# ---- design 1 ----
===== src/rtl/seq_wide_adder_pkg.sv =====
// Shared constants and state encoding for the nibble-serial wide adder.
package seq_wide_adder_pkg;
    localparam int NIB_W = 4;

    typedef enum logic [1:0] {
        IDLE = 2'd0,
        RUN  = 2'd1,
        DONE = 2'd2
    } state_t;
endpackage


===== src/rtl/seq_wide_adder_adder.sv =====
// 4-bit ripple-carry adder slice; purely combinational.
module adder (
    input  logic [3:0] a,
    input  logic [3:0] b,
    input  logic       cin,
    output logic [3:0] sum,
    output logic       cout
);
    logic [4:0] c;

    always_comb begin
        c    = '0;
        sum  = '0;
        c[0] = cin;
        for (int i = 0; i < 4; i++) begin
            sum[i]   = a[i] ^ b[i] ^ c[i];
            c[i + 1] = (a[i] & b[i]) | (c[i] & (a[i] ^ b[i]));
        end
        cout = c[4];
    end
endmodule


===== src/rtl/seq_wide_adder.sv =====
// Wide adder that streams one nibble per cycle through a single 4-bit slice,
// carrying between nibbles in a register; start/done handshake.
module seq_wide_adder
    import seq_wide_adder_pkg::*;
#(
    parameter int NIBBLES = 4,
    localparam int W      = NIB_W * NIBBLES
) (
    input  logic         clk,
    input  logic         rst_n,
    input  logic         start,
    input  logic [W-1:0] a,
    input  logic [W-1:0] b,
    input  logic         cin,
    output logic         busy,
    output logic         done,
    output logic [W-1:0] sum,
    output logic         cout
);
    localparam int IDX_W = (NIBBLES > 1) ? $clog2(NIBBLES) : 1;
    localparam logic [IDX_W-1:0] LAST = IDX_W'(NIBBLES - 1);

    state_t                       state;
    logic [NIBBLES-1:0][NIB_W-1:0] a_q, b_q, partial, partial_nxt;
    logic [IDX_W-1:0]             idx;
    logic                         carry_q;
    logic [NIB_W-1:0]             slice_sum;
    logic                         slice_cout;

    adder u_slice (
        .a    (a_q[idx]),
        .b    (b_q[idx]),
        .cin  (carry_q),
        .sum  (slice_sum),
        .cout (slice_cout)
    );

    // Partial sum including the nibble being produced this cycle, so the
    // final write and the output update happen on the same edge.
    always_comb begin
        partial_nxt      = partial;
        partial_nxt[idx] = slice_sum;
    end

    always_ff @(posedge clk or negedge rst_n) begin
        if (!rst_n) begin
            state   <= IDLE;
            busy    <= 1'b0;
            done    <= 1'b0;
            sum     <= '0;
            cout    <= 1'b0;
            a_q     <= '0;
            b_q     <= '0;
            partial <= '0;
            carry_q <= 1'b0;
            idx     <= '0;
        end else begin
            case (state)
                RUN: begin
                    partial <= partial_nxt;
                    carry_q <= slice_cout;
                    if (idx == LAST) begin
                        sum   <= partial_nxt;
                        cout  <= slice_cout;
                        busy  <= 1'b0;
                        done  <= 1'b1;
                        state <= DONE;
                    end else begin
                        idx <= idx + 1'b1;
                    end
                end
                // IDLE, DONE and the unused encoding are all "ready" states.
                default: begin
                    done <= 1'b0;
                    busy <= 1'b0;
                    if (start) begin
                        a_q     <= a;
                        b_q     <= b;
                        carry_q <= cin;
                        idx     <= '0;
                        busy    <= 1'b1;
                        state   <= RUN;
                    end else begin
                        state <= IDLE;
                    end
                end
            endcase
        end
    end
endmodule


===== config.mk =====
export PLATFORM = sky130hd
export DESIGN_NAME = seq_wide_adder
export DESIGN_NICKNAME = d
export VERILOG_FILES = /design/src/rtl/seq_wide_adder_pkg.sv /design/src/rtl/seq_wide_adder_adder.sv /design/src/rtl/seq_wide_adder.sv
export SDC_FILE = /design/constraint.sdc
export NUM_CORES = 1
export LEC_CHECK = 0
export CORE_MARGIN = 1.5
export CORE_UTILIZATION = 47
export CTS_CLUSTER_SIZE = 24
export DETAILED_ROUTE_END_ITERATION = 10
export PLACE_DENSITY = 0.75
export SLEW_MARGIN = 10
export SYNTH_ARGS = -nofsm -noshare
export SYNTH_HDL_FRONTEND = slang
export SYNTH_HIERARCHICAL = 1
export SYNTH_SLANG_ARGS = --single-unit

===== constraint.sdc =====
create_clock -name clk -period 3 [get_ports clk]
set_input_delay 0.45 -clock clk [delete_from_list [all_inputs] [get_ports clk]]
set_output_delay 0.45 -clock clk [all_outputs]
set_load 0.05 [all_outputs]

==> PnR_summary.wiki <==
== Metrics ==
{| class="wikitable"
! Metric !! Value
|-
| Routed wire per std cell || 15.2 µm
|-
| Number of nets with antenna violations after routing || 0
|-
| Cell row count || 29
|-
| Final tally of setup violations || 0
|-
| # DRC || 2
|-
| Master of the slowest instance on the critical path || mux4_2
|-
| Per-instance average area after synthesis || 14.5 µm²
|-
| Max frequency || 351 MHz
|-
| Aoi share || 2.83%
|-
| Critical R2R Capture || sum[7]
|-
| Startpoint of the worst register-to-register path || idx[0]
|-
| Netlist area before placement || 3140 µm²
|-
| Core Region || 6420 µm²
|-
| Run status || finished, violations left
|-
| Mux contribution to synthesized area || 29.8%
|-
| Count of cell instances traversed by the critical path || 11
|-
| Final Hold Violation Tally || 0
|-
| Peak-usage layer in the global routing report || met2
|-
| Max-cap violations || 0
|-
| Fraction of the yosys area taken by sequential cells || 54.1%
|-
| Number of enable-type register cells in the synthesized netlist || 0
|-
| Pre-antenna DRT Iters || 7
|-
| Routed wl met2 || 2.67 mm
|-
| Cell-by-cell trace of the critical path || mux4_2 -> fa_2 -> inv_2 -> fa_2 -> inv_2 -> fa_2 -> inv_2 -> fa_1 -> inv_2 -> mux2i_1 -> o21ai_1
|-
| Violations in the final reports || DRC
|-
| Critical path fanouts, max || 7
|-
| Global placer's final weighted congestion || 0.744
|-
| Minimum setup slack after placement || -0.00209 ns
|-
| Required time at the worst-slack endpoint || 3.25 ns
|-
| Highest signal layer in the routed design || met4
|}
## flip-flops by register name (all words and copies together) (netlist names)
| name | count |
|---|---|
| partial | 14 |
| cout | 1 |
| sum | 16 |
| carry_q | 1 |
| idx | 2 |
| done | 1 |
| b_q | 16 |
| a_q | 16 |
| state | 1 |
## area by class of cell
cell class                 instances  area share, %
inverter                          13           1.23
clock inverter                     1          0.758
sequential                        68           43.0
multi-input combinational        125           33.6
tap                               77           2.43
timing repair buffer              58           14.6
clock buffer                      14           4.36
## what timing repair did
item                       in CTS  in global routing
pin swaps                       0                  3
gates resized                   1                  8
hold buffers                    0                  0
setup endpoints to repair       2                  7
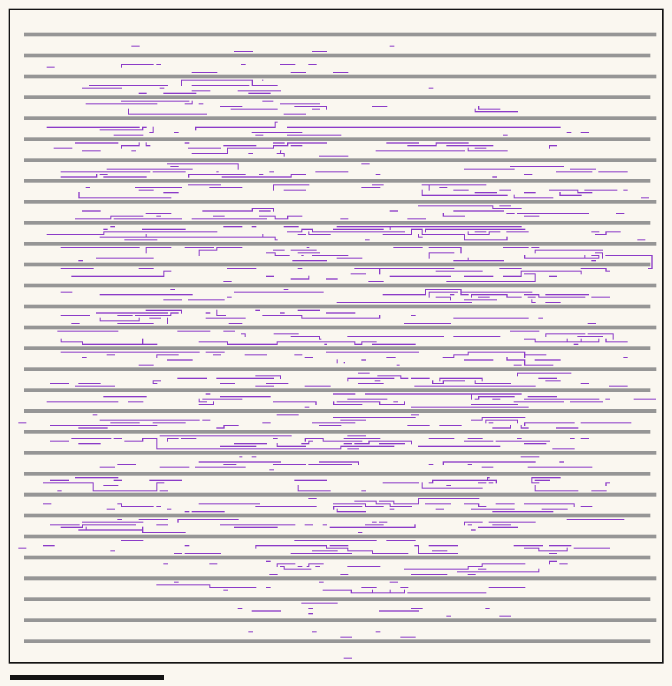
**Above:** design 1 (the metal 1 layer).
Bar = 20 µm. Supply wires on this layer in grey.
nets with wire on the layer: 261
main direction: horizontal
longest straight run: 35.4 µm
share of all routed wire: 45%
wire length on this layer: 2420 µm
Routed Wire Length: 5.41 mm
total via count after detailed routing: 1806
met1 capacity usage during global routing: 21.3%

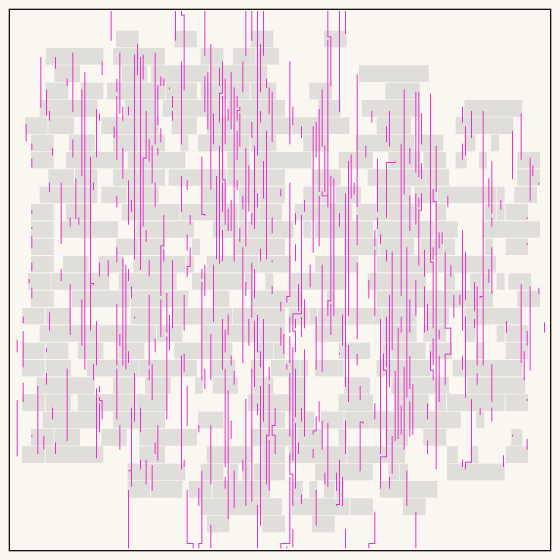
**Above:** design 1 (signal wires on met2).
longest straight run: 46.6 µm
main direction: vertical
met2 routing resource usage after global routing: 29.2%


# ---- design 2 ----
--- config.mk ---
export PLATFORM = sky130hd
export DESIGN_NAME = ga_fitness_fsm_flat
export DESIGN_NICKNAME = d
export VERILOG_FILES = /design/src/rtl/ga_fitness_fsm_pkg.sv /design/src/rtl/ga_fitness_fsm_if.sv /design/src/rtl/ga_fitness_fsm_gen_wd_cnt.sv /design/src/rtl/ga_fitness_fsm.sv /design/src/flat_wrapper.sv
export SDC_FILE = /design/constraint.sdc
export NUM_CORES = 1
export LEC_CHECK = 0
export CAP_MARGIN = 10
export CORE_MARGIN = 1.5
export CORE_UTILIZATION = 55
export DETAILED_ROUTE_END_ITERATION = 12
export PLACE_DENSITY = 0.88
export SLEW_MARGIN = 15
export SYNTH_ARGS = -nofsm -noshare
export SYNTH_HDL_FRONTEND = slang
export SYNTH_SLANG_ARGS = --single-unit
export TNS_END_PERCENT = 10
--- constraint.sdc ---
create_clock -name clk -period 2.2 [get_ports clk]
set_input_delay 0.33 -clock clk [delete_from_list [all_inputs] [get_ports clk]]
set_output_delay 0.33 -clock clk [all_outputs]
set_load 0.02 [all_outputs]
--- src/rtl/ga_fitness_fsm_pkg.sv ---
// Shared GA definitions: index widths and the fitness sequencer state encoding.
package ga_fitness_fsm_pkg;

  localparam int B_MAX   = 128;
  localparam int B_IDX_W = $clog2(B_MAX);
  localparam int P_MAX   = 64;
  localparam int P_IDX_W = $clog2(P_MAX);
  localparam int WD_W    = 4;

  typedef enum logic [2:0] {
    ST_IDLE   = 3'd0,
    ST_FLUSH  = 3'd1,
    ST_POP    = 3'd2,
    ST_START  = 3'd3,
    ST_WAIT   = 3'd4,
    ST_NEXT   = 3'd5,
    ST_REPORT = 3'd6,
    ST_DONE   = 3'd7
  } ga_fit_fsm_st_e;

endpackage

--- src/rtl/ga_fitness_fsm_if.sv ---
// Queue / sample-buffer / datapath / selection signals seen by the fitness sequencer.
interface ga_fitness_fsm_if;
  import ga_fitness_fsm_pkg::*;

  logic               queue_rd_pls;
  logic [B_IDX_W-1:0] vd_rd_idx;
  logic               fit_flush_pls;
  logic               fit_start_pls;
  logic               fit_next_pls;
  logic               algo_done_pls;
  logic               sel_valid;
  logic               sel_ready;
  logic               sel_last;

  // Sequencer side
  modport master (
    output queue_rd_pls, vd_rd_idx, fit_flush_pls, fit_start_pls, fit_next_pls,
    output sel_valid, sel_last,
    input  algo_done_pls, sel_ready
  );

  // Datapath / queue / selection side
  modport slave (
    input  queue_rd_pls, vd_rd_idx, fit_flush_pls, fit_start_pls, fit_next_pls,
    input  sel_valid, sel_last,
    output algo_done_pls, sel_ready
  );

endinterface

--- src/rtl/ga_fitness_fsm_gen_wd_cnt.sv ---
// Generic watchdog counter: clear restarts the count, enable advances it,
// expire_o pulses so that a registered error lands exactly LIMIT cycles
// after the clearing cycle (the clearing cycle itself counts as 1).
module gen_wd_cnt #(
  parameter int CNT_W = 4,
  parameter int LIMIT = 15
) (
  input  logic clk,
  input  logic rstn,
  input  logic clr_i,
  input  logic en_i,
  output logic expire_o
);

  localparam logic [CNT_W-1:0] CNT_MAX = '1;
  localparam logic [CNT_W-1:0] EXP_AT  = CNT_W'(LIMIT - 1);

  logic [CNT_W-1:0] cnt_q;
  logic [CNT_W-1:0] cnt_d;

  // Next count: restart on clear, saturating increment while enabled
  always_comb begin
    cnt_d = cnt_q;
    if (clr_i) begin
      cnt_d = CNT_W'(1);
    end else if (en_i && (cnt_q != CNT_MAX)) begin
      cnt_d = cnt_q + CNT_W'(1);
    end
  end

  assign expire_o = en_i && !clr_i && (cnt_q == EXP_AT);

  // Count register
  always_ff @(posedge clk or negedge rstn) begin
    if (!rstn) begin
      cnt_q <= '0;
    end else begin
      cnt_q <= cnt_d;
    end
  end

endmodule

--- src/rtl/ga_fitness_fsm.sv ---
// Fitness control sequencer for one GA generation: pops chromosomes, walks the
// V/D sample buffer issuing flush/start/next pulses, reports each score to
// selection with valid/ready and signals generation done. All outputs registered.
module ga_fitness_fsm
  import ga_fitness_fsm_pkg::*;
#(
  parameter int WD_CYC = 15
) (
  input  logic               clk,
  input  logic               rstn,
  input  logic               sw_rst,
  input  logic               gen_start_pls,
  input  logic [B_IDX_W-1:0] cfg_b_num,
  input  logic [P_IDX_W-1:0] cfg_p_num,
  output logic               gen_done_pls,
  output logic               busy,
  output logic               wd_err,
  ga_fitness_fsm_if.master   bus
);

  ga_fit_fsm_st_e     state_q;
  logic [B_IDX_W-1:0] b_num_q;
  logic [P_IDX_W-1:0] p_num_q;
  logic [B_IDX_W-1:0] b_cnt_q;
  logic [P_IDX_W-1:0] p_cnt_q;
  logic [B_IDX_W-1:0] vd_idx_q;
  logic               flush_q;
  logic               pop_q;
  logic               start_q;
  logic               next_q;
  logic               sel_valid_q;
  logic               sel_last_q;
  logic               gen_done_q;
  logic               busy_q;
  logic               wd_err_q;

  logic wd_clr;
  logic wd_en;
  logic wd_expire;

  // The watchdog restarts in every start/next pulse cycle and runs only while
  // a sample is outstanding.
  assign wd_clr = sw_rst || (state_q == ST_START) || (state_q == ST_NEXT);
  assign wd_en  = (state_q == ST_WAIT);

  gen_wd_cnt #(
    .CNT_W (WD_W),
    .LIMIT (WD_CYC)
  ) u_wd (
    .clk      (clk),
    .rstn     (rstn),
    .clr_i    (wd_clr),
    .en_i     (wd_en),
    .expire_o (wd_expire)
  );

  // Sequencer: state, counters and every registered output
  always_ff @(posedge clk or negedge rstn) begin
    if (!rstn) begin
      state_q     <= ST_IDLE;
      b_num_q     <= '0;
      p_num_q     <= '0;
      b_cnt_q     <= '0;
      p_cnt_q     <= '0;
      vd_idx_q    <= '0;
      flush_q     <= 1'b0;
      pop_q       <= 1'b0;
      start_q     <= 1'b0;
      next_q      <= 1'b0;
      sel_valid_q <= 1'b0;
      sel_last_q  <= 1'b0;
      gen_done_q  <= 1'b0;
      busy_q      <= 1'b0;
      wd_err_q    <= 1'b0;
    end else if (sw_rst) begin
      // Soft reset drops straight to idle without a flush; the next
      // generation always flushes the datapath first anyway.
      state_q     <= ST_IDLE;
      b_num_q     <= '0;
      p_num_q     <= '0;
      b_cnt_q     <= '0;
      p_cnt_q     <= '0;
      vd_idx_q    <= '0;
      flush_q     <= 1'b0;
      pop_q       <= 1'b0;
      start_q     <= 1'b0;
      next_q      <= 1'b0;
      sel_valid_q <= 1'b0;
      sel_last_q  <= 1'b0;
      gen_done_q  <= 1'b0;
      busy_q      <= 1'b0;
      wd_err_q    <= 1'b0;
    end else begin
      flush_q    <= 1'b0;
      pop_q      <= 1'b0;
      start_q    <= 1'b0;
      next_q     <= 1'b0;
      gen_done_q <= 1'b0;
      case (state_q)
        ST_IDLE: begin
          if (gen_start_pls) begin
            b_num_q  <= cfg_b_num;
            p_num_q  <= cfg_p_num;
            p_cnt_q  <= '0;
            wd_err_q <= 1'b0;
            flush_q  <= 1'b1;
            busy_q   <= 1'b1;
            state_q  <= ST_FLUSH;
          end
        end
        ST_FLUSH: begin
          pop_q    <= 1'b1;
          vd_idx_q <= '0;
          state_q  <= ST_POP;
        end
        ST_POP: begin
          start_q <= 1'b1;
          b_cnt_q <= '0;
          state_q <= ST_START;
        end
        ST_START: begin
          state_q <= ST_WAIT;
        end
        ST_WAIT: begin
          // A completed sample wins over a watchdog expiry in the same cycle.
          if (bus.algo_done_pls) begin
            if (b_cnt_q == b_num_q) begin
              sel_valid_q <= 1'b1;
              sel_last_q  <= (p_cnt_q == p_num_q);
              state_q     <= ST_REPORT;
            end else begin
              b_cnt_q  <= b_cnt_q + B_IDX_W'(1);
              vd_idx_q <= b_cnt_q + B_IDX_W'(1);
              next_q   <= 1'b1;
              state_q  <= ST_NEXT;
            end
          end else if (wd_expire) begin
            wd_err_q <= 1'b1;
            flush_q  <= 1'b1;
            busy_q   <= 1'b0;
            state_q  <= ST_IDLE;
          end
        end
        ST_NEXT: begin
          state_q <= ST_WAIT;
        end
        ST_REPORT: begin
          if (bus.sel_ready) begin
            sel_valid_q <= 1'b0;
            sel_last_q  <= 1'b0;
            if (sel_last_q) begin
              gen_done_q <= 1'b1;
              state_q    <= ST_DONE;
            end else begin
              p_cnt_q <= p_cnt_q + P_IDX_W'(1);
              flush_q <= 1'b1;
              state_q <= ST_FLUSH;
            end
          end
        end
        ST_DONE: begin
          busy_q  <= 1'b0;
          state_q <= ST_IDLE;
        end
        default: begin
          busy_q  <= 1'b0;
          state_q <= ST_IDLE;
        end
      endcase
    end
  end

  assign bus.queue_rd_pls  = pop_q;
  assign bus.vd_rd_idx     = vd_idx_q;
  assign bus.fit_flush_pls = flush_q;
  assign bus.fit_start_pls = start_q;
  assign bus.fit_next_pls  = next_q;
  assign bus.sel_valid     = sel_valid_q;
  assign bus.sel_last      = sel_last_q;
  assign gen_done_pls      = gen_done_q;
  assign busy              = busy_q;
  assign wd_err            = wd_err_q;

endmodule

--- src/flat_wrapper.sv ---
// flat-port wrapper written by rule: the top's interface ports become plain ports
module ga_fitness_fsm_flat import ga_fitness_fsm_pkg::*;
#(
  parameter int WD_CYC = 15
)
  (clk, rstn, sw_rst, gen_start_pls, cfg_b_num, cfg_p_num, gen_done_pls, busy, wd_err, bus_queue_rd_pls, bus_vd_rd_idx, bus_fit_flush_pls, bus_fit_start_pls, bus_fit_next_pls, bus_sel_valid, bus_sel_last, bus_algo_done_pls, bus_sel_ready);
  ga_fitness_fsm_if bus_i ();
  input  logic clk;
  input  logic rstn;
  input  logic sw_rst;
  input  logic gen_start_pls;
  input  logic [B_IDX_W-1:0] cfg_b_num;
  input  logic [P_IDX_W-1:0] cfg_p_num;
  output logic gen_done_pls;
  output logic busy;
  output logic wd_err;
  output wire logic [$bits(bus_i.queue_rd_pls)-1:0] bus_queue_rd_pls;
  output wire logic [$bits(bus_i.vd_rd_idx)-1:0] bus_vd_rd_idx;
  output wire logic [$bits(bus_i.fit_flush_pls)-1:0] bus_fit_flush_pls;
  output wire logic [$bits(bus_i.fit_start_pls)-1:0] bus_fit_start_pls;
  output wire logic [$bits(bus_i.fit_next_pls)-1:0] bus_fit_next_pls;
  output wire logic [$bits(bus_i.sel_valid)-1:0] bus_sel_valid;
  output wire logic [$bits(bus_i.sel_last)-1:0] bus_sel_last;
  input wire logic [$bits(bus_i.algo_done_pls)-1:0] bus_algo_done_pls;
  input wire logic [$bits(bus_i.sel_ready)-1:0] bus_sel_ready;
  assign bus_queue_rd_pls = bus_i.queue_rd_pls;
  assign bus_vd_rd_idx = bus_i.vd_rd_idx;
  assign bus_fit_flush_pls = bus_i.fit_flush_pls;
  assign bus_fit_start_pls = bus_i.fit_start_pls;
  assign bus_fit_next_pls = bus_i.fit_next_pls;
  assign bus_sel_valid = bus_i.sel_valid;
  assign bus_sel_last = bus_i.sel_last;
  assign bus_i.algo_done_pls = bus_algo_done_pls;
  assign bus_i.sel_ready = bus_sel_ready;
  ga_fitness_fsm #(.WD_CYC(WD_CYC)) u_core (.clk(clk), .rstn(rstn), .sw_rst(sw_rst), .gen_start_pls(gen_start_pls), .cfg_b_num(cfg_b_num), .cfg_p_num(cfg_p_num), .gen_done_pls(gen_done_pls), .busy(busy), .wd_err(wd_err), .bus(bus_i));
endmodule
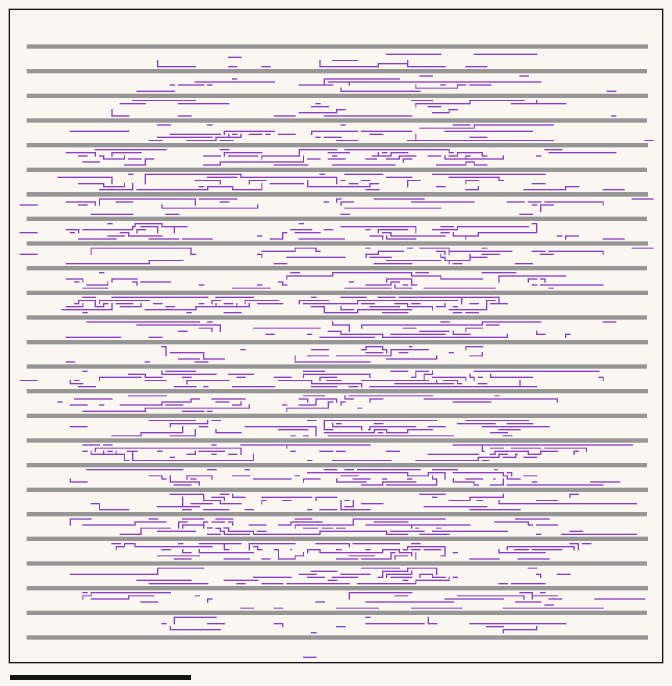
**Above:** design 2 (the metal 1 layer).
Bar = 20 µm. Supply wires on this layer in grey.
main direction: horizontal
nets with wire on the layer: 299
wire length on this layer: 2450 µm
Routed Wire Length: 5.40 mm
met1 capacity usage during global routing: 31.3%

==> PnR_summary.wiki <==
== Metrics ==
{| class="wikitable"
! Metric !! Value
|-
| Register fraction of the total cell area || 38.7%
|-
| Post-cts repair resize count || 0
|-
| Largest clock skew in the final design || 0.00306 ns
|-
| Portion of total power attributed to the clock network || 33.7%
|-
| Tool Warnings || 27
|-
| Fraction of the yosys area taken by sequential cells || 46.8%
|-
| Required time at the worst-slack endpoint || 2.39 ns
|-
| Count of input and output buffers || 34
|-
| Non-clock buffer share of cell area || 14.2%
|-
| Met2 routing resource usage after global routing || 36.4%
|-
| Final Hold Violation Tally || 0
|-
| Main area contributors after synthesis || dfrtp_1, xor2_1, nand2_1
|-
| Sequential group share of total power || 51.9%
|-
| Run status || finished clean
|-
| Category of the worst setup path launch point || flip-flop
|-
| # DRC || 0
|-
| Ys flops || 49
|-
| Final tally of setup violations || 0
|-
| Arrival time reported for the critical path endpoint || 2.18 ns
|}
-- per-stage QoR --
step	area, µm²	hold WS, ns	power, µW
finish	3170	0.467	1840
global placement	3050	0.257	1220
global route	3170	0.508	1920
CTS	3170	0.477	1850
floorplan	2620	0.0344	1110
detailed placement	3050	0.260	1230
-- cells in the final DEF, fill, tap and decap left out, drive strengths merged, types with 6 or more instances in the layout --
master / n
and3: 6
a21oi: 22
nand3: 8
inv: 7
nand4: 6
clkdlybuf4s50: 33
nand2b: 8
xor2: 20
buf: 15
dfrtp: 49
nor2: 19
nand2: 38
a22o: 6

# ---- design 3 ----
**Design 3: the metal 1 layer**

Bar = 50 µm. Supply wires on this layer in grey.
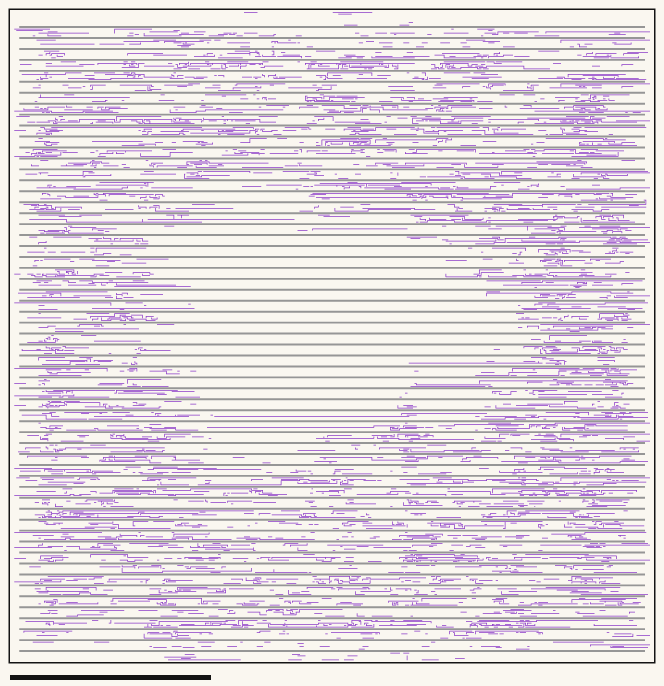
**Design 3: signal wires on met2**

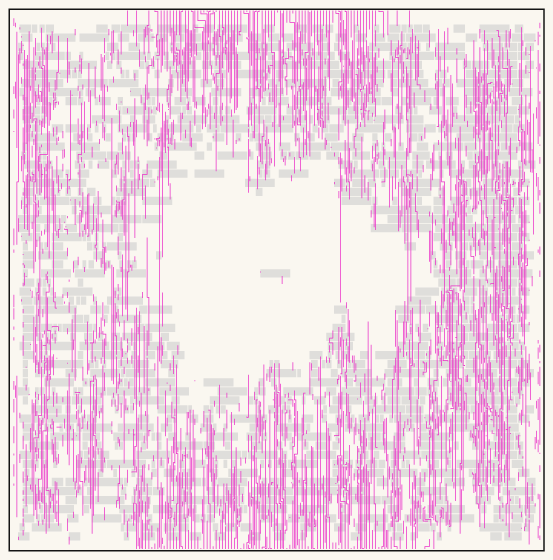
$ cat config.mk
export PLATFORM = sky130hd
export DESIGN_NAME = mesm6_alu_ctl_flat
export DESIGN_NICKNAME = d
export VERILOG_FILES = /design/src/rtl/mesm6_pkg.sv /design/src/rtl/mesm6_alu_ctl_if.sv /design/src/rtl/mesm6_alu_ctl.sv /design/src/flat_wrapper.sv
export SDC_FILE = /design/constraint.sdc
export NUM_CORES = 1
export LEC_CHECK = 0
export ABC_AREA = 1
export CAP_MARGIN = 0
export CORE_AREA = 2 2 158 160
export CTS_BUF_LIST = sky130_fd_sc_hd__clkbuf_8 sky130_fd_sc_hd__clkbuf_16
export DETAILED_ROUTE_END_ITERATION = 10
export DIE_AREA = 0 0 160 162
export GPL_TIMING_DRIVEN = 0
export PLACE_DENSITY = 0.68
export SYNTH_ARGS = -nofsm -noshare
export SYNTH_HDL_FRONTEND = slang
export SYNTH_SLANG_ARGS = --single-unit
$ cat constraint.sdc
create_clock -name clk -period 1.52 [get_ports clk]
set_input_delay 0.456 -clock clk [delete_from_list [all_inputs] [get_ports clk]]
set_output_delay 0.456 -clock clk [all_outputs]
set_load 0.005 [all_outputs]
$ cat src/rtl/mesm6_pkg.sv
// Shared MESM-6 definitions: ALU opcode encoding, ALU controller state and response types.
package mesm6_pkg;

    localparam int ALU_OP_WIDTH = 5;

    localparam logic [ALU_OP_WIDTH-1:0] ALU_NOP              = 5'd0;
    localparam logic [ALU_OP_WIDTH-1:0] ALU_AND              = 5'd1;
    localparam logic [ALU_OP_WIDTH-1:0] ALU_OR               = 5'd2;
    localparam logic [ALU_OP_WIDTH-1:0] ALU_XOR              = 5'd3;
    localparam logic [ALU_OP_WIDTH-1:0] ALU_ADD_CARRY_AROUND = 5'd4;
    localparam logic [ALU_OP_WIDTH-1:0] ALU_FADD             = 5'd8;
    localparam logic [ALU_OP_WIDTH-1:0] ALU_FMUL             = 5'd9;
    localparam logic [ALU_OP_WIDTH-1:0] ALU_FDIV             = 5'd10;
    localparam logic [ALU_OP_WIDTH-1:0] ALU_SHIFT            = 5'd11;

    typedef enum logic [1:0] {
        IDLE = 2'd0,
        RUN  = 2'd1,
        RESP = 2'd2
    } alu_ctl_state_t;

    typedef struct packed {
        logic [47:0] result;
        logic [47:0] y;
        logic        err;
    } alu_rsp_t;

endpackage

$ cat src/rtl/mesm6_alu_ctl_if.sv
// Decoder-side request/response handshake of the MESM-6 ALU controller.
interface mesm6_alu_ctl_if;
    import mesm6_pkg::*;

    logic                    req_valid;
    logic                    req_ready;
    logic [ALU_OP_WIDTH-1:0] req_op;
    logic [47:0]             req_a;
    logic [47:0]             req_b;
    logic                    rsp_valid;
    logic                    rsp_ready;
    logic [47:0]             rsp_result;
    logic [47:0]             rsp_y;
    logic                    rsp_err;

    modport master (
        output req_valid, req_op, req_a, req_b, rsp_ready,
        input  req_ready, rsp_valid, rsp_result, rsp_y, rsp_err
    );

    modport slave (
        input  req_valid, req_op, req_a, req_b, rsp_ready,
        output req_ready, rsp_valid, rsp_result, rsp_y, rsp_err
    );

endinterface

$ cat src/rtl/mesm6_alu_ctl.sv
// Sequencing controller between the instruction decoder and the MESM-6 ALU.
// Optional RUN-state timeout is enabled by defining MESM6_ALU_TIMEOUT_EN.
//
// state | meaning
// IDLE  | ready for a request, ALU held at NOP
// RUN   | latched op driven onto the ALU, waiting for done (or timeout)
// RESP  | response held until taken, ALU at NOP so its sticky done clears
module mesm6_alu_ctl
    import mesm6_pkg::*;
#(
    parameter int TIMEOUT = 15
) (
    input  logic                    clk,
    input  logic                    reset_n,
    mesm6_alu_ctl_if.slave          bus,
    output logic                    busy,
    output logic [47:0]             alu_a,
    output logic [47:0]             alu_b,
    output logic [ALU_OP_WIDTH-1:0] alu_op,
    input  logic [47:0]             alu_result,
    input  logic [47:0]             alu_y,
    input  logic                    alu_done
);

    if (TIMEOUT < 2) begin : g_bad_timeout
        $error("mesm6_alu_ctl: TIMEOUT must be at least 2");
    end

    alu_ctl_state_t          state;
    logic [ALU_OP_WIDTH-1:0] op_q;
    logic [47:0]             result_q;
    logic [47:0]             y_q;

`ifdef MESM6_ALU_TIMEOUT_EN
    localparam int CNT_W = $clog2(TIMEOUT);
    localparam logic [CNT_W-1:0] CNT_LAST = CNT_W'(TIMEOUT - 1);

    logic [CNT_W-1:0] cnt;
    logic             err_q;
`endif

    always_ff @(posedge clk or negedge reset_n) begin
        if (!reset_n) begin
            state    <= IDLE;
            op_q     <= ALU_NOP;
            alu_a    <= '0;
            alu_b    <= '0;
            result_q <= '0;
            y_q      <= '0;
`ifdef MESM6_ALU_TIMEOUT_EN
            cnt      <= '0;
            err_q    <= 1'b0;
`endif
        end else begin
            case (state)
                IDLE: begin
                    if (bus.req_valid) begin
                        op_q  <= bus.req_op;
                        alu_a <= bus.req_a;
                        alu_b <= bus.req_b;
`ifdef MESM6_ALU_TIMEOUT_EN
                        cnt   <= '0;
`endif
                        // A NOP request never touches the ALU and answers with zeros.
                        if (bus.req_op == ALU_NOP) begin
                            result_q <= '0;
                            y_q      <= '0;
`ifdef MESM6_ALU_TIMEOUT_EN
                            err_q    <= 1'b0;
`endif
                            state    <= RESP;
                        end else begin
                            state <= RUN;
                        end
                    end
                end
                RUN: begin
                    // done takes priority over a timeout landing on the same edge.
                    if (alu_done) begin
                        result_q <= alu_result;
                        y_q      <= alu_y;
`ifdef MESM6_ALU_TIMEOUT_EN
                        err_q    <= 1'b0;
`endif
                        state    <= RESP;
                    end
`ifdef MESM6_ALU_TIMEOUT_EN
                    else if (cnt == CNT_LAST) begin
                        result_q <= '0;
                        y_q      <= '0;
                        err_q    <= 1'b1;
                        state    <= RESP;
                    end else begin
                        cnt <= cnt + 1'b1;
                    end
`endif
                end
                RESP: begin
                    if (bus.rsp_ready) begin
                        state <= IDLE;
                    end
                end
                default: state <= IDLE;
            endcase
        end
    end

    assign bus.req_ready  = (state == IDLE);
    assign bus.rsp_valid  = (state == RESP);
    assign bus.rsp_result = result_q;
    assign bus.rsp_y      = y_q;
    assign busy           = (state != IDLE);
    assign alu_op         = (state == RUN) ? op_q : ALU_NOP;

`ifdef MESM6_ALU_TIMEOUT_EN
    assign bus.rsp_err = err_q;
`else
    assign bus.rsp_err = 1'b0;
`endif

endmodule
$ cat src/flat_wrapper.sv
// flat-port wrapper written by rule: the top's interface ports become plain ports
module mesm6_alu_ctl_flat import mesm6_pkg::*;
#(
    parameter int TIMEOUT = 15
)
  (clk, reset_n, busy, alu_a, alu_b, alu_op, alu_result, alu_y, alu_done, bus_req_valid, bus_req_op, bus_req_a, bus_req_b, bus_rsp_ready, bus_req_ready, bus_rsp_valid, bus_rsp_result, bus_rsp_y, bus_rsp_err);
  mesm6_alu_ctl_if bus_i ();
  input  logic clk;
  input  logic reset_n;
  output logic busy;
  output logic [47:0] alu_a;
  output logic [47:0] alu_b;
  output logic [ALU_OP_WIDTH-1:0] alu_op;
  input  logic [47:0] alu_result;
  input  logic [47:0] alu_y;
  input  logic alu_done;
  input wire logic [$bits(bus_i.req_valid)-1:0] bus_req_valid;
  input wire logic [$bits(bus_i.req_op)-1:0] bus_req_op;
  input wire logic [$bits(bus_i.req_a)-1:0] bus_req_a;
  input wire logic [$bits(bus_i.req_b)-1:0] bus_req_b;
  input wire logic [$bits(bus_i.rsp_ready)-1:0] bus_rsp_ready;
  output wire logic [$bits(bus_i.req_ready)-1:0] bus_req_ready;
  output wire logic [$bits(bus_i.rsp_valid)-1:0] bus_rsp_valid;
  output wire logic [$bits(bus_i.rsp_result)-1:0] bus_rsp_result;
  output wire logic [$bits(bus_i.rsp_y)-1:0] bus_rsp_y;
  output wire logic [$bits(bus_i.rsp_err)-1:0] bus_rsp_err;
  assign bus_i.req_valid = bus_req_valid;
  assign bus_i.req_op = bus_req_op;
  assign bus_i.req_a = bus_req_a;
  assign bus_i.req_b = bus_req_b;
  assign bus_i.rsp_ready = bus_rsp_ready;
  assign bus_req_ready = bus_i.req_ready;
  assign bus_rsp_valid = bus_i.rsp_valid;
  assign bus_rsp_result = bus_i.rsp_result;
  assign bus_rsp_y = bus_i.rsp_y;
  assign bus_rsp_err = bus_i.rsp_err;
  mesm6_alu_ctl #(.TIMEOUT(TIMEOUT)) u_core (.clk(clk), .reset_n(reset_n), .bus(bus_i), .busy(busy), .alu_a(alu_a), .alu_b(alu_b), .alu_op(alu_op), .alu_result(alu_result), .alu_y(alu_y), .alu_done(alu_done));
endmodule
==> PnR_summary.wiki <==
== Metrics ==
{| class="wikitable"
! Metric !! Value
|-
| Largest clock skew in the final design || 0.0150 ns
|-
| Dpl cells || 1617
|-
| Violations in the final reports || setup timing
|-
| Final tally of setup violations || 88
|-
| Depth of the worst register-to-register path || 10
|-
| Number of antenna violations at the first check in global routing || 0
|-
| Power in combinational cells || 13400 µW
|-
| XOR-XNOR Cells, Area Fraction || 0%
|-
| Internal power || 16900 µW
|-
| Cell family with the largest share of critical-path delay || flip-flops
|-
| PnR worst setup slack || -0.219 ns
|-
| Total of clock buffers placed in the layout || 17
|-
| Run status || finished, violations left
|-
| Maximum ir drop on the vdd rail || 0.917 mV
|-
| Portion of total power attributed to the clock network || 16.4%
|-
| Cell row count || 57
|-
| CTS tree || yes
|-
| Cell class ranked first by area || sequential cells
|}
## Picture notes: 'the metal 1 layer' of design 3
share of all routed wire: 39%
wire length on this layer: 11700 µm
nets with wire on the layer: 1380
main direction: horizontal
longest straight run: 48.3 µm

## Picture notes: 'signal wires on met2' of design 3
longest straight run: 61.2 µm
nets with wire on the layer: 1352
main direction: vertical
Routed Wire Length: 29.9 mm
total via count after detailed routing: 8324
met2 routing resource usage after global routing: 38.6%

[routing by layer]
layer	wire length (µm)	vias up	global-route usage [%]
met3	2580	40	7.79
met1	11700	3991	26.0
li1	-	3950	-
met4	682	0	7.13
met2	15000	343	38.6
met5	0	-	0
[flip-flops by register name, indices dropped and copies added (netlist names)]
| register | cells |
|---|---|
| u_core.bus.rsp_y | 48 |
| u_core.alu_b | 48 |
| u_core.alu_a | 48 |
| u_core.op_q | 5 |
| u_core.state | 2 |
| u_core.bus.rsp_result | 48 |

# ---- design 4 ----
**Design 4: the metal 1 layer**

Bar = 20 µm. Supply wires on this layer in grey.
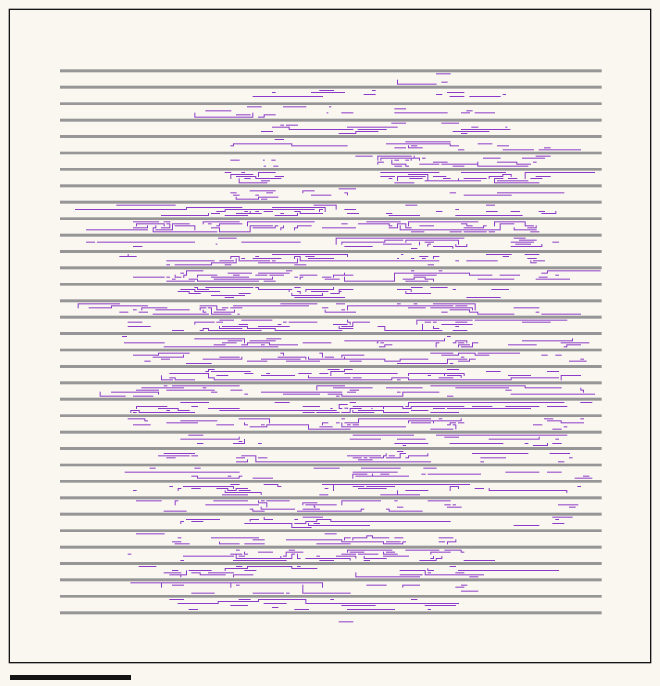
**Design 4: signal wires on met2**

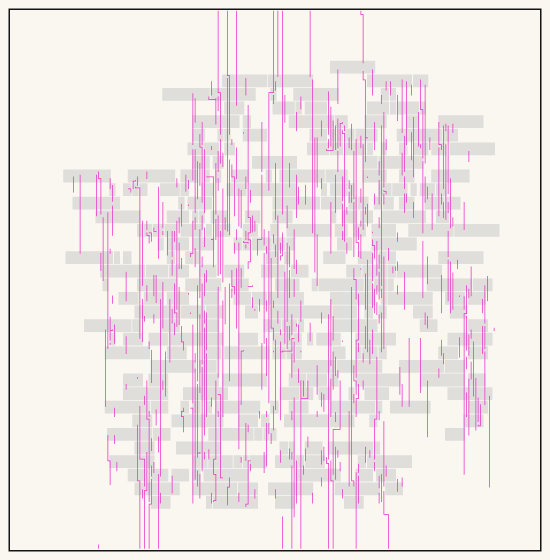
$ cat src/rtl/seg7_frame_writer.sv
// Encodes a 16-bit value to active-low 7-segment bytes and writes digits 3..0 to the display port.
// Latency: first write 1 cycle after start, then one write every GAP_CYCLES+1 cycles, done 1 cycle after the last; no backpressure, a start while busy is held as one pending frame (latest wins).
module seg7_frame_writer #(
    parameter int GAP_CYCLES = 0,
    parameter bit HEX_EN     = 1'b1
) (
    input  logic        clk,
    input  logic        rst,
    input  logic        start,
    input  logic [15:0] value,
    input  logic [3:0]  dots,
    input  logic        blank_lz,
    output logic        en_w,
    output logic [1:0]  waddr,
    output logic [7:0]  data,
    output logic        busy,
    output logic        done
);

    typedef enum logic [1:0] {IDLE, WRITE, GAP, DONE} state_t;

    typedef struct packed {
        logic [15:0] value;
        logic [3:0]  dots;
        logic        blank_lz;
    } frame_t;

    state_t     state, state_nxt;
    logic [1:0] idx, idx_nxt;
    logic [7:0] gap_cnt, gap_nxt;
    frame_t     frame, frame_nxt;
    frame_t     cap, cap_nxt;
    logic       pend, pend_nxt;
    frame_t     req;

    assign req = '{value: value, dots: dots, blank_lz: blank_lz};

    function automatic logic [6:0] seg_of(input logic [3:0] n);
        logic [6:0] s;
        case (n)
            4'h0: s = 7'h40;
            4'h1: s = 7'h79;
            4'h2: s = 7'h24;
            4'h3: s = 7'h30;
            4'h4: s = 7'h19;
            4'h5: s = 7'h12;
            4'h6: s = 7'h02;
            4'h7: s = 7'h78;
            4'h8: s = 7'h00;
            4'h9: s = 7'h10;
            4'hA: s = 7'h08;
            4'hB: s = 7'h03;
            4'hC: s = 7'h46;
            4'hD: s = 7'h21;
            4'hE: s = 7'h06;
            default: s = 7'h0E;
        endcase
        if (!HEX_EN && n > 4'h9) s = 7'h3F;
        return s;
    endfunction

    // A digit is blank when it and every digit above it are zero.
    function automatic logic [7:0] enc(input frame_t f, input logic [1:0] i);
        logic [15:0] upper;
        logic        blanked;
        upper   = f.value >> {i, 2'b00};
        blanked = f.blank_lz && (i != 2'd0) && (upper == 16'h0000);
        return {~f.dots[i], blanked ? 7'h7F : seg_of(upper[3:0])};
    endfunction

    always_comb begin
        state_nxt = state;
        idx_nxt   = idx;
        gap_nxt   = gap_cnt;
        frame_nxt = frame;
        cap_nxt   = cap;
        pend_nxt  = pend;
        case (state)
            IDLE, DONE: begin
                pend_nxt  = 1'b0;
                state_nxt = IDLE;
                if (start) begin
                    frame_nxt = req;
                    idx_nxt   = 2'd3;
                    state_nxt = WRITE;
                end else if (state == DONE && pend) begin
                    frame_nxt = cap;
                    idx_nxt   = 2'd3;
                    state_nxt = WRITE;
                end
            end
            WRITE: begin
                if (idx == 2'd0) begin
                    state_nxt = DONE;
                end else if (GAP_CYCLES == 0) begin
                    idx_nxt = idx - 2'd1;
                end else begin
                    gap_nxt   = 8'(GAP_CYCLES - 1);
                    state_nxt = GAP;
                end
            end
            default: begin
                if (gap_cnt == 8'd0) begin
                    idx_nxt   = idx - 2'd1;
                    state_nxt = WRITE;
                end else begin
                    gap_nxt = gap_cnt - 8'd1;
                end
            end
        endcase
        if ((state == WRITE || state == GAP) && start) begin
            pend_nxt = 1'b1;
            cap_nxt  = req;
        end
    end

    always_ff @(posedge clk or negedge rst) begin
        if (!rst) begin
            state   <= IDLE;
            idx     <= 2'd0;
            gap_cnt <= 8'd0;
            frame   <= '0;
            cap     <= '0;
            pend    <= 1'b0;
            en_w    <= 1'b0;
            waddr   <= 2'd0;
            data    <= 8'hFF;
            busy    <= 1'b0;
            done    <= 1'b0;
        end else begin
            state   <= state_nxt;
            idx     <= idx_nxt;
            gap_cnt <= gap_nxt;
            frame   <= frame_nxt;
            cap     <= cap_nxt;
            pend    <= pend_nxt;
            en_w    <= (state_nxt == WRITE);
            busy    <= (state_nxt == WRITE) || (state_nxt == GAP);
            done    <= (state_nxt == DONE);
            if (state_nxt == WRITE) begin
                waddr <= idx_nxt;
                data  <= enc(frame_nxt, idx_nxt);
            end
        end
    end

endmodule

$ cat config.mk
export PLATFORM = sky130hd
export DESIGN_NAME = seg7_frame_writer
export DESIGN_NICKNAME = d
export VERILOG_FILES = /design/src/rtl/seg7_frame_writer.sv
export SDC_FILE = /design/constraint.sdc
export NUM_CORES = 1
export LEC_CHECK = 0
export CORE_AREA = 8 8 98 100
export DETAILED_ROUTE_END_ITERATION = 7
export DIE_AREA = 0 0 106 108
export DONT_BUFFER_PORTS = 1
export PLACE_DENSITY = 0.66
export SLEW_MARGIN = 20
export SYNTH_ARGS = -nofsm -noshare
export SYNTH_HDL_FRONTEND = slang
export SYNTH_SLANG_ARGS = --single-unit
$ cat constraint.sdc
create_clock -name clk -period 9.09 [get_ports clk]
set_input_delay 1.818 -clock clk [delete_from_list [all_inputs] [get_ports clk]]
set_output_delay 1.818 -clock clk [all_outputs]
set_load 0.1 [all_outputs]
==> PnR_summary.wiki <==
== Metrics ==
{| class="wikitable"
! Metric !! Value
|-
| Run status || finished clean
|-
| Number of vias per cell || 5.45
|-
| Slew Limit Headroom || 31.1%
|-
| Number of fill cells || 727
|-
| Number of nets with antenna violations after routing || 0
|-
| Routed wire length on met3 || 395 µm
|-
| Routed wl met2 || 3.35 mm
|-
| Initial Utilization || 46.2%
|-
| Total of clock buffers placed in the layout || 10
|-
| Arrival time reported for the critical path endpoint || 4.80 ns
|-
| Delay of the slowest critical-path stage || 0.87 ns
|-
| Min Clock Period, post-route || 4.52 ns
|-
| Core Region || 8050 µm²
|-
| Insertion delay of the later-clocked pin in the worst-skew pair || 0.35 ns
|-
| Number of nets at floorplan || 359
|-
| Peak-usage layer in the global routing report || met2
|-
| CTS Sinks || 68
|-
| XOR-XNOR Cells, Area Fraction || 2.12%
|-
| Top cells by count || dfrtp_1, mux2_2, mux2i_1
|-
| Reg area || 1710 µm²
|-
| Number of placed I/O pins || 37
|-
| Wire length of the first global-routing pass || 12.2 mm
|-
| Max-cap violations || 0
|-
| Minimum setup slack after placement || 4.23 ns
|-
| Master of the slowest instance on the critical path || a311oi_4
|-
| Largest clock skew in the final design || 0.00780 ns
|-
| Count of different cell masters after synthesis || 50
|-
| Class of the worst hold path || reg -> reg
|-
| Min-Delay Startpoint || gap_cnt[7]
|-
| GR Overflow Total || 0
|-
| Area leader share || 40.4%
|-
| Maximum level of the CTS H-tree || 3
|-
| Detailed-route wire length on metal 1 || 3.25 mm
|-
| Max frequency || 221 MHz
|-
| Number of warning messages in the yosys log || 0
|}
## Picture notes: 'the metal 1 layer' of design 4
wire length on this layer: 3250 µm
nets with wire on the layer: 331
main direction: horizontal
met1 capacity usage during global routing: 17.0%
total via count after detailed routing: 2311
Routed Wire Length: 7.20 mm

## Picture notes: 'signal wires on met2' of design 4
longest straight run: 41.1 µm
main direction: vertical
nets with wire on the layer: 294
wire length on this layer: 3350 µm
met2 routing resource usage after global routing: 20.5%

worst max-delay path by stage:
stage	from	end	slack, ns	cells after the start
after global routing	start	data[3]	4.31	11
after detailed placement	start	data[3]	4.23	11
after floorplan	start	data[3]	4.67	15
after CTS	start	data[3]	4.60	11
after global placement	start	data[3]	4.41	11
final	start	data[3]	4.57	11
stage by stage:
step	std cells	utilization, %
2_1_floorplan	318	-
5_1_grt	424	49.2
6_report	424	49.2
3_5_place_dp	408	46.6
3_3_place_gp	408	46.6
4_1_cts	424	49.1

# ---- design 5 ----
**Design 5: the metal 1 layer**

Bar = 20 µm. Supply wires on this layer in grey.
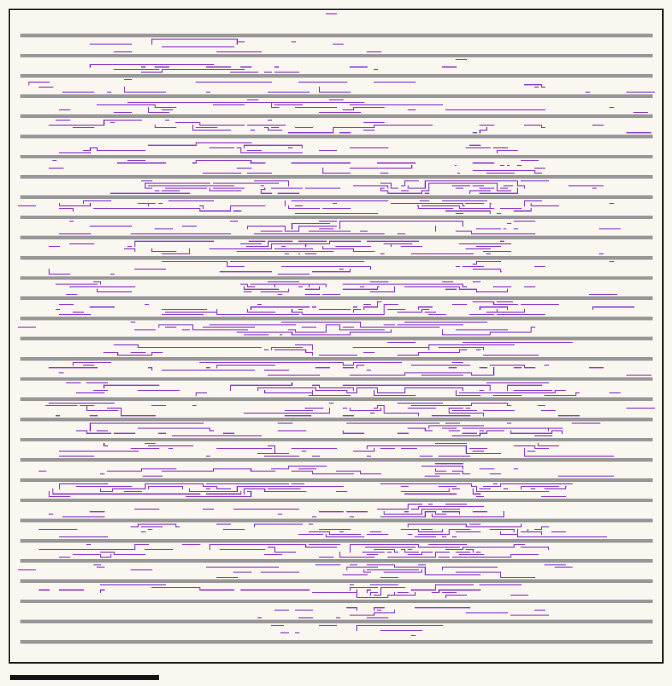
File: config.mk
export PLATFORM = sky130hd
export DESIGN_NAME = seg7_scan_driver
export DESIGN_NICKNAME = d
export VERILOG_FILES = /design/src/rtl/seg7_pkg.sv /design/src/rtl/seg7_digit_decode.sv /design/src/rtl/seg7_scan_driver.sv
export SDC_FILE = /design/constraint.sdc
export NUM_CORES = 1
export LEC_CHECK = 0
export ABC_AREA = 0
export CAP_MARGIN = 40
export CELL_PAD_IN_SITES_DETAIL_PLACEMENT = 1
export CELL_PAD_IN_SITES_GLOBAL_PLACEMENT = 1
export CORE_UTILIZATION = 45
export CTS_BUF_LIST = sky130_fd_sc_hd__clkbuf_4 sky130_fd_sc_hd__clkbuf_8
export CTS_CLUSTER_SIZE = 14
export DETAILED_ROUTE_END_ITERATION = 8
export PLACE_DENSITY = 0.87
export SYNTH_ARGS = -nofsm -noshare
export SYNTH_HDL_FRONTEND = slang
export SYNTH_SLANG_ARGS = --single-unit
File: constraint.sdc
create_clock -name clk -period 3.2 [get_ports clk]
set_clock_uncertainty 0.1 [all_clocks]
set_input_delay 0.96 -clock clk [delete_from_list [all_inputs] [get_ports clk]]
set_output_delay 0.96 -clock clk [all_outputs]
set_load 0.03 [all_outputs]
File: src/rtl/seg7_pkg.sv
// Shared constants for the 7-segment scan driver: active-high segment patterns
// ({g,f,e,d,c,b,a}, a = bit 0) and a pin-polarity helper.
package seg7_pkg;

    localparam logic [6:0] SEG_0     = 7'h3F;
    localparam logic [6:0] SEG_1     = 7'h06;
    localparam logic [6:0] SEG_2     = 7'h5B;
    localparam logic [6:0] SEG_3     = 7'h4F;
    localparam logic [6:0] SEG_4     = 7'h66;
    localparam logic [6:0] SEG_5     = 7'h6D;
    localparam logic [6:0] SEG_6     = 7'h7D;
    localparam logic [6:0] SEG_7     = 7'h07;
    localparam logic [6:0] SEG_8     = 7'h7F;
    localparam logic [6:0] SEG_9     = 7'h6F;
    localparam logic [6:0] SEG_BLANK = 7'h00;

    function automatic logic [6:0] seg_polarity(input logic [6:0] pattern,
                                                input logic       active_low);
        return active_low ? ~pattern : pattern;
    endfunction

endpackage

File: src/rtl/seg7_digit_decode.sv
// Combinational BCD to active-high 7-segment pattern; codes 10-15 show nothing.
module seg7_digit_decode
    import seg7_pkg::*;
(
    input  logic [3:0] bcd,
    output logic [6:0] pattern
);

    always_comb begin
        pattern = SEG_BLANK;
        case (bcd)
            4'd0:    pattern = SEG_0;
            4'd1:    pattern = SEG_1;
            4'd2:    pattern = SEG_2;
            4'd3:    pattern = SEG_3;
            4'd4:    pattern = SEG_4;
            4'd5:    pattern = SEG_5;
            4'd6:    pattern = SEG_6;
            4'd7:    pattern = SEG_7;
            4'd8:    pattern = SEG_8;
            4'd9:    pattern = SEG_9;
            default: pattern = SEG_BLANK;
        endcase
    end

endmodule

File: src/rtl/seg7_scan_driver.sv
// Time-multiplexed N-digit 7-segment driver: frame-synchronous display latch,
// leading-zero blanking, per-digit decimal points and an anti-ghosting blank interval.
module seg7_scan_driver
    import seg7_pkg::*;
#(
    parameter int unsigned NUM_DIGITS     = 4,
    parameter int unsigned REFRESH_DIV    = 50000,
    parameter int unsigned BLANK_CYCLES   = 2,
    parameter bit          SEG_ACTIVE_LOW = 1'b1,
    parameter bit          AN_ACTIVE_LOW  = 1'b1
) (
    input  logic                                                  clk,
    input  logic                                                  rst,
    input  logic                                                  en,
    input  logic                                                  load,
    input  logic [4*NUM_DIGITS-1:0]                               bcd_in,
    input  logic [NUM_DIGITS-1:0]                                 dp_in,
    input  logic                                                  lz_blank,
    output logic [6:0]                                            seg,
    output logic                                                  dp,
    output logic [NUM_DIGITS-1:0]                                 an,
    output logic [((NUM_DIGITS > 1) ? $clog2(NUM_DIGITS) : 1)-1:0] digit_idx,
    output logic                                                  frame_tick
);

    localparam int unsigned IDX_W = (NUM_DIGITS > 1) ? $clog2(NUM_DIGITS) : 1;
    localparam int unsigned PRE_W = (REFRESH_DIV > 1) ? $clog2(REFRESH_DIV) : 1;
    localparam logic [PRE_W-1:0]      PRE_LAST = PRE_W'(REFRESH_DIV - 1);
    localparam logic [IDX_W-1:0]      IDX_LAST = IDX_W'(NUM_DIGITS - 1);
    localparam logic [NUM_DIGITS-1:0] AN_OFF   = {NUM_DIGITS{AN_ACTIVE_LOW}};
    localparam logic [6:0]            SEG_OFF  = seg_polarity(SEG_BLANK, SEG_ACTIVE_LOW);
    localparam logic                  DP_OFF   = SEG_ACTIVE_LOW;

    logic [PRE_W-1:0]        prescaler_q;
    logic [IDX_W-1:0]        digit_idx_q;
    logic [4*NUM_DIGITS-1:0] hold_bcd_q, disp_bcd_q;
    logic [NUM_DIGITS-1:0]   hold_dp_q, disp_dp_q;
    logic [NUM_DIGITS-1:0]   an_q;
    logic [6:0]              seg_q;
    logic                    dp_q;
    logic                    frame_tick_q;

    logic                  slot_end, frame_end, in_blank;
    logic [NUM_DIGITS-1:0] sel_onehot;
    logic [3:0]            cur_bcd;
    logic                  cur_dp, cur_lz, zero_above;
    logic [6:0]            cur_pat;

    assign slot_end  = (prescaler_q == PRE_LAST);
    assign frame_end = slot_end && (digit_idx_q == IDX_LAST);
    assign in_blank  = 32'(prescaler_q) < BLANK_CYCLES;

    // Walk from the most significant digit down so zero_above covers digits k..N-1.
    always_comb begin
        zero_above = 1'b1;
        sel_onehot = '0;
        cur_bcd    = '0;
        cur_dp     = 1'b0;
        cur_lz     = 1'b0;
        for (int k = NUM_DIGITS - 1; k >= 0; k--) begin
            zero_above = zero_above && (disp_bcd_q[4*k +: 4] == 4'd0);
            if (digit_idx_q == IDX_W'(k)) begin
                sel_onehot[k] = 1'b1;
                cur_bcd       = disp_bcd_q[4*k +: 4];
                cur_dp        = disp_dp_q[k];
                cur_lz        = zero_above && (k != 0);
            end
        end
    end

    seg7_digit_decode u_decode (
        .bcd     (cur_bcd),
        .pattern (cur_pat)
    );

    always_ff @(posedge clk or posedge rst) begin
        if (rst) begin
            prescaler_q  <= '0;
            digit_idx_q  <= '0;
            hold_bcd_q   <= '0;
            hold_dp_q    <= '0;
            disp_bcd_q   <= '0;
            disp_dp_q    <= '0;
            an_q         <= AN_OFF;
            seg_q        <= SEG_OFF;
            dp_q         <= DP_OFF;
            frame_tick_q <= 1'b0;
        end else begin
            if (load) begin
                hold_bcd_q <= bcd_in;
                hold_dp_q  <= dp_in;
            end
            if (en) begin
                prescaler_q <= slot_end ? '0 : prescaler_q + PRE_W'(1);
                if (slot_end) begin
                    digit_idx_q <= frame_end ? '0 : digit_idx_q + IDX_W'(1);
                end
                // Old hold value wins over a load on the same edge.
                if (frame_end) begin
                    disp_bcd_q <= hold_bcd_q;
                    disp_dp_q  <= hold_dp_q;
                end
                frame_tick_q <= frame_end;
                an_q  <= in_blank ? AN_OFF : (AN_ACTIVE_LOW ? ~sel_onehot : sel_onehot);
                seg_q <= (lz_blank && cur_lz) ? SEG_OFF : seg_polarity(cur_pat, SEG_ACTIVE_LOW);
                dp_q  <= SEG_ACTIVE_LOW ? ~cur_dp : cur_dp;
            end else begin
                frame_tick_q <= 1'b0;
                an_q         <= AN_OFF;
                seg_q        <= SEG_OFF;
                dp_q         <= DP_OFF;
            end
        end
    end

    assign an         = an_q;
    assign seg        = seg_q;
    assign dp         = dp_q;
    assign digit_idx  = digit_idx_q;
    assign frame_tick = frame_tick_q;

endmodule

==> PnR_summary.wiki <==
== Metrics ==
{| class="wikitable"
! Metric !! Value
|-
| Largest regs || disp_bcd_q: 16 flops, hold_bcd_q: 16 flops, prescaler_q: 16 flops
|-
| Final Hold Violation Tally || 0
|-
| Startpoint of the worst register-to-register path || digit_idx[0]
|-
| Timing endpoint of the critical path || disp_bcd_q[2]
|-
| Portion of total power attributed to the clock network || 39.3%
|-
| Insertion delay of the later-clocked pin in the worst-skew pair || 0.36 ns
|-
| Final design utilization || 57.8%
|-
| Number of instances on the worst hold path || 1
|-
| Top cells by count || dfrtp_1, mux2_2, mux2_4
|-
| Dpl cells || 390
|-
| Depth of the worst register-to-register path || 7
|-
| Clk Tree Root Cell || clkbuf_8
|-
| Detailed placement HPWL || 4.94 mm
|-
| Number of enable-type register cells in the synthesized netlist || 0
|-
| Sequential cells || 71
|-
| Category of the worst setup path launch point || primary input
|-
| Internal power || 1520 µW
|-
| Slew Limit Headroom || 57.2%
|-
| Per-instance average area after synthesis || 12.6 µm²
|-
| Most frequently placed logic cells in the final layout || dfrtp_1, clkdlybuf4s50_1, mux2_2
|-
| Fraction of standard cell area in multi-input logic || 35.2%
|-
| Netlist area before placement || 3310 µm²
|-
| Number of nets with antenna violations after routing || 0
|-
| Post-synthesis to final-layout area growth || 21.3%
|-
| # DRC || 0
|-
| Register fraction of the total cell area || 44.7%
|-
| Kind of end point of the critical path || flip-flop
|-
| Maximum ir drop on the vdd rail || 0.255 mV
|-
| Count of different cell masters after synthesis || 43
|-
| Critical R2R Capture || seg[6]
|-
| Cell-by-cell trace of the critical path || clkdlybuf4s50_1 -> nand4_1 -> nor2_8 -> nand2_4 -> mux2_4
|-
| Run status || finished clean
|-
| Clock Pin Slew Worst Setup and Hold Paths || 0.07 ns
|-
| Post-cts repair resize count || 0
|-
| Initial Utilization || 47.6%
|-
| Cycle use final || 83.8%
|-
| CP Launch Point || en
|-
| Unrepaired setup endpoints after global routing || false
|-
| WHS || 0.410 ns
|-
| Yosys chip area || 3310 µm²
|-
| Ys cells || 262
|-
| Number of non-clock inverters in the layout || 12
|-
| Clock buf/inv share || 5.43%
|-
| Main area contributors after synthesis || dfrtp_1, dfstp_2, mux2_4
|-
| Delay of the slowest critical-path stage || 0.63 ns
|-
| Maximum number of pins on one net before global-route repair || 72
|-
| Power in combinational cells || 201 µW
|-
| Inserted Diodes || 0
|-
| Worst reg2reg setup slack || 0.69 ns
|-
| Chip area || 7700 µm²
|-
| DRC violation total after the first TritonRoute iteration || 153
|-
| Global placer's final weighted congestion || 0.813
|-
| Count of cell instances traversed by the critical path || 5
|-
| Arrival time reported for the critical path endpoint || 2.82 ns
|-
| Core Region || 6940 µm²
|-
| Static power due to leakage || 0.00185 µW
|-
| Cell row count || 30
|-
| Die y size || 87.7 µm
|-
| Routed Wire Length || 7.04 mm
|}
## Picture notes: 'the metal 1 layer' of design 5
main direction: horizontal
longest straight run: 31.7 µm
share of all routed wire: 46%

cell families after synthesis:
logic type / Yosys count / share of synthesized area, %
muxes: 41 / 16.1
DFF: 71 / 54.2
adders and majority gates: 10 / 3.78
AOI/OAI and AO/OA: 34 / 6.92
buffers and inverters: 22 / 3.14
and+or+nand+nor: 72 / 12.7
xor gates and xnor gates: 12 / 3.18
metal layers:
| metal | track usage [%] | wire length (µm) |
|---|---|---|
| met1 | 27.1 | 3210 |
| met2 | 34.7 | 3540 |
| met3 | 5.94 | 198 |
| met4 | 8.20 | 99 |
| met5 | 0 | 0 |

# ---- design 6 ----
$ cat src/rtl/uncache_axi_bridge.sv
// uncache_axi_bridge
//   Converts the single-beat request from the uncached-access tag stage into one
//   AXI4-Lite-style master transaction (AR/R for loads, AW+W/B for stores) and
//   returns a one-cycle refresh pulse with read data and an error flag.
//   Only one transaction is in flight at a time.
//
//   Optional build macro: UNCACHE_TIMEOUT_EN
//     Defined   - a watchdog aborts a transaction after TIMEOUT_CYCLES cycles
//                 waiting on the slave; completes with resp_err=1, rdata=0.
//     Undefined - no watchdog; the block waits indefinitely for the slave.
//
// Ports
//   clk, rst                 clock, synchronous active-high reset
//   req_e/we/addr/wdata/wsel upstream request (level, held until refresh)
//   refresh                  one-cycle completion pulse
//   rdata, resp_err          load data / non-OKAY response flag
//   busy                     high from acceptance through the refresh cycle
//   ar*/r*/aw*/w*/b*         AXI master channels
module uncache_axi_bridge #(
    parameter int unsigned AXI_ADDR_W     = 32,
    parameter int unsigned TIMEOUT_CYCLES = 1024
) (
    input  logic                  clk,
    input  logic                  rst,
    input  logic                  req_e,
    input  logic                  req_we,
    input  logic [63:0]           req_addr,
    input  logic [63:0]           req_wdata,
    input  logic [7:0]            req_wsel,
    output logic                  refresh,
    output logic [63:0]           rdata,
    output logic                  resp_err,
    output logic                  busy,
    output logic [AXI_ADDR_W-1:0] araddr,
    output logic                  arvalid,
    input  logic                  arready,
    input  logic [63:0]           r_data,
    input  logic [1:0]            rresp,
    input  logic                  rvalid,
    output logic                  rready,
    output logic [AXI_ADDR_W-1:0] awaddr,
    output logic                  awvalid,
    input  logic                  awready,
    output logic [63:0]           wdata,
    output logic [7:0]            wstrb,
    output logic                  wvalid,
    input  logic                  wready,
    input  logic [1:0]            bresp,
    input  logic                  bvalid,
    output logic                  bready
);

    typedef enum logic [2:0] {
        S_IDLE = 3'd0,
        S_AR   = 3'd1,
        S_R    = 3'd2,
        S_AW_W = 3'd3,
        S_B    = 3'd4,
        S_DONE = 3'd5,
        S_DROP = 3'd6
    } state_t;

    state_t      state_q, state_d;
    logic [63:0] addr_q;
    logic [63:0] wdata_q;
    logic [7:0]  sel_q;
    logic        aw_done_q, aw_done_d;
    logic        w_done_q, w_done_d;
    logic [63:0] rdata_q, rdata_d;
    logic        err_q, err_d;
    logic        accept;

    // Bits above AXI_ADDR_W are deliberately dropped.
    logic unused_addr_bits;
    assign unused_addr_bits = ^addr_q;

    // Latched request; the direction itself is held by the state (AR vs AW_W).
    always_ff @(posedge clk) begin
        if (rst) begin
            addr_q  <= '0;
            wdata_q <= '0;
            sel_q   <= '0;
        end else if (accept) begin
            addr_q  <= req_addr;
            wdata_q <= req_wdata;
            sel_q   <= req_wsel;
        end
    end

`ifdef UNCACHE_TIMEOUT_EN
    localparam int unsigned CNT_W = $clog2(TIMEOUT_CYCLES + 1);

    logic [CNT_W-1:0] tmo_q, tmo_d;
    logic             waiting;
    logic             timeout;

    assign waiting = (state_q == S_AR) || (state_q == S_R) ||
                     (state_q == S_AW_W) || (state_q == S_B);
    // Fires in the TIMEOUT_CYCLES-th waiting cycle so DONE follows immediately.
    assign timeout = waiting && (tmo_q == CNT_W'(TIMEOUT_CYCLES - 1));

    always_comb begin
        tmo_d = tmo_q;
        if (accept) begin
            tmo_d = '0;
        end else if (waiting) begin
            tmo_d = tmo_q + CNT_W'(1);
        end
    end

    always_ff @(posedge clk) begin
        if (rst) begin
            tmo_q <= '0;
        end else begin
            tmo_q <= tmo_d;
        end
    end
`else
    localparam int unsigned unused_timeout_cycles = TIMEOUT_CYCLES;
`endif

    always_comb begin
        state_d   = state_q;
        aw_done_d = aw_done_q;
        w_done_d  = w_done_q;
        rdata_d   = rdata_q;
        err_d     = err_q;
        accept    = 1'b0;
        case (state_q)
            S_IDLE: begin
                if (req_e) begin
                    accept    = 1'b1;
                    aw_done_d = 1'b0;
                    w_done_d  = 1'b0;
                    state_d   = req_we ? S_AW_W : S_AR;
                end
            end
            S_AR: begin
                if (arready) begin
                    state_d = S_R;
                end
            end
            S_R: begin
                if (rvalid) begin
                    rdata_d = r_data;
                    err_d   = (rresp != 2'b00);
                    state_d = S_DONE;
                end
            end
            S_AW_W: begin
                if (awready) begin
                    aw_done_d = 1'b1;
                end
                if (wready) begin
                    w_done_d = 1'b1;
                end
                if (aw_done_d && w_done_d) begin
                    state_d = S_B;
                end
            end
            S_B: begin
                if (bvalid) begin
                    err_d   = (bresp != 2'b00);
                    state_d = S_DONE;
                end
            end
            S_DONE: begin
                state_d = S_DROP;
            end
            S_DROP: begin
                // Upstream still holds req_e after refresh; wait for release.
                if (!req_e) begin
                    state_d = S_IDLE;
                end
            end
            default: begin
                state_d = S_IDLE;
            end
        endcase
`ifdef UNCACHE_TIMEOUT_EN
        if (timeout) begin
            state_d = S_DONE;
            err_d   = 1'b1;
            rdata_d = '0;
        end
`endif
    end

    always_ff @(posedge clk) begin
        if (rst) begin
            state_q   <= S_IDLE;
            aw_done_q <= 1'b0;
            w_done_q  <= 1'b0;
            rdata_q   <= '0;
            err_q     <= 1'b0;
        end else begin
            state_q   <= state_d;
            aw_done_q <= aw_done_d;
            w_done_q  <= w_done_d;
            rdata_q   <= rdata_d;
            err_q     <= err_d;
        end
    end

    // All handshake outputs are decoded from state, so any exit (normal,
    // timeout, reset or illegal encoding) drops them together.
    assign arvalid  = (state_q == S_AR);
    assign rready   = (state_q == S_R);
    assign awvalid  = (state_q == S_AW_W) && !aw_done_q;
    assign wvalid   = (state_q == S_AW_W) && !w_done_q;
    assign bready   = (state_q == S_B);
    assign refresh  = (state_q == S_DONE);
    assign busy     = (state_q == S_AR) || (state_q == S_R) || (state_q == S_AW_W) ||
                      (state_q == S_B)  || (state_q == S_DONE);
    assign araddr   = addr_q[AXI_ADDR_W-1:0];
    assign awaddr   = addr_q[AXI_ADDR_W-1:0];
    assign wdata    = wdata_q;
    assign wstrb    = sel_q;
    assign rdata    = rdata_q;
    assign resp_err = err_q;

endmodule
$ cat config.mk
export PLATFORM = sky130hd
export DESIGN_NAME = uncache_axi_bridge
export DESIGN_NICKNAME = d
export VERILOG_FILES = /design/src/rtl/uncache_axi_bridge.sv
export SDC_FILE = /design/constraint.sdc
export NUM_CORES = 1
export LEC_CHECK = 0
export CAP_MARGIN = 30
export CORE_AREA = 2 2 166 168
export DETAILED_ROUTE_END_ITERATION = 16
export DIE_AREA = 0 0 168 170
export GPL_TIMING_DRIVEN = 0
export PLACE_DENSITY_LB_ADDON = 0.08
export SYNTH_ARGS = -nofsm -noshare
export SYNTH_HDL_FRONTEND = slang
export SYNTH_SLANG_ARGS = --single-unit
export TNS_END_PERCENT = 20
$ cat constraint.sdc
create_clock -name clk -period 1.65 [get_ports clk]
set_clock_uncertainty 0.2 [all_clocks]
set_input_delay 0.33 -clock clk [delete_from_list [all_inputs] [get_ports clk]]
set_output_delay 0.33 -clock clk [all_outputs]
set_load 0.005 [all_outputs]
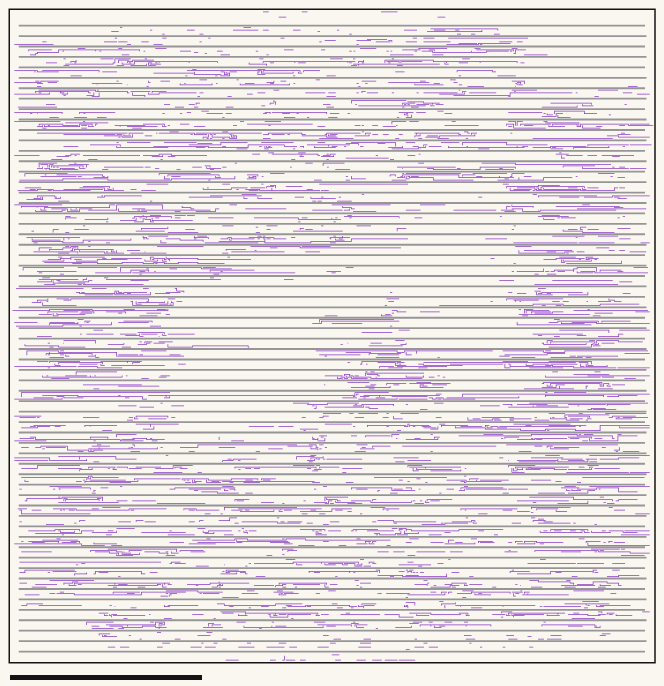
**Above:** design 6 (the metal 1 layer).
Bar = 50 µm. Supply wires on this layer in grey.
wire length on this layer: 10600 µm
share of all routed wire: 42%
main direction: horizontal
total via count after detailed routing: 6772
Routed Wire Length: 25.5 mm
met1 capacity usage during global routing: 20.4%

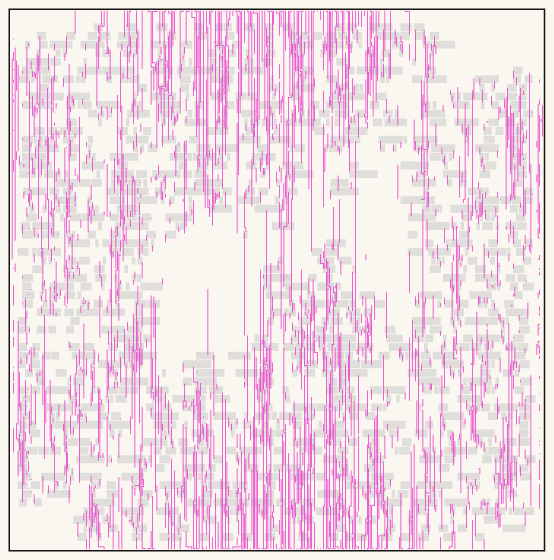
**Above:** design 6 (signal wires on met2).
wire length on this layer: 12600 µm
nets with wire on the layer: 1154
main direction: vertical
share of all routed wire: 49%

==> PnR_summary.wiki <==
== Metrics ==
{| class="wikitable"
! Metric !! Value
|-
| Count of cell instances traversed by the critical path || 5
|-
| Count of input and output buffers || 388
|-
| Chip area || 28600 µm²
|-
| Sequential cell power || 5460 µW
|-
| Fraction of power spent switching nets || 32.5%
|-
| Area of all placed cells without fillers || 11500 µm²
|-
| Reg area || 3560 µm²
|-
| Ys cells || 817
|-
| Multi-input combinational gate total || 552
|-
| Min Clock Period, post-route || 1.91 ns
|-
| Yosys simple share || 22.6%
|-
| Category of the worst setup path launch point || flip-flop
|-
| Worst reg2reg setup slack || -0.21 ns
|-
| Cell row count || 60
|-
| Number of antenna violations at the first check in global routing || 2
|-
| Cycle use final || 115%
|-
| Biggest power consumer among the groups || registers
|-
| Final total negative setup slack || -17.17 ns
|-
| Synth Area in Adders || 0.194%
|-
| Global placer's final weighted congestion || 0.759
|-
| Critical path start-end classification || reg -> out
|-
| Number of enable-type register cells in the synthesized netlist || 0
|-
| Required time at the worst-slack endpoint || 1.12 ns
|-
| Number of global-route vias before repair || 6532
|-
| Delay of the slowest critical-path stage || 0.35 ns
|-
| Hold Path Sink || rdata[24]
|-
| Violations in the final reports || setup timing
|-
| Register fraction of the total cell area || 31.0%
|-
| Final tally of setup violations || 147
|-
| Internal power || 10100 µW
|-
| Clock group total power || 4090 µW
|-
| Total of clock buffers placed in the layout || 19
|-
| Class of the worst hold path || in -> reg
|-
| Detailed placement HPWL || 19.0 mm
|-
| Number of nets at floorplan || 1031
|-
| Sequential cells || 174
|-
| PnR worst setup slack || -0.255 ns
|-
| Fraction of registers with async set/reset || 0%
|-
| Insertion delay of the later-clocked pin in the worst-skew pair || 0.42 ns
|-
| CTS Sinks || 174
|-
| Run status || finished, violations left
|-
| Max-cap violations || 0
|-
| Count of non-filler cells in the finished layout || 1598
|-
| Final Hold Violation Tally || 0
|-
| Startpoint of the worst register-to-register path || state_q[1]
|}
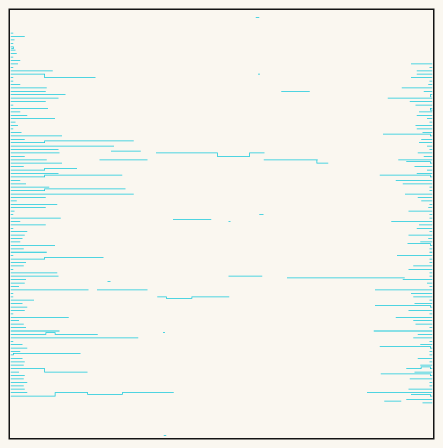
**Above:** design 6 (metal 3).
wire length on this layer: 2160 µm
longest straight run: 50.4 µm
share of all routed wire: 8.5%
Global Route met3 Usage: 6.63%

==> logic make-up (layout without fill, tap and decap cells) <==
family | Yosys count | after routing
compound gates | 181 | 181
mux | 1 | 1
flops | 174 | 174
simple gates | 369 | 369
buf+inv | 91 | 530
fa+ha+maj | 1 | 1
other cells | 0 | 1
==> per-layer routing <==
| layer | routed length [µm] | vias up | GRT usage (%) |
|---|---|---|---|
| li1 | - | 3458 | - |
| met1 | 10600 | 3067 | 20.4 |
| met2 | 12600 | 237 | 30.8 |
| met3 | 2160 | 10 | 6.63 |
| met4 | 187 | 0 | 3.40 |
| met5 | 0 | - | 0 |

# ---- design 7 ----
**Design 7: the metal 1 layer**

Bar = 50 µm. Supply wires on this layer in grey.
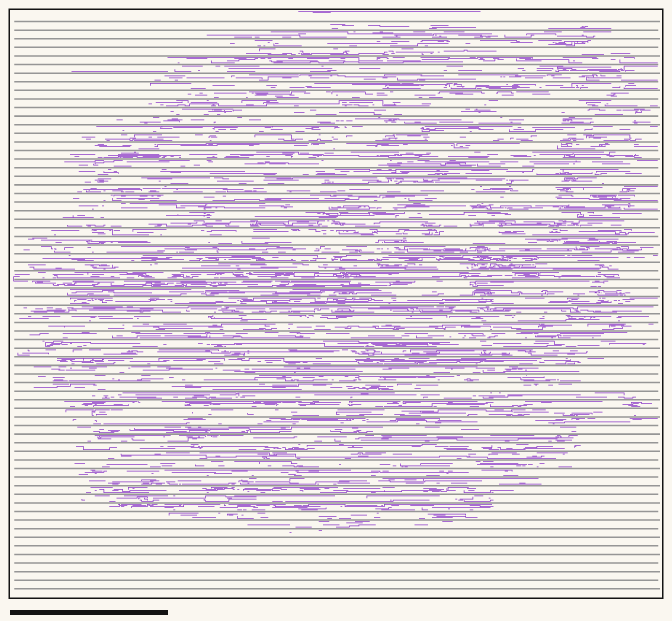
**Design 7: signal wires on met2**

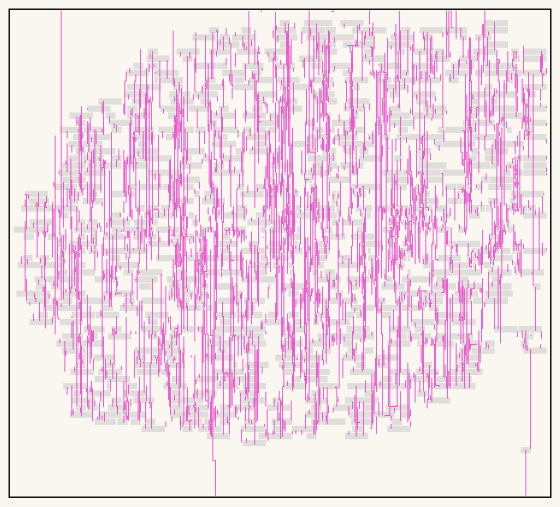
`config.mk`:
```
export PLATFORM = sky130hd
export DESIGN_NAME = nn_stream_loader
export DESIGN_NICKNAME = d
export VERILOG_FILES = /design/src/rtl/nn_pkg.sv /design/src/rtl/nn_byte_buffer.sv /design/src/rtl/nn_stream_loader.sv
export SDC_FILE = /design/constraint.sdc
export NUM_CORES = 1
export LEC_CHECK = 0
export CORE_ASPECT_RATIO = 0.9
export CORE_UTILIZATION = 35
export CTS_CLUSTER_SIZE = 24
export DETAILED_ROUTE_END_ITERATION = 10
export DONT_BUFFER_PORTS = 1
export GPL_ROUTABILITY_DRIVEN = 1
export PLACE_DENSITY = 0.5
export SYNTH_ARGS = -nofsm -noshare
export SYNTH_HDL_FRONTEND = slang
export SYNTH_SLANG_ARGS = --single-unit
export TNS_END_PERCENT = 100
```
`constraint.sdc`:
```
create_clock -name clk -period 16.5 [get_ports clk]
set_input_delay 1.65 -clock clk [delete_from_list [all_inputs] [get_ports clk]]
set_output_delay 1.65 -clock clk [all_outputs]
set_load 0.02 [all_outputs]
```
`src/rtl/nn_pkg.sv`:
```
// Shared definitions for the perceptron-network host loader: phase codes,
// frame geometry and the loader FSM encoding.
package nn_pkg;

  localparam int DATA_W    = 8;
  localparam int N_PARAM   = 24;
  localparam int N_INPUT   = 4;
  localparam int N_OUT     = 4;
  localparam int FRAME_LEN = N_PARAM + N_INPUT;
  localparam int CNT_W     = 5;

  localparam logic [1:0] PH_HOLD   = 2'd0;
  localparam logic [1:0] PH_PARAM  = 2'd1;
  localparam logic [1:0] PH_INPUT  = 2'd2;
  localparam logic [1:0] PH_OUTPUT = 2'd3;

  typedef enum logic [3:0] {
    ST_FILL   = 4'd0,
    ST_ENT_P  = 4'd1,
    ST_LOAD_P = 4'd2,
    ST_ENT_I  = 4'd3,
    ST_LOAD_I = 4'd4,
    ST_ENT_O  = 4'd5,
    ST_READ   = 4'd6,
    ST_EXIT   = 4'd7,
    ST_DONE   = 4'd8
  } state_t;

endpackage

```
`src/rtl/nn_byte_buffer.sv`:
```
// Frame buffer: FRAME_LEN x DATA_W register file, one write port and one
// combinational read port; addresses past the frame read back as zero.
module nn_byte_buffer
  import nn_pkg::*;
(
  input  logic              clk,
  input  logic              reset,
  input  logic              wr_en,
  input  logic [CNT_W-1:0]  wr_addr,
  input  logic [DATA_W-1:0] wr_data,
  input  logic [CNT_W-1:0]  rd_addr,
  output logic [DATA_W-1:0] rd_data
);

  localparam logic [CNT_W-1:0] DEPTH = CNT_W'(FRAME_LEN);

  logic [DATA_W-1:0] mem_r [FRAME_LEN];

  // Storage array, cleared on reset so an aborted frame leaves nothing behind.
  always_ff @(posedge clk or posedge reset) begin
    if (reset) begin
      for (int i = 0; i < FRAME_LEN; i++) begin
        mem_r[i] <= {DATA_W{1'b0}};
      end
    end else if (wr_en && (wr_addr < DEPTH)) begin
      mem_r[wr_addr] <= wr_data;
    end
  end

  assign rd_data = (rd_addr < DEPTH) ? mem_r[rd_addr] : {DATA_W{1'b0}};

endmodule

```
`src/rtl/nn_stream_loader.sv`:
```
// Host-side driver for the 4-neuron perceptron network: buffers a 28-byte frame,
// replays it through the phase-step interface and returns the 4 neuron outputs.
module nn_stream_loader
  import nn_pkg::*;
(
  input  logic                    clk,
  input  logic                    reset,
  input  logic [DATA_W-1:0]       s_data,
  input  logic                    s_valid,
  output logic                    s_ready,
  output logic [DATA_W-1:0]       net_data,
  output logic                    net_change,
  output logic [1:0]              net_sel,
  input  logic [DATA_W-1:0]       net_out,
  output logic [N_OUT*DATA_W-1:0] r_data,
  output logic                    r_valid,
  input  logic                    r_ready,
  output logic [1:0]              phase
);

  localparam logic [CNT_W-1:0] LAST_WR  = CNT_W'(FRAME_LEN - 1);
  localparam logic [CNT_W-1:0] END_P    = CNT_W'(N_PARAM);
  localparam logic [CNT_W-1:0] END_I    = CNT_W'(FRAME_LEN);
  localparam logic [CNT_W-1:0] LAST_RD  = CNT_W'(N_OUT);

  state_t                  state_r;
  logic [CNT_W-1:0]        wr_cnt_r;
  logic [CNT_W-1:0]        rd_cnt_r;
  logic                    s_ready_r;
  logic [DATA_W-1:0]       net_data_r;
  logic                    net_change_r;
  logic [1:0]              net_sel_r;
  logic [N_OUT*DATA_W-1:0] r_data_r;
  logic                    r_valid_r;
  logic [1:0]              phase_r;
  logic                    wr_en_s;
  logic [DATA_W-1:0]       rd_data_s;
  logic [1:0]              slot_s;

  assign wr_en_s = (state_r == ST_FILL) && s_valid && s_ready_r;
  // In READ, count k captures the output selected one cycle earlier (slot k-1).
  assign slot_s  = rd_cnt_r[1:0] - 2'd1;

  nn_byte_buffer u_buf (
    .clk     (clk),
    .reset   (reset),
    .wr_en   (wr_en_s),
    .wr_addr (wr_cnt_r),
    .wr_data (s_data),
    .rd_addr (rd_cnt_r),
    .rd_data (rd_data_s)
  );

  // Loader FSM with all host and network outputs registered.
  always_ff @(posedge clk or posedge reset) begin
    if (reset) begin
      state_r      <= ST_FILL;
      wr_cnt_r     <= {CNT_W{1'b0}};
      rd_cnt_r     <= {CNT_W{1'b0}};
      s_ready_r    <= 1'b1;
      net_data_r   <= {DATA_W{1'b0}};
      net_change_r <= 1'b0;
      net_sel_r    <= 2'd0;
      r_data_r     <= {(N_OUT*DATA_W){1'b0}};
      r_valid_r    <= 1'b0;
      phase_r      <= PH_HOLD;
    end else begin
      net_change_r <= 1'b0;
      if (net_change_r) begin
        phase_r <= phase_r + 2'd1;
      end
      case (state_r)
        ST_FILL: begin
          if (wr_en_s) begin
            if (wr_cnt_r == LAST_WR) begin
              wr_cnt_r     <= {CNT_W{1'b0}};
              s_ready_r    <= 1'b0;
              net_change_r <= 1'b1;
              rd_cnt_r     <= {CNT_W{1'b0}};
              state_r      <= ST_ENT_P;
            end else begin
              wr_cnt_r <= wr_cnt_r + 5'd1;
            end
          end
        end
        ST_ENT_P, ST_ENT_I: begin
          net_data_r <= rd_data_s;
          rd_cnt_r   <= rd_cnt_r + 5'd1;
          state_r    <= (state_r == ST_ENT_P) ? ST_LOAD_P : ST_LOAD_I;
        end
        ST_LOAD_P, ST_LOAD_I: begin
          if (rd_cnt_r == ((state_r == ST_LOAD_P) ? END_P : END_I)) begin
            net_data_r   <= {DATA_W{1'b0}};
            net_change_r <= 1'b1;
            state_r      <= (state_r == ST_LOAD_P) ? ST_ENT_I : ST_ENT_O;
          end else begin
            net_data_r <= rd_data_s;
            rd_cnt_r   <= rd_cnt_r + 5'd1;
          end
        end
        ST_ENT_O: begin
          // Selector 0 is already presented here, so READ starts at selector 1.
          net_sel_r <= 2'd1;
          rd_cnt_r  <= 5'd1;
          state_r   <= ST_READ;
        end
        ST_READ: begin
          r_data_r[{slot_s, 3'b000} +: DATA_W] <= net_out;
          if (rd_cnt_r == LAST_RD) begin
            net_sel_r    <= 2'd0;
            net_change_r <= 1'b1;
            rd_cnt_r     <= {CNT_W{1'b0}};
            state_r      <= ST_EXIT;
          end else begin
            net_sel_r <= (rd_cnt_r >= 5'd3) ? 2'd3 : (rd_cnt_r[1:0] + 2'd1);
            rd_cnt_r  <= rd_cnt_r + 5'd1;
          end
        end
        ST_EXIT: begin
          r_valid_r <= 1'b1;
          state_r   <= ST_DONE;
        end
        ST_DONE: begin
          if (r_ready) begin
            r_valid_r <= 1'b0;
            r_data_r  <= {(N_OUT*DATA_W){1'b0}};
            s_ready_r <= 1'b1;
            state_r   <= ST_FILL;
          end
        end
        default: begin
          state_r   <= ST_FILL;
          s_ready_r <= 1'b1;
          wr_cnt_r  <= {CNT_W{1'b0}};
          rd_cnt_r  <= {CNT_W{1'b0}};
        end
      endcase
    end
  end

  assign s_ready    = s_ready_r;
  assign net_data   = net_data_r;
  assign net_change = net_change_r;
  assign net_sel    = net_sel_r;
  assign r_data     = r_data_r;
  assign r_valid    = r_valid_r;
  assign phase      = phase_r;

endmodule

```
==> PnR_summary.wiki <==
== Metrics ==
{| class="wikitable"
! Metric !! Value
|-
| Min-Delay Startpoint || u_buf.mem_r[45]
|-
| Pre-antenna DRT Iters || 10
|-
| Max reg flops || 224
|-
| Top cells by count || dfrtp_1, mux2_2, clkbuf_1
|-
| Fraction of power spent switching nets || 20.2%
|-
| Violations in the final reports || DRC
|-
| Delay of the slowest critical-path stage || 0.90 ns
|-
| Worst reg2reg setup slack || 13.10 ns
|-
| Internal power || 1220 µW
|-
| # DRC || 22
|-
| Wire length of the first global-routing pass || 51.5 mm
|-
| Unrepaired setup endpoints after global routing || false
|-
| Multi-input combinational gate total || 577
|-
| Actual slew at the worst max-slew pin || 1.19 ns
|-
| Count of input and output buffers || 0
|-
| Routed wl met2 || 14.5 mm
|-
| Peak-usage layer in the global routing report || met2
|-
| Buffer-and-inverter tally for the worst setup path || 1
|-
| Number of vias per cell || 5.51
|-
| Most flops, register || u_buf.mem_r
|-
| Final Hold Violation Tally || 0
|-
| Fraction of standard cell area in multi-input logic || 38.9%
|-
| Power density cells || 103 nW/µm²
|-
| Placed Instance Area || 13600 µm²
|-
| Slew Limit Headroom || 18.5%
|-
| Post-synthesis to final-layout area growth || 12.2%
|-
| Ys flops || 285
|-
| Combinational share of power || 1.2%
|-
| Global placer's final weighted congestion || 0.834
|-
| Cell-by-cell trace of the critical path || buf_4 -> mux4_2 -> nor2b_1 -> a2111oi_0 -> o41ai_1
|-
| Fraction of the yosys area taken by sequential cells || 54.2%
|-
| Min Clock Period, post-route || 3.40 ns
|-
| Required time at the worst-slack endpoint || 16.91 ns
|-
| Timing endpoint of the critical path || net_data[7]
|-
| Critical path fanouts, max || 54
|-
| Largest clock skew in the final design || 0.0178 ns
|-
| Initial Utilization || 36.0%
|-
| Critical path start-end classification || reg -> reg
|-
| Kind of end point of the critical path || flip-flop
|-
| Count of different cell masters after synthesis || 59
|-
| Main area contributors after synthesis || dfrtp_1, mux2_2, mux4_2
|-
| GR Overflow Total || 0
|-
| Total of clock buffers placed in the layout || 42
|-
| Run status || finished, violations left
|-
| Maximum level of the CTS H-tree || 1
|-
| Category of the worst setup path launch point || flip-flop
|-
| Number of nets with antenna violations after routing || 0
|}
About 'the metal 1 layer' of design 7:
longest straight run: 76.4 µm
main direction: horizontal
total via count after detailed routing: 7765
Routed Wire Length: 33.1 mm
met1 capacity usage during global routing: 26.3%

About 'signal wires on met2' of design 7:
nets with wire on the layer: 862
longest straight run: 80.9 µm
wire length on this layer: 14500 µm
share of all routed wire: 44%
met2 routing resource usage after global routing: 26.5%

## worst reg2reg max path, delay by kind of cell (launching register included)
family	cells	cell delay [ns]
simple gates	1	0.14
buf+inv	1	0.80
mux	1	0.46
compound gates	2	1.04
flops	1	0.81
## kinds of logic (layout without fill, tap and decap cells)
group	Yosys count	in the layout	share of synthesized area, %
DFF	285	285	54.2
buffers and inverters	71	72	2.09
and+or+nand+nor	135	135	6.43
muxes	300	300	28.4
AOI/OAI and AO/OA	124	124	7.32
adders and majority gates	10	10	0.951
xor gates and xnor gates	8	8	0.533

# ---- design 8 ----
--- src/rtl/clkdiv_pkg.sv ---
// Shared defaults, divisor type and per-edge action codes for the clock divider.
package clkdiv_pkg;

  localparam int CLKDIV_DIV_W   = 8;
  localparam int CLKDIV_DEF_DIV = 2;

  typedef logic [CLKDIV_DIV_W-1:0] div_t;

  // What a channel does on a given clock edge (reset handled separately)
  typedef enum logic [1:0] {
    ACT_HOLD  = 2'd0,  // counting paused, loads still captured
    ACT_COUNT = 2'd1,  // advance counter inside the period
    ACT_APPLY = 2'd2   // period boundary: take new divisor, restart at cnt 0
  } act_e;

endpackage

--- src/rtl/clk_div_chan.sv ---
// One divider channel: counter, active/shadow divisor, pending flag, output flops.
module clk_div_chan
  import clkdiv_pkg::*;
#(
  parameter int DIV_W   = CLKDIV_DIV_W,
  parameter int DEF_DIV = CLKDIV_DEF_DIV
) (
  input  logic             iClkIN,
  input  logic             reset,
  input  logic             iEn,
  input  logic             iSync,
  input  logic             iLoad,
  input  logic [DIV_W-1:0] iDivisor,
  output logic             oDiv,
  output logic             oTick,
  output logic             oPending
);

  localparam logic [DIV_W-1:0] L_DEF = DIV_W'(DEF_DIV);

  logic [DIV_W-1:0] r_cnt, r_active, r_shadow;
  logic             r_pending, r_div, r_tick;

  logic [DIV_W-1:0] w_byp, w_cnt_inc;
  logic             w_wrap;
  act_e             w_act;

  // Next-count and action select; the load value bypasses the shadow so a
  // load landing on a boundary edge takes effect immediately.
  always_comb begin
    w_byp     = iLoad ? iDivisor : r_shadow;
    w_cnt_inc = (r_cnt == r_active - 1'b1) ? '0 : r_cnt + 1'b1;
    w_wrap    = (w_cnt_inc == '0);
    w_act     = ACT_COUNT;
    if (iSync || r_active == '0) w_act = ACT_APPLY;
    else if (!iEn)               w_act = ACT_HOLD;
    else if (w_wrap)             w_act = ACT_APPLY;
  end

  // Channel state and registered outputs
  always_ff @(posedge iClkIN) begin
    if (reset) begin
      r_cnt     <= L_DEF - 1'b1;
      r_active  <= L_DEF;
      r_shadow  <= L_DEF;
      r_pending <= 1'b0;
      r_div     <= 1'b0;
      r_tick    <= 1'b0;
    end else begin
      case (w_act)
        ACT_APPLY: begin
          // Shadow equals active whenever nothing is pending, so applying the
          // bypassed shadow is correct whether or not a load is outstanding.
          r_cnt     <= '0;
          r_active  <= w_byp;
          r_shadow  <= w_byp;
          r_pending <= 1'b0;
          r_tick    <= (w_byp != '0);
          r_div     <= (w_byp != '0);
        end
        ACT_COUNT: begin
          r_cnt     <= w_cnt_inc;
          r_shadow  <= w_byp;
          r_pending <= r_pending | iLoad;
          r_tick    <= 1'b0;
          r_div     <= (w_cnt_inc < (r_active >> 1));
        end
        default: begin
          r_shadow  <= w_byp;
          r_pending <= r_pending | iLoad;
          r_tick    <= 1'b0;
        end
      endcase
    end
  end

  assign oDiv     = r_div;
  assign oTick    = r_tick;
  assign oPending = r_pending;

endmodule

--- src/rtl/clk_div_multi.sv ---
// Multi-channel programmable clock divider: slices the divisor bus and
// fans the global controls out to NCH identical channels.
module clk_div_multi
  import clkdiv_pkg::*;
#(
  parameter int NCH     = 4,
  parameter int DIV_W   = CLKDIV_DIV_W,
  parameter int DEF_DIV = CLKDIV_DEF_DIV
) (
  input  logic                 iClkIN,
  input  logic                 reset,
  input  logic                 iEn,
  input  logic                 iSync,
  input  logic [NCH-1:0]       iLoad,
  input  logic [NCH*DIV_W-1:0] iDivisor,
  output logic [NCH-1:0]       oDiv,
  output logic [NCH-1:0]       oTick,
  output logic [NCH-1:0]       oPending
);

  logic [NCH-1:0][DIV_W-1:0] w_div_in;
  assign w_div_in = iDivisor;

  for (genvar g = 0; g < NCH; g++) begin : g_ch
    clk_div_chan #(
      .DIV_W  (DIV_W),
      .DEF_DIV(DEF_DIV)
    ) u_chan (
      .iClkIN  (iClkIN),
      .reset   (reset),
      .iEn     (iEn),
      .iSync   (iSync),
      .iLoad   (iLoad[g]),
      .iDivisor(w_div_in[g]),
      .oDiv    (oDiv[g]),
      .oTick   (oTick[g]),
      .oPending(oPending[g])
    );
  end

endmodule

--- config.mk ---
export PLATFORM = sky130hd
export DESIGN_NAME = clk_div_multi
export DESIGN_NICKNAME = d
export VERILOG_FILES = /design/src/rtl/clkdiv_pkg.sv /design/src/rtl/clk_div_chan.sv /design/src/rtl/clk_div_multi.sv
export SDC_FILE = /design/constraint.sdc
export NUM_CORES = 1
export LEC_CHECK = 0
export ABC_CLOCK_PERIOD_IN_PS = 4800
export CAP_MARGIN = 10
export CORE_MARGIN = 5
export CORE_UTILIZATION = 60
export CTS_CLUSTER_SIZE = 30
export DETAILED_ROUTE_END_ITERATION = 8
export GPL_TIMING_DRIVEN = 0
export PLACE_DENSITY = 0.81
export SYNTH_ARGS = -nofsm -noshare
export SYNTH_HDL_FRONTEND = slang
export SYNTH_SLANG_ARGS = --single-unit
--- constraint.sdc ---
create_clock -name iClkIN -period 4.8 [get_ports iClkIN]
set_clock_uncertainty 0.05 [all_clocks]
set_input_delay 0.96 -clock iClkIN [delete_from_list [all_inputs] [get_ports iClkIN]]
set_output_delay 0.96 -clock iClkIN [all_outputs]
set_load 0.01 [all_outputs]
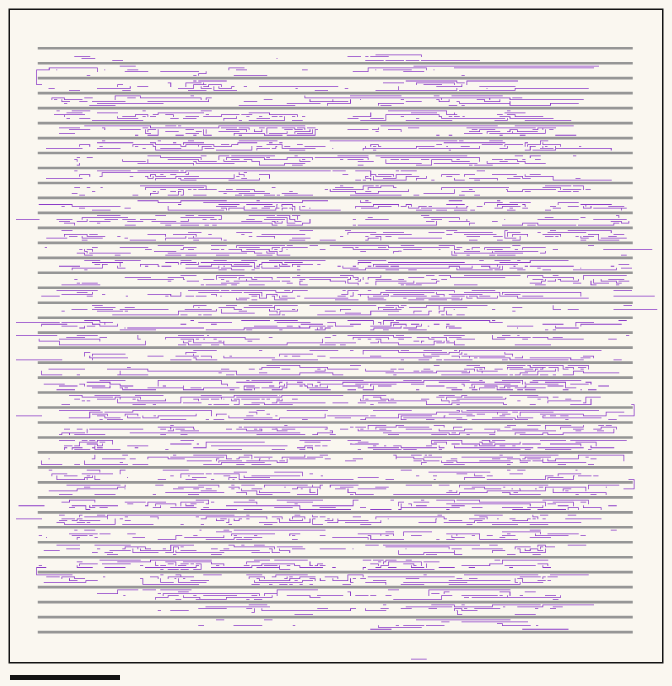
**Above:** design 8 (the metal 1 layer).
Bar = 20 µm. Supply wires on this layer in grey.
share of all routed wire: 45%
longest straight run: 37.3 µm
main direction: horizontal
nets with wire on the layer: 957
wire length on this layer: 7740 µm

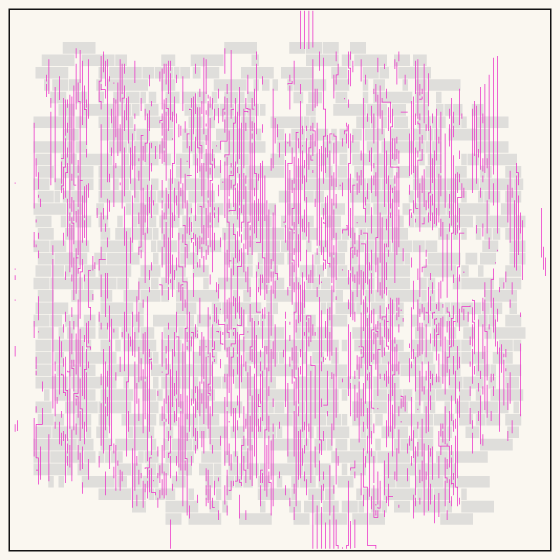
**Above:** design 8 (signal wires on met2).
longest straight run: 39.4 µm
share of all routed wire: 47%
wire length on this layer: 8000 µm
nets with wire on the layer: 820
met2 routing resource usage after global routing: 39.2%
total via count after detailed routing: 6337
Routed Wire Length: 17.0 mm

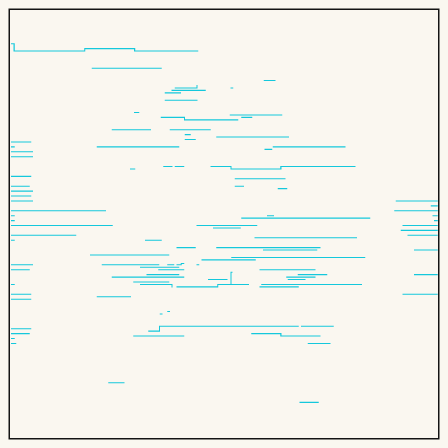
**Above:** design 8 (metal 3).
main direction: horizontal
longest straight run: 38.4 µm
nets with wire on the layer: 84
share of all routed wire: 6.1%

==> per-stage QoR <==
stage               hold slack, ns  std cells  util [%]  setup slack (ns)  power [µW]
floorplan                    0.396        872         -              1.30        1680
global placement             0.417       1065      67.5             0.813        1910
detailed placement           0.415       1065      67.5             0.761        1920
CTS                          0.432       1081      69.9             0.709        2640
global route                 0.462       1081      69.9             0.417        2780
finish                       0.426       1081      69.9             0.643        2630
==> layer usage <==
metal	track usage [%]	wire, µm
met3	4.92	1040
met2	39.2	8000
met5	0	0
met1	31.7	7740
met4	7.73	263
==> PnR_summary.wiki <==
== Metrics ==
{| class="wikitable"
! Metric !! Value
|-
| Category of the worst setup path launch point || flip-flop
|-
| Share of cells above drive strength 1 || 6.82%
|-
| Reg area || 2160 µm²
|-
| Most common cell after layout, fill and taps aside || dfxtp_1
|-
| Critical path start-end classification || reg -> reg
|-
| Depth of the worst register-to-register path || 15
|-
| Dominant register cell in the synthesized netlist || dfxtp_1
|-
| Master of the slowest instance on the critical path || or4b_2
|-
| Cycle use final || 86.6%
|-
| Number of non-clock inverters in the layout || 42
|-
| Number of global-route vias before repair || 5852
|-
| Max frequency || 241 MHz
|-
| Number of vias per cell || 5.86
|-
| Maximum clock insertion buffer count || 2
|-
| Initial Utilization || 61.6%
|-
| Number of antenna violations at the first check in global routing || 0
|-
| Ys flops || 108
|-
| Actual slew at the worst max-slew pin || 0.716 ns
|-
| Fraction of registers with async set/reset || 0%
|-
| Final Max Slew Viols || 0
|-
| Final tally of setup violations || 0
|-
| Logic area || 4390 µm²
|-
| Min-Delay Startpoint || g_ch[2].u_chan.oPending
|-
| Critical path fanouts, max || 10
|-
| Number of nets at floorplan || 956
|-
| Largest regs || g_ch.u_chan.r_active: 32 flops, g_ch.u_chan.r_cnt: 32 flops, g_ch.u_chan.r_shadow: 32 flops
|-
| Biggest power consumer among the groups || registers
|-
| Cell-by-cell trace of the critical path || inv_1 -> ha_1 -> nor3b_1 -> xnor2_1 -> nor4_1 -> nand4_1 -> clkbuf_1 -> nand4_1 -> inv_1 -> ha_1 -> clkbuf_1 -> or4b_2 -> a221oi_1 -> o21ai_0 -> o21ai_0
|-
| Number of enable-type register cells in the synthesized netlist || 0
|-
| Timing endpoint of the critical path || g_ch[0].u_chan.oDiv
|-
| Clock group total power || 706 µW
|-
| Synthesized netlist cell count || 872
|-
| Placed Instance Area || 7740 µm²
|-
| Arrival time reported for the critical path endpoint || 4.38 ns
|-
| Area leader share || 30.6%
|-
| Per-instance average area after synthesis || 8.10 µm²
|-
| Delay of the slowest critical-path stage || 0.71 ns
|-
| Netlist area before placement || 7060 µm²
|-
| Final Hold Violation Tally || 0
|-
| Area of all placed cells without fillers || 8020 µm²
|-
| Slew Limit Headroom || 52.3%
|-
| CTS tree || yes
|-
| Cell class ranked first by area || combinational gates
|-
| CP Launch Point || g_ch[0].u_chan.r_active[0]
|-
| Count of cell instances traversed by the critical path || 15
|-
| Hold Path Sink || g_ch[2].u_chan.oPending
|-
| # DRC || 0
|-
| Run status || finished clean
|-
| Multi-input combinational gate total || 647
|-
| Most frequently placed logic cells in the final layout || dfxtp_1, nor2_1, nand2_1
|-
| Insertion delay of the later-clocked pin in the worst-skew pair || 0.36 ns
|-
| Post-cts repair resize count || 0
|-
| Routed wire per std cell || 15.8 µm
|-
| XOR-XNOR Cells, Area Fraction || 8.67%
|-
| # Post-CTS Setup Buffers || 0
|-
| Yosys simple share || 25.3%
|-
| Count of different cell masters after synthesis || 65
|-
| Most used standard cell by instance count after synthesis || dfxtp_1
|-
| Maximum number of pins on one net before global-route repair || 19
|-
| Ys cells || 872
|-
| Maximum level of the CTS H-tree || 3
|-
| Global router's overall resource usage || 23.9%
|-
| GR Overflow Total || 0
|-
| Critical R2R Capture || g_ch[0].u_chan.oDiv
|}

# ---- design 9 ----
[src/rtl/debounce_sync.sv]
// -----------------------------------------------------------------------------
// debounce_sync
//
// Multi-channel input conditioner for asynchronous, bouncy board-level
// signals (push-buttons, external reset pins, strap switches). Each channel
// runs through a SYNC_STAGES-deep synchroniser followed by a debounce counter
// that only accepts a new level once it has persisted for DEBOUNCE_CYCLES
// consecutive synchronised cycles.
//
// Parameters:
//   N               number of independent channels (>= 1)
//   SYNC_STAGES     synchroniser flops per channel (>= 2)
//   DEBOUNCE_CYCLES cycles a new value must persist before acceptance (>= 1)
//   RESET_VALUE     value loaded into the synchroniser and dout on reset
//
// Ports:
//   clk    in   1  system clock
//   rst_n  in   1  synchronous active-low reset
//   din    in   N  asynchronous raw inputs
//   dout   out  N  debounced, synchronised levels
//   rise   out  N  one-cycle strobe on an accepted 0->1 transition of dout
//   fall   out  N  one-cycle strobe on an accepted 1->0 transition of dout
//
// Build option:
//   DEBOUNCE_SYNC_EDGE_EN  when defined, the rise/fall strobe registers are
//                          built; otherwise rise and fall are tied to zero.
// -----------------------------------------------------------------------------
module debounce_sync #(
  parameter int             N               = 1,
  parameter int             SYNC_STAGES     = 3,
  parameter int             DEBOUNCE_CYCLES = 250000,
  parameter logic [N-1:0]   RESET_VALUE     = '1
) (
  input  logic         clk,
  input  logic         rst_n,
  input  logic [N-1:0] din,
  output logic [N-1:0] dout,
  output logic [N-1:0] rise,
  output logic [N-1:0] fall
);

  localparam int            CW   = $clog2(DEBOUNCE_CYCLES + 1);
  localparam logic [CW-1:0] LAST = CW'(DEBOUNCE_CYCLES - 1);

  logic [N-1:0]  sync_q [SYNC_STAGES];
  logic [N-1:0]  s;
  logic [N-1:0]  dout_q, dout_d;
  logic [CW-1:0] cnt_q [N];
  logic [CW-1:0] cnt_d [N];

  assign s    = sync_q[SYNC_STAGES-1];
  assign dout = dout_q;

  // Synchroniser chain, debounced level and per-channel counters. The chain
  // is a plain shift register so each stage has a full cycle to resolve.
  always_ff @(posedge clk) begin
    if (!rst_n) begin
      for (int k = 0; k < SYNC_STAGES; k++) begin
        sync_q[k] <= RESET_VALUE;
      end
      dout_q <= RESET_VALUE;
      for (int i = 0; i < N; i++) begin
        cnt_q[i] <= '0;
      end
    end else begin
      sync_q[0] <= din;
      for (int k = 1; k < SYNC_STAGES; k++) begin
        sync_q[k] <= sync_q[k-1];
      end
      dout_q <= dout_d;
      for (int i = 0; i < N; i++) begin
        cnt_q[i] <= cnt_d[i];
      end
    end
  end

  // Debounce decision. A channel whose synchronised value matches dout drops
  // any accumulated progress. A mismatching channel counts up, and on the
  // cycle the count has already reached DEBOUNCE_CYCLES-1 the new value is
  // accepted. The count stops at DEBOUNCE_CYCLES-1, so it can never wrap.
  always_comb begin
    dout_d = dout_q;
    for (int i = 0; i < N; i++) begin
      cnt_d[i] = '0;
      if (s[i] != dout_q[i]) begin
        if (cnt_q[i] == LAST) begin
          dout_d[i] = s[i];
        end else begin
          cnt_d[i] = cnt_q[i] + CW'(1);
        end
      end
    end
  end

`ifdef DEBOUNCE_SYNC_EDGE_EN
  logic [N-1:0] rise_q, fall_q;

  // Strobes are registered alongside dout, so they are high exactly in the
  // cycle where dout first shows the newly accepted value.
  always_ff @(posedge clk) begin
    if (!rst_n) begin
      rise_q <= '0;
      fall_q <= '0;
    end else begin
      rise_q <= dout_d & ~dout_q;
      fall_q <= ~dout_d & dout_q;
    end
  end

  assign rise = rise_q;
  assign fall = fall_q;
`else
  assign rise = '0;
  assign fall = '0;
`endif

endmodule

[config.mk]
export PLATFORM = sky130hd
export DESIGN_NAME = debounce_sync
export DESIGN_NICKNAME = d
export VERILOG_FILES = /design/src/rtl/debounce_sync.sv
export SDC_FILE = /design/constraint.sdc
export NUM_CORES = 1
export LEC_CHECK = 0
export ABC_AREA = 1
export CAP_MARGIN = 20
export CORE_ASPECT_RATIO = 1.75
export CORE_MARGIN = 4
export CORE_UTILIZATION = 38
export DETAILED_ROUTE_END_ITERATION = 8
export PLACE_DENSITY = 0.54
export SYNTH_ARGS = -nofsm -noshare
export SYNTH_HDL_FRONTEND = slang
export SYNTH_SLANG_ARGS = --single-unit
[constraint.sdc]
create_clock -name clk -period 2.8 [get_ports clk]
set_input_delay 0.7 -clock clk [delete_from_list [all_inputs] [get_ports clk]]
set_output_delay 0.7 -clock clk [all_outputs]
set_load 0.1 [all_outputs]
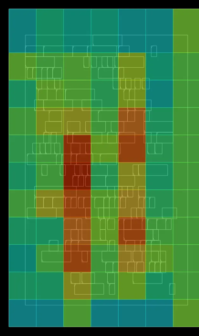
**Above:** design 9 (congestion heat map).
met1 capacity usage during global routing: 11.8%
Global Route met3 Usage: 1.68%
global router's overall resource usage: 10.8%
final design utilization: 43.5%

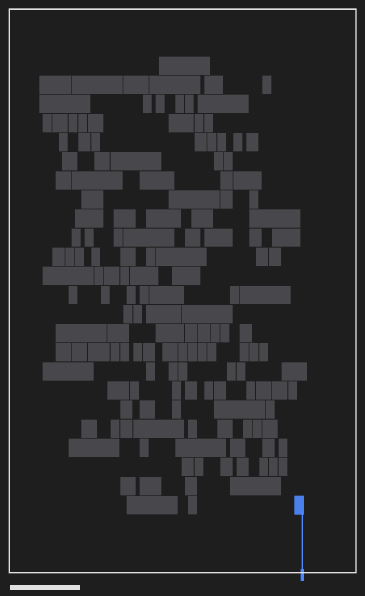
**Above:** design 9 (nets reached from selected ports).
Bar = 10 µm.
[fall] blue | bits: 1 | direction: output | end cells: 1 | buffers: 0 | wire: 8.30 µm
number of placed I/O pins: 6
count of input and output buffers: 3

==> PnR_summary.wiki <==
== Metrics ==
{| class="wikitable"
! Metric !! Value
|-
| Final Max Slew Viols || 0
|-
| Post-cts repair resize count || 0
|-
| # Post-CTS Setup Buffers || 0
|-
| Detailed-route wire length on metal 1 || 850 µm
|-
| # DRC || 0
|-
| Aoi share || 5.22%
|-
| Startpoint of the worst register-to-register path || cnt_q[0][0]
|-
| Most frequently placed logic cells in the final layout || nand2_1, dfxtp_1, nor2_1
|-
| Unrepaired setup endpoints after global routing || false
|-
| Number of warning messages in the yosys log || 0
|-
| Worst reg2reg setup slack || 1.35 ns
|-
| Min Clock Period, post-route || 1.78 ns
|-
| WHS || 0.410 ns
|-
| Met2 routing resource usage after global routing || 20.3%
|-
| Timing endpoint of the critical path || cnt_q[0][2]
|-
| Most flops, register || cnt_q
|-
| Routed Wire Length || 1.97 mm
|-
| Run status || finished clean
|-
| Final Total Pwr || 561 µW
|-
| Tool Warnings || 26
|-
| Biggest combinational cell group after synthesis || simple AND/OR/NAND/NOR gates
|-
| Static power due to leakage || 0.000396 µW
|-
| Most used standard cell by instance count after synthesis || nand2_1
|-
| Yosys chip area || 1130 µm²
|-
| Nets@finish || 161
|}
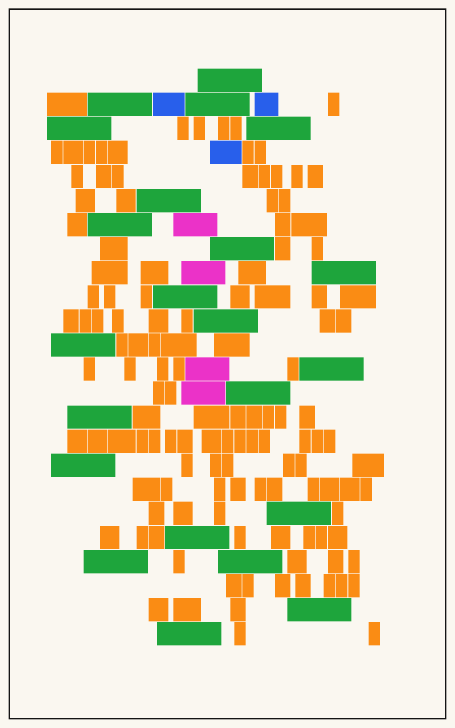
**Above:** design 9 (cell classes on the final placement).
[clock drivers and dummy loads] magenta | cells: 4 | share of their area: 4.7%
[other buffers and delay cells] blue | cells: 3 | share of their area: 2.3%
[all other logic] orange | cells: 127 | share of their area: 56%
[flip-flops] green | cells: 22 | share of their area: 37%

[power by group]
part           switching, µW  internal, µW
logic                   15.7          3.81
registers              0.852           314
clock network            101           125
total                    118           443
[worst max-delay path, cell delays in order]
cell,delay (ns)
clkdlybuf4s50_1,0.53
nand2_1,0.07
nor2_1,0.26
nand2_4,0.22
nor3_1,0.18
[area by class of cell]
| cell class | instances | area (µm²) |
|---|---|---|
| fillers | 291 | 1570 |
| multi-input cells | 108 | 583 |
| flip-flops and latches | 22 | 440 |
| inverters | 19 | 71.3 |
| clock buffers | 4 | 55.1 |
| well taps | 27 | 33.8 |
| repair buffers | 3 | 27.5 |

# ---- design 10 ----
**Design 10: the metal 1 layer**

Bar = 20 µm. Supply wires on this layer in grey.
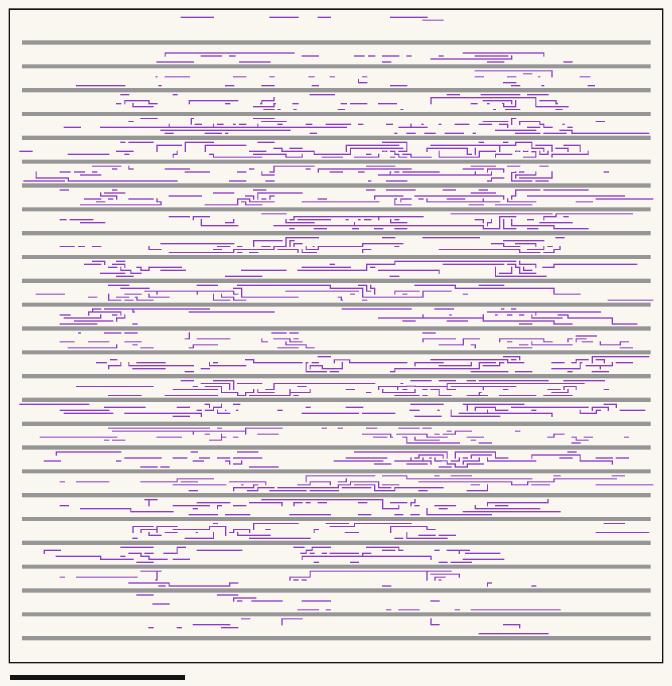
**Design 10: signal wires on met2**

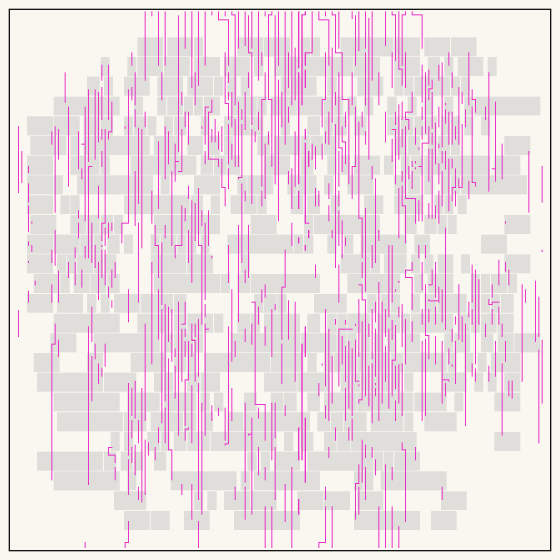
## src/rtl/uart_pkg.sv

```systemverilog
// Types shared by the UART transmit arbiter and its helpers.
package uart_pkg;

    typedef enum logic [1:0] {
        IDLE      = 2'd0,
        ISSUE     = 2'd1,
        WAIT_ACK  = 2'd2,
        WAIT_DONE = 2'd3
    } arb_state_t;

    typedef struct packed {
        logic two_stop;
        logic parity;
        logic even;
    } frame_fmt_t;

    localparam frame_fmt_t FRAME_FMT_DEFAULT = '{two_stop: 1'b0, parity: 1'b0, even: 1'b0};

endpackage

```

## src/rtl/rr_pick.sv

```systemverilog
// Combinational round-robin picker: first valid index strictly after the pointer, wrapping.
module rr_pick #(
    parameter int NUM_REQ = 4,
    parameter int IDX_W   = 2
) (
    input  logic [NUM_REQ-1:0] valid_i,
    input  logic [IDX_W-1:0]   ptr_i,
    output logic [NUM_REQ-1:0] winner_o,
    output logic [IDX_W-1:0]   idx_o,
    output logic               found_o
);

    logic [IDX_W-1:0] cand;
    logic             found;

    // Walk ptr+1 .. ptr+NUM_REQ so the last owner gets lowest priority.
    always_comb begin
        winner_o = '0;
        idx_o    = '0;
        found    = 1'b0;
        cand     = '0;
        for (int i = 1; i <= NUM_REQ; i++) begin
            cand = IDX_W'((int'(ptr_i) + i) % NUM_REQ);
            if (!found && valid_i[cand]) begin
                found          = 1'b1;
                winner_o[cand] = 1'b1;
                idx_o          = cand;
            end
        end
    end

    assign found_o = found;

endmodule

```

## src/rtl/uart_tx_arbiter.sv

```systemverilog
// Round-robin sharing of one uart_tx between NUM_REQ requesters, each with its own frame format.
module uart_tx_arbiter
    import uart_pkg::*;
#(
    parameter int NUM_REQ     = 4,
    parameter int ACK_TIMEOUT = 4
) (
    input  logic                 clock_i,
    input  logic                 reset_ni,
    input  logic [NUM_REQ-1:0]   req_valid_i,
    input  logic [8*NUM_REQ-1:0] req_data_i,
    input  logic [NUM_REQ-1:0]   req_two_stop_bits_i,
    input  logic [NUM_REQ-1:0]   req_parity_bit_i,
    input  logic [NUM_REQ-1:0]   req_parity_even_i,
    output logic [NUM_REQ-1:0]   req_ack_o,
    output logic [NUM_REQ-1:0]   grant_o,
    output logic [7:0]           tx_data_o,
    output logic                 tx_write_o,
    output logic                 tx_two_stop_bits_o,
    output logic                 tx_parity_bit_o,
    output logic                 tx_parity_even_o,
    input  logic                 tx_busy_i,
    output logic                 busy_o,
    output logic                 timeout_o
);

    localparam int IDX_W = (NUM_REQ > 1) ? $clog2(NUM_REQ) : 1;
    localparam int TMR_W = $clog2(ACK_TIMEOUT + 1);
    localparam logic [IDX_W-1:0] PTR_RESET = IDX_W'(NUM_REQ - 1);
    localparam logic [TMR_W-1:0] TMR_LAST  = TMR_W'(ACK_TIMEOUT - 1);

    arb_state_t         state_q, state_d;
    logic [IDX_W-1:0]   ptr_q, ptr_d;
    logic [IDX_W-1:0]   idx_q, idx_d;
    logic [NUM_REQ-1:0] grant_q, grant_d;
    logic [NUM_REQ-1:0] ack_q, ack_d;
    logic [7:0]         data_q, data_d;
    frame_fmt_t         fmt_q, fmt_d;
    logic               write_q, write_d;
    logic               busy_q, busy_d;
    logic               timeout_q, timeout_d;
    logic [TMR_W-1:0]   timer_q, timer_d;

    logic [NUM_REQ-1:0] win_onehot;
    logic [IDX_W-1:0]   win_idx;
    logic               win_found;

    rr_pick #(
        .NUM_REQ (NUM_REQ),
        .IDX_W   (IDX_W)
    ) u_rr_pick (
        .valid_i  (req_valid_i),
        .ptr_i    (ptr_q),
        .winner_o (win_onehot),
        .idx_o    (win_idx),
        .found_o  (win_found)
    );

    always_comb begin
        state_d   = state_q;
        ptr_d     = ptr_q;
        idx_d     = idx_q;
        grant_d   = grant_q;
        ack_d     = '0;
        data_d    = data_q;
        fmt_d     = fmt_q;
        write_d   = 1'b0;
        timeout_d = timeout_q;
        timer_d   = timer_q;

        case (state_q)
            IDLE: begin
                if (!tx_busy_i && win_found) begin
                    idx_d   = win_idx;
                    grant_d = win_onehot;
                    data_d  = req_data_i[{win_idx, 3'b000} +: 8];
                    fmt_d   = '{two_stop: req_two_stop_bits_i[win_idx],
                                parity:   req_parity_bit_i[win_idx],
                                even:     req_parity_even_i[win_idx]};
                    write_d = 1'b1;
                    state_d = ISSUE;
                end
            end
            ISSUE: begin
                timer_d = '0;
                state_d = WAIT_ACK;
            end
            WAIT_ACK: begin
                // Busy rising is the transmitter's only acceptance signal.
                if (tx_busy_i) begin
                    ack_d   = grant_q;
                    ptr_d   = idx_q;
                    state_d = WAIT_DONE;
                end else if (timer_q == TMR_LAST) begin
                    timeout_d = 1'b1;
                    grant_d   = '0;
                    state_d   = IDLE;
                end else begin
                    timer_d = timer_q + 1'b1;
                end
            end
            WAIT_DONE: begin
                if (!tx_busy_i) begin
                    grant_d = '0;
                    state_d = IDLE;
                end
            end
            default: begin
                grant_d = '0;
                state_d = IDLE;
            end
        endcase

        busy_d = (state_d != IDLE);
    end

    always_ff @(posedge clock_i or negedge reset_ni) begin
        if (!reset_ni) begin
            state_q   <= IDLE;
            ptr_q     <= PTR_RESET;
            idx_q     <= '0;
            grant_q   <= '0;
            ack_q     <= '0;
            data_q    <= '0;
            fmt_q     <= FRAME_FMT_DEFAULT;
            write_q   <= 1'b0;
            busy_q    <= 1'b0;
            timeout_q <= 1'b0;
            timer_q   <= '0;
        end else begin
            state_q   <= state_d;
            ptr_q     <= ptr_d;
            idx_q     <= idx_d;
            grant_q   <= grant_d;
            ack_q     <= ack_d;
            data_q    <= data_d;
            fmt_q     <= fmt_d;
            write_q   <= write_d;
            busy_q    <= busy_d;
            timeout_q <= timeout_d;
            timer_q   <= timer_d;
        end
    end

    assign req_ack_o          = ack_q;
    assign grant_o            = grant_q;
    assign tx_data_o          = data_q;
    assign tx_write_o         = write_q;
    assign tx_two_stop_bits_o = fmt_q.two_stop;
    assign tx_parity_bit_o    = fmt_q.parity;
    assign tx_parity_even_o   = fmt_q.even;
    assign busy_o             = busy_q;
    assign timeout_o          = timeout_q;

endmodule

```

## config.mk

```make
export PLATFORM = sky130hd
export DESIGN_NAME = uart_tx_arbiter
export DESIGN_NICKNAME = d
export VERILOG_FILES = /design/src/rtl/uart_pkg.sv /design/src/rtl/rr_pick.sv /design/src/rtl/uart_tx_arbiter.sv
export SDC_FILE = /design/constraint.sdc
export NUM_CORES = 1
export LEC_CHECK = 0
export ABC_AREA = 1
export CAP_MARGIN = 20
export CORE_UTILIZATION = 45
export CTS_CLUSTER_SIZE = 16
export DETAILED_ROUTE_END_ITERATION = 10
export PLACE_DENSITY = 0.78
export SYNTH_ARGS = -nofsm -noshare
export SYNTH_HDL_FRONTEND = slang
export SYNTH_SLANG_ARGS = --single-unit
```

## constraint.sdc

```tcl
create_clock -name clock_i -period 7.25 [get_ports clock_i]
set_input_delay 1.45 -clock clock_i [delete_from_list [all_inputs] [get_ports clock_i]]
set_output_delay 1.45 -clock clock_i [all_outputs]
set_load 0.05 [all_outputs]
```

==> PnR_summary.wiki <==
== Metrics ==
{| class="wikitable"
! Metric !! Value
|-
| Run status || finished clean
|-
| Top cell by count, worst path || nand2_1
|-
| Area leader share || 30.7%
|-
| Count of non-filler cells in the finished layout || 472
|-
| Sequential cell power || 297 µW
|-
| Most common cell after layout, fill and taps aside || nand2_1
|-
| Maximum level of the CTS H-tree || 2
|-
| Power density cells || 506 nW/µm²
|-
| GR Overflow Total || 0
|-
| Ys cells || 332
|-
| Fraction of the yosys area taken by sequential cells || 33.0%
|-
| Largest clock skew in the final design || 0.00572 ns
|-
| Count of cell instances traversed by the critical path || 13
|-
| Main area contributors after synthesis || dfrtp_1, nand2_1, nand3_1
|-
| Maximum clock insertion buffer count || 2
|-
| Met2 routing resource usage after global routing || 37.2%
|-
| Master of the slowest instance on the critical path || clkdlybuf4s50_1
|-
| Top cells by count || nand2_1, inv_1, nand3_1
|-
| Number of antenna violations at the first check in global routing || 0
|-
| Final tally of setup violations || 0
|-
| Portion of total power attributed to the clock network || 8.2%
|-
| Number of nets at floorplan || 398
|-
| Global Route met3 Usage || 4.07%
|-
| CP Launch Point || req_valid_i[1]
|-
| CTS tree || yes
|-
| Dominant register cell in the synthesized netlist || dfrtp_1
|-
| Number of placed I/O pins || 73
|-
| Initial Utilization || 48.4%
|-
| Biggest area consumer among synthesized cells || dfrtp_1
|-
| Clock Pin Slew Worst Setup and Hold Paths || 0.07 ns
|-
| Sequential group share of total power || 18.4%
|-
| Placed Instance Area || 3110 µm²
|-
| Critical R2R Capture || tx_data_o[0]
|-
| Post-synthesis to final-layout area growth || 35.2%
|-
| Count of input and output buffers || 72
|-
| Maximum number of pins on one net before global-route repair || 32
|-
| Biggest power consumer among the groups || combinational logic
|}
Notes on 'the metal 1 layer' of design 10 above:
main direction: horizontal
wire length on this layer: 2410 µm
share of all routed wire: 43%
nets with wire on the layer: 421
met1 capacity usage during global routing: 26.0%
total via count after detailed routing: 2307
Routed Wire Length: 5.57 mm

Notes on 'signal wires on met2' of design 10 above:
wire length on this layer: 2840 µm
share of all routed wire: 51%

-- logic make-up (layout without fill, tap and decap cells) --
group	after synthesis	after routing	synth area share, %
buf+inv	75	148	13.6
fa+ha+maj	15	15	7.95
flops	31	31	33.0
simple gates	183	183	37.9
compound gates	28	28	7.53
-- layout make-up --
class / instances / area (µm²) / area share [%]
Multi-Input combinational cell: 226 / 1260 / 39.5
Sequential cell: 31 / 778 / 24.4
Clock buffer: 6 / 72.6 / 2.27
Inverter: 67 / 256 / 8.03
Clock inverter: 2 / 12.5 / 0.392
Tap cell: 67 / 83.8 / 2.63
Timing Repair Buffer: 73 / 728 / 22.8


==> layout pictures side by side <==
Cell classes on the final placement.
Plate I
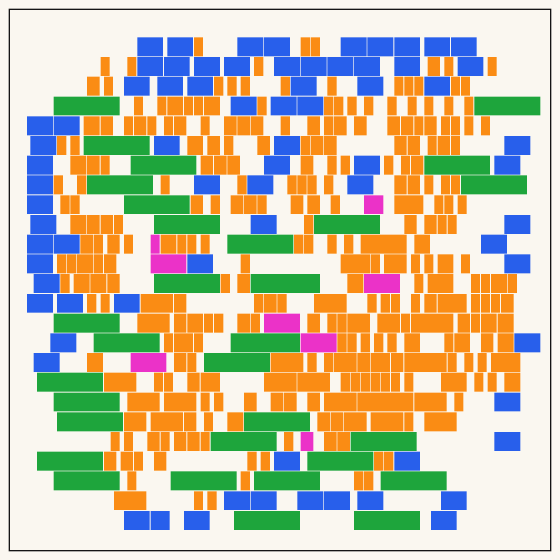
Plate II
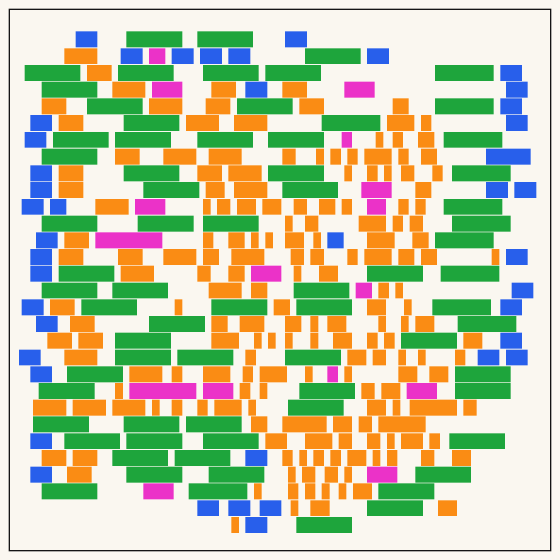
Plate III
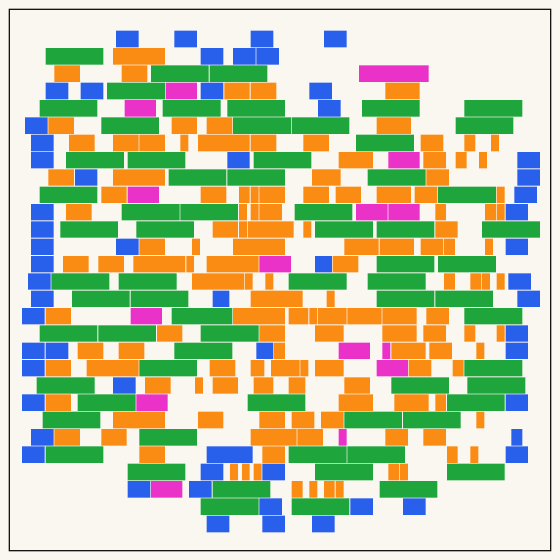
Plate IV
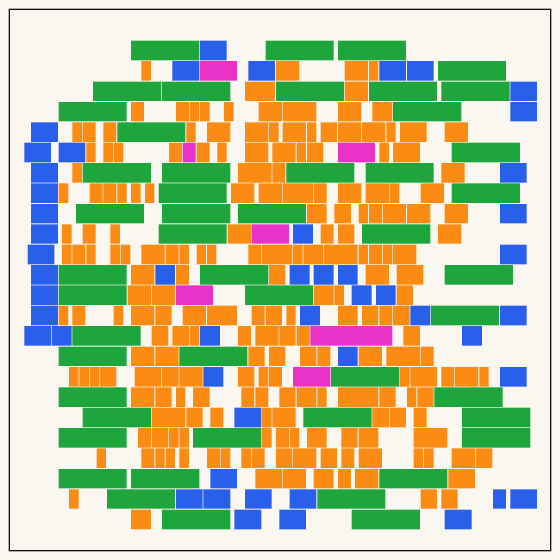
Plate V
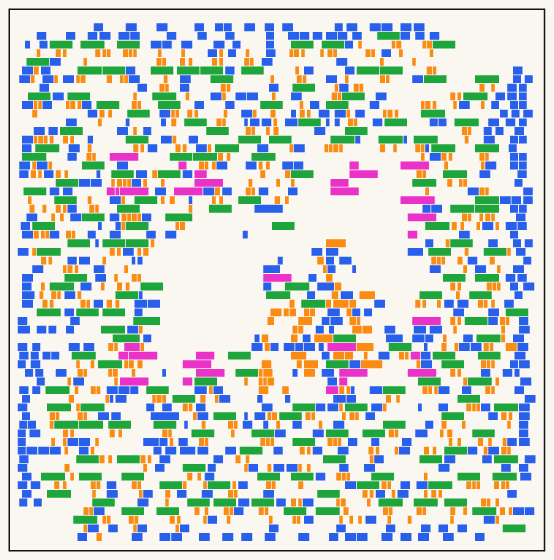
| picture | from |
|---|---|
| Plate II | design 5 |
| Plate III | design 1 |
| Plate IV | design 2 |
| Plate V | design 6 |
| Plate I | design 10 |

Key to Plate IV:
[all other logic] orange | cells: 209 | share of their area: 43%
[clock drivers and dummy loads] magenta | cells: 7 | share of their area: 3.3%
[flip-flops] green | cells: 49 | share of their area: 40%
[other buffers and delay cells] blue | cells: 49 | share of their area: 15%


## Gallery

Metal 4.
(a)
Bar = 20 µm. Supply wires on this layer in grey.
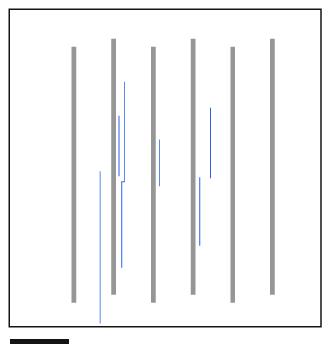
(b)
Bar = 20 µm. Supply wires on this layer in grey.
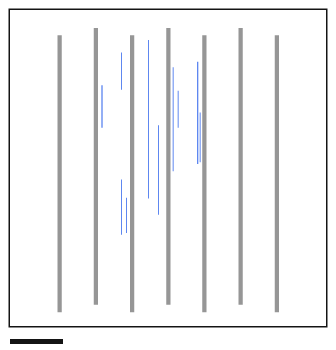
(c)
Bar = 50 µm. Supply wires on this layer in grey.
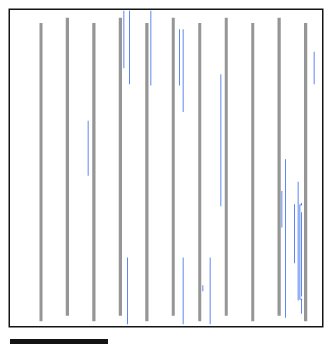
(d)
Bar = 50 µm. Supply wires on this layer in grey.
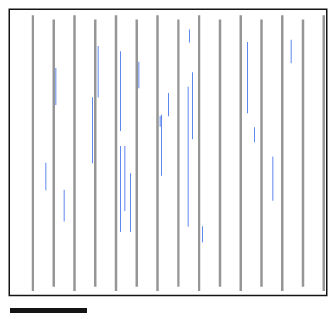
design 4 -> (a)
design 7 -> (d)
design 3 -> (c)
design 8 -> (b)
- largest die: (d)
- smallest die: (a)

Power is estimated from default activity; no workload was simulated.
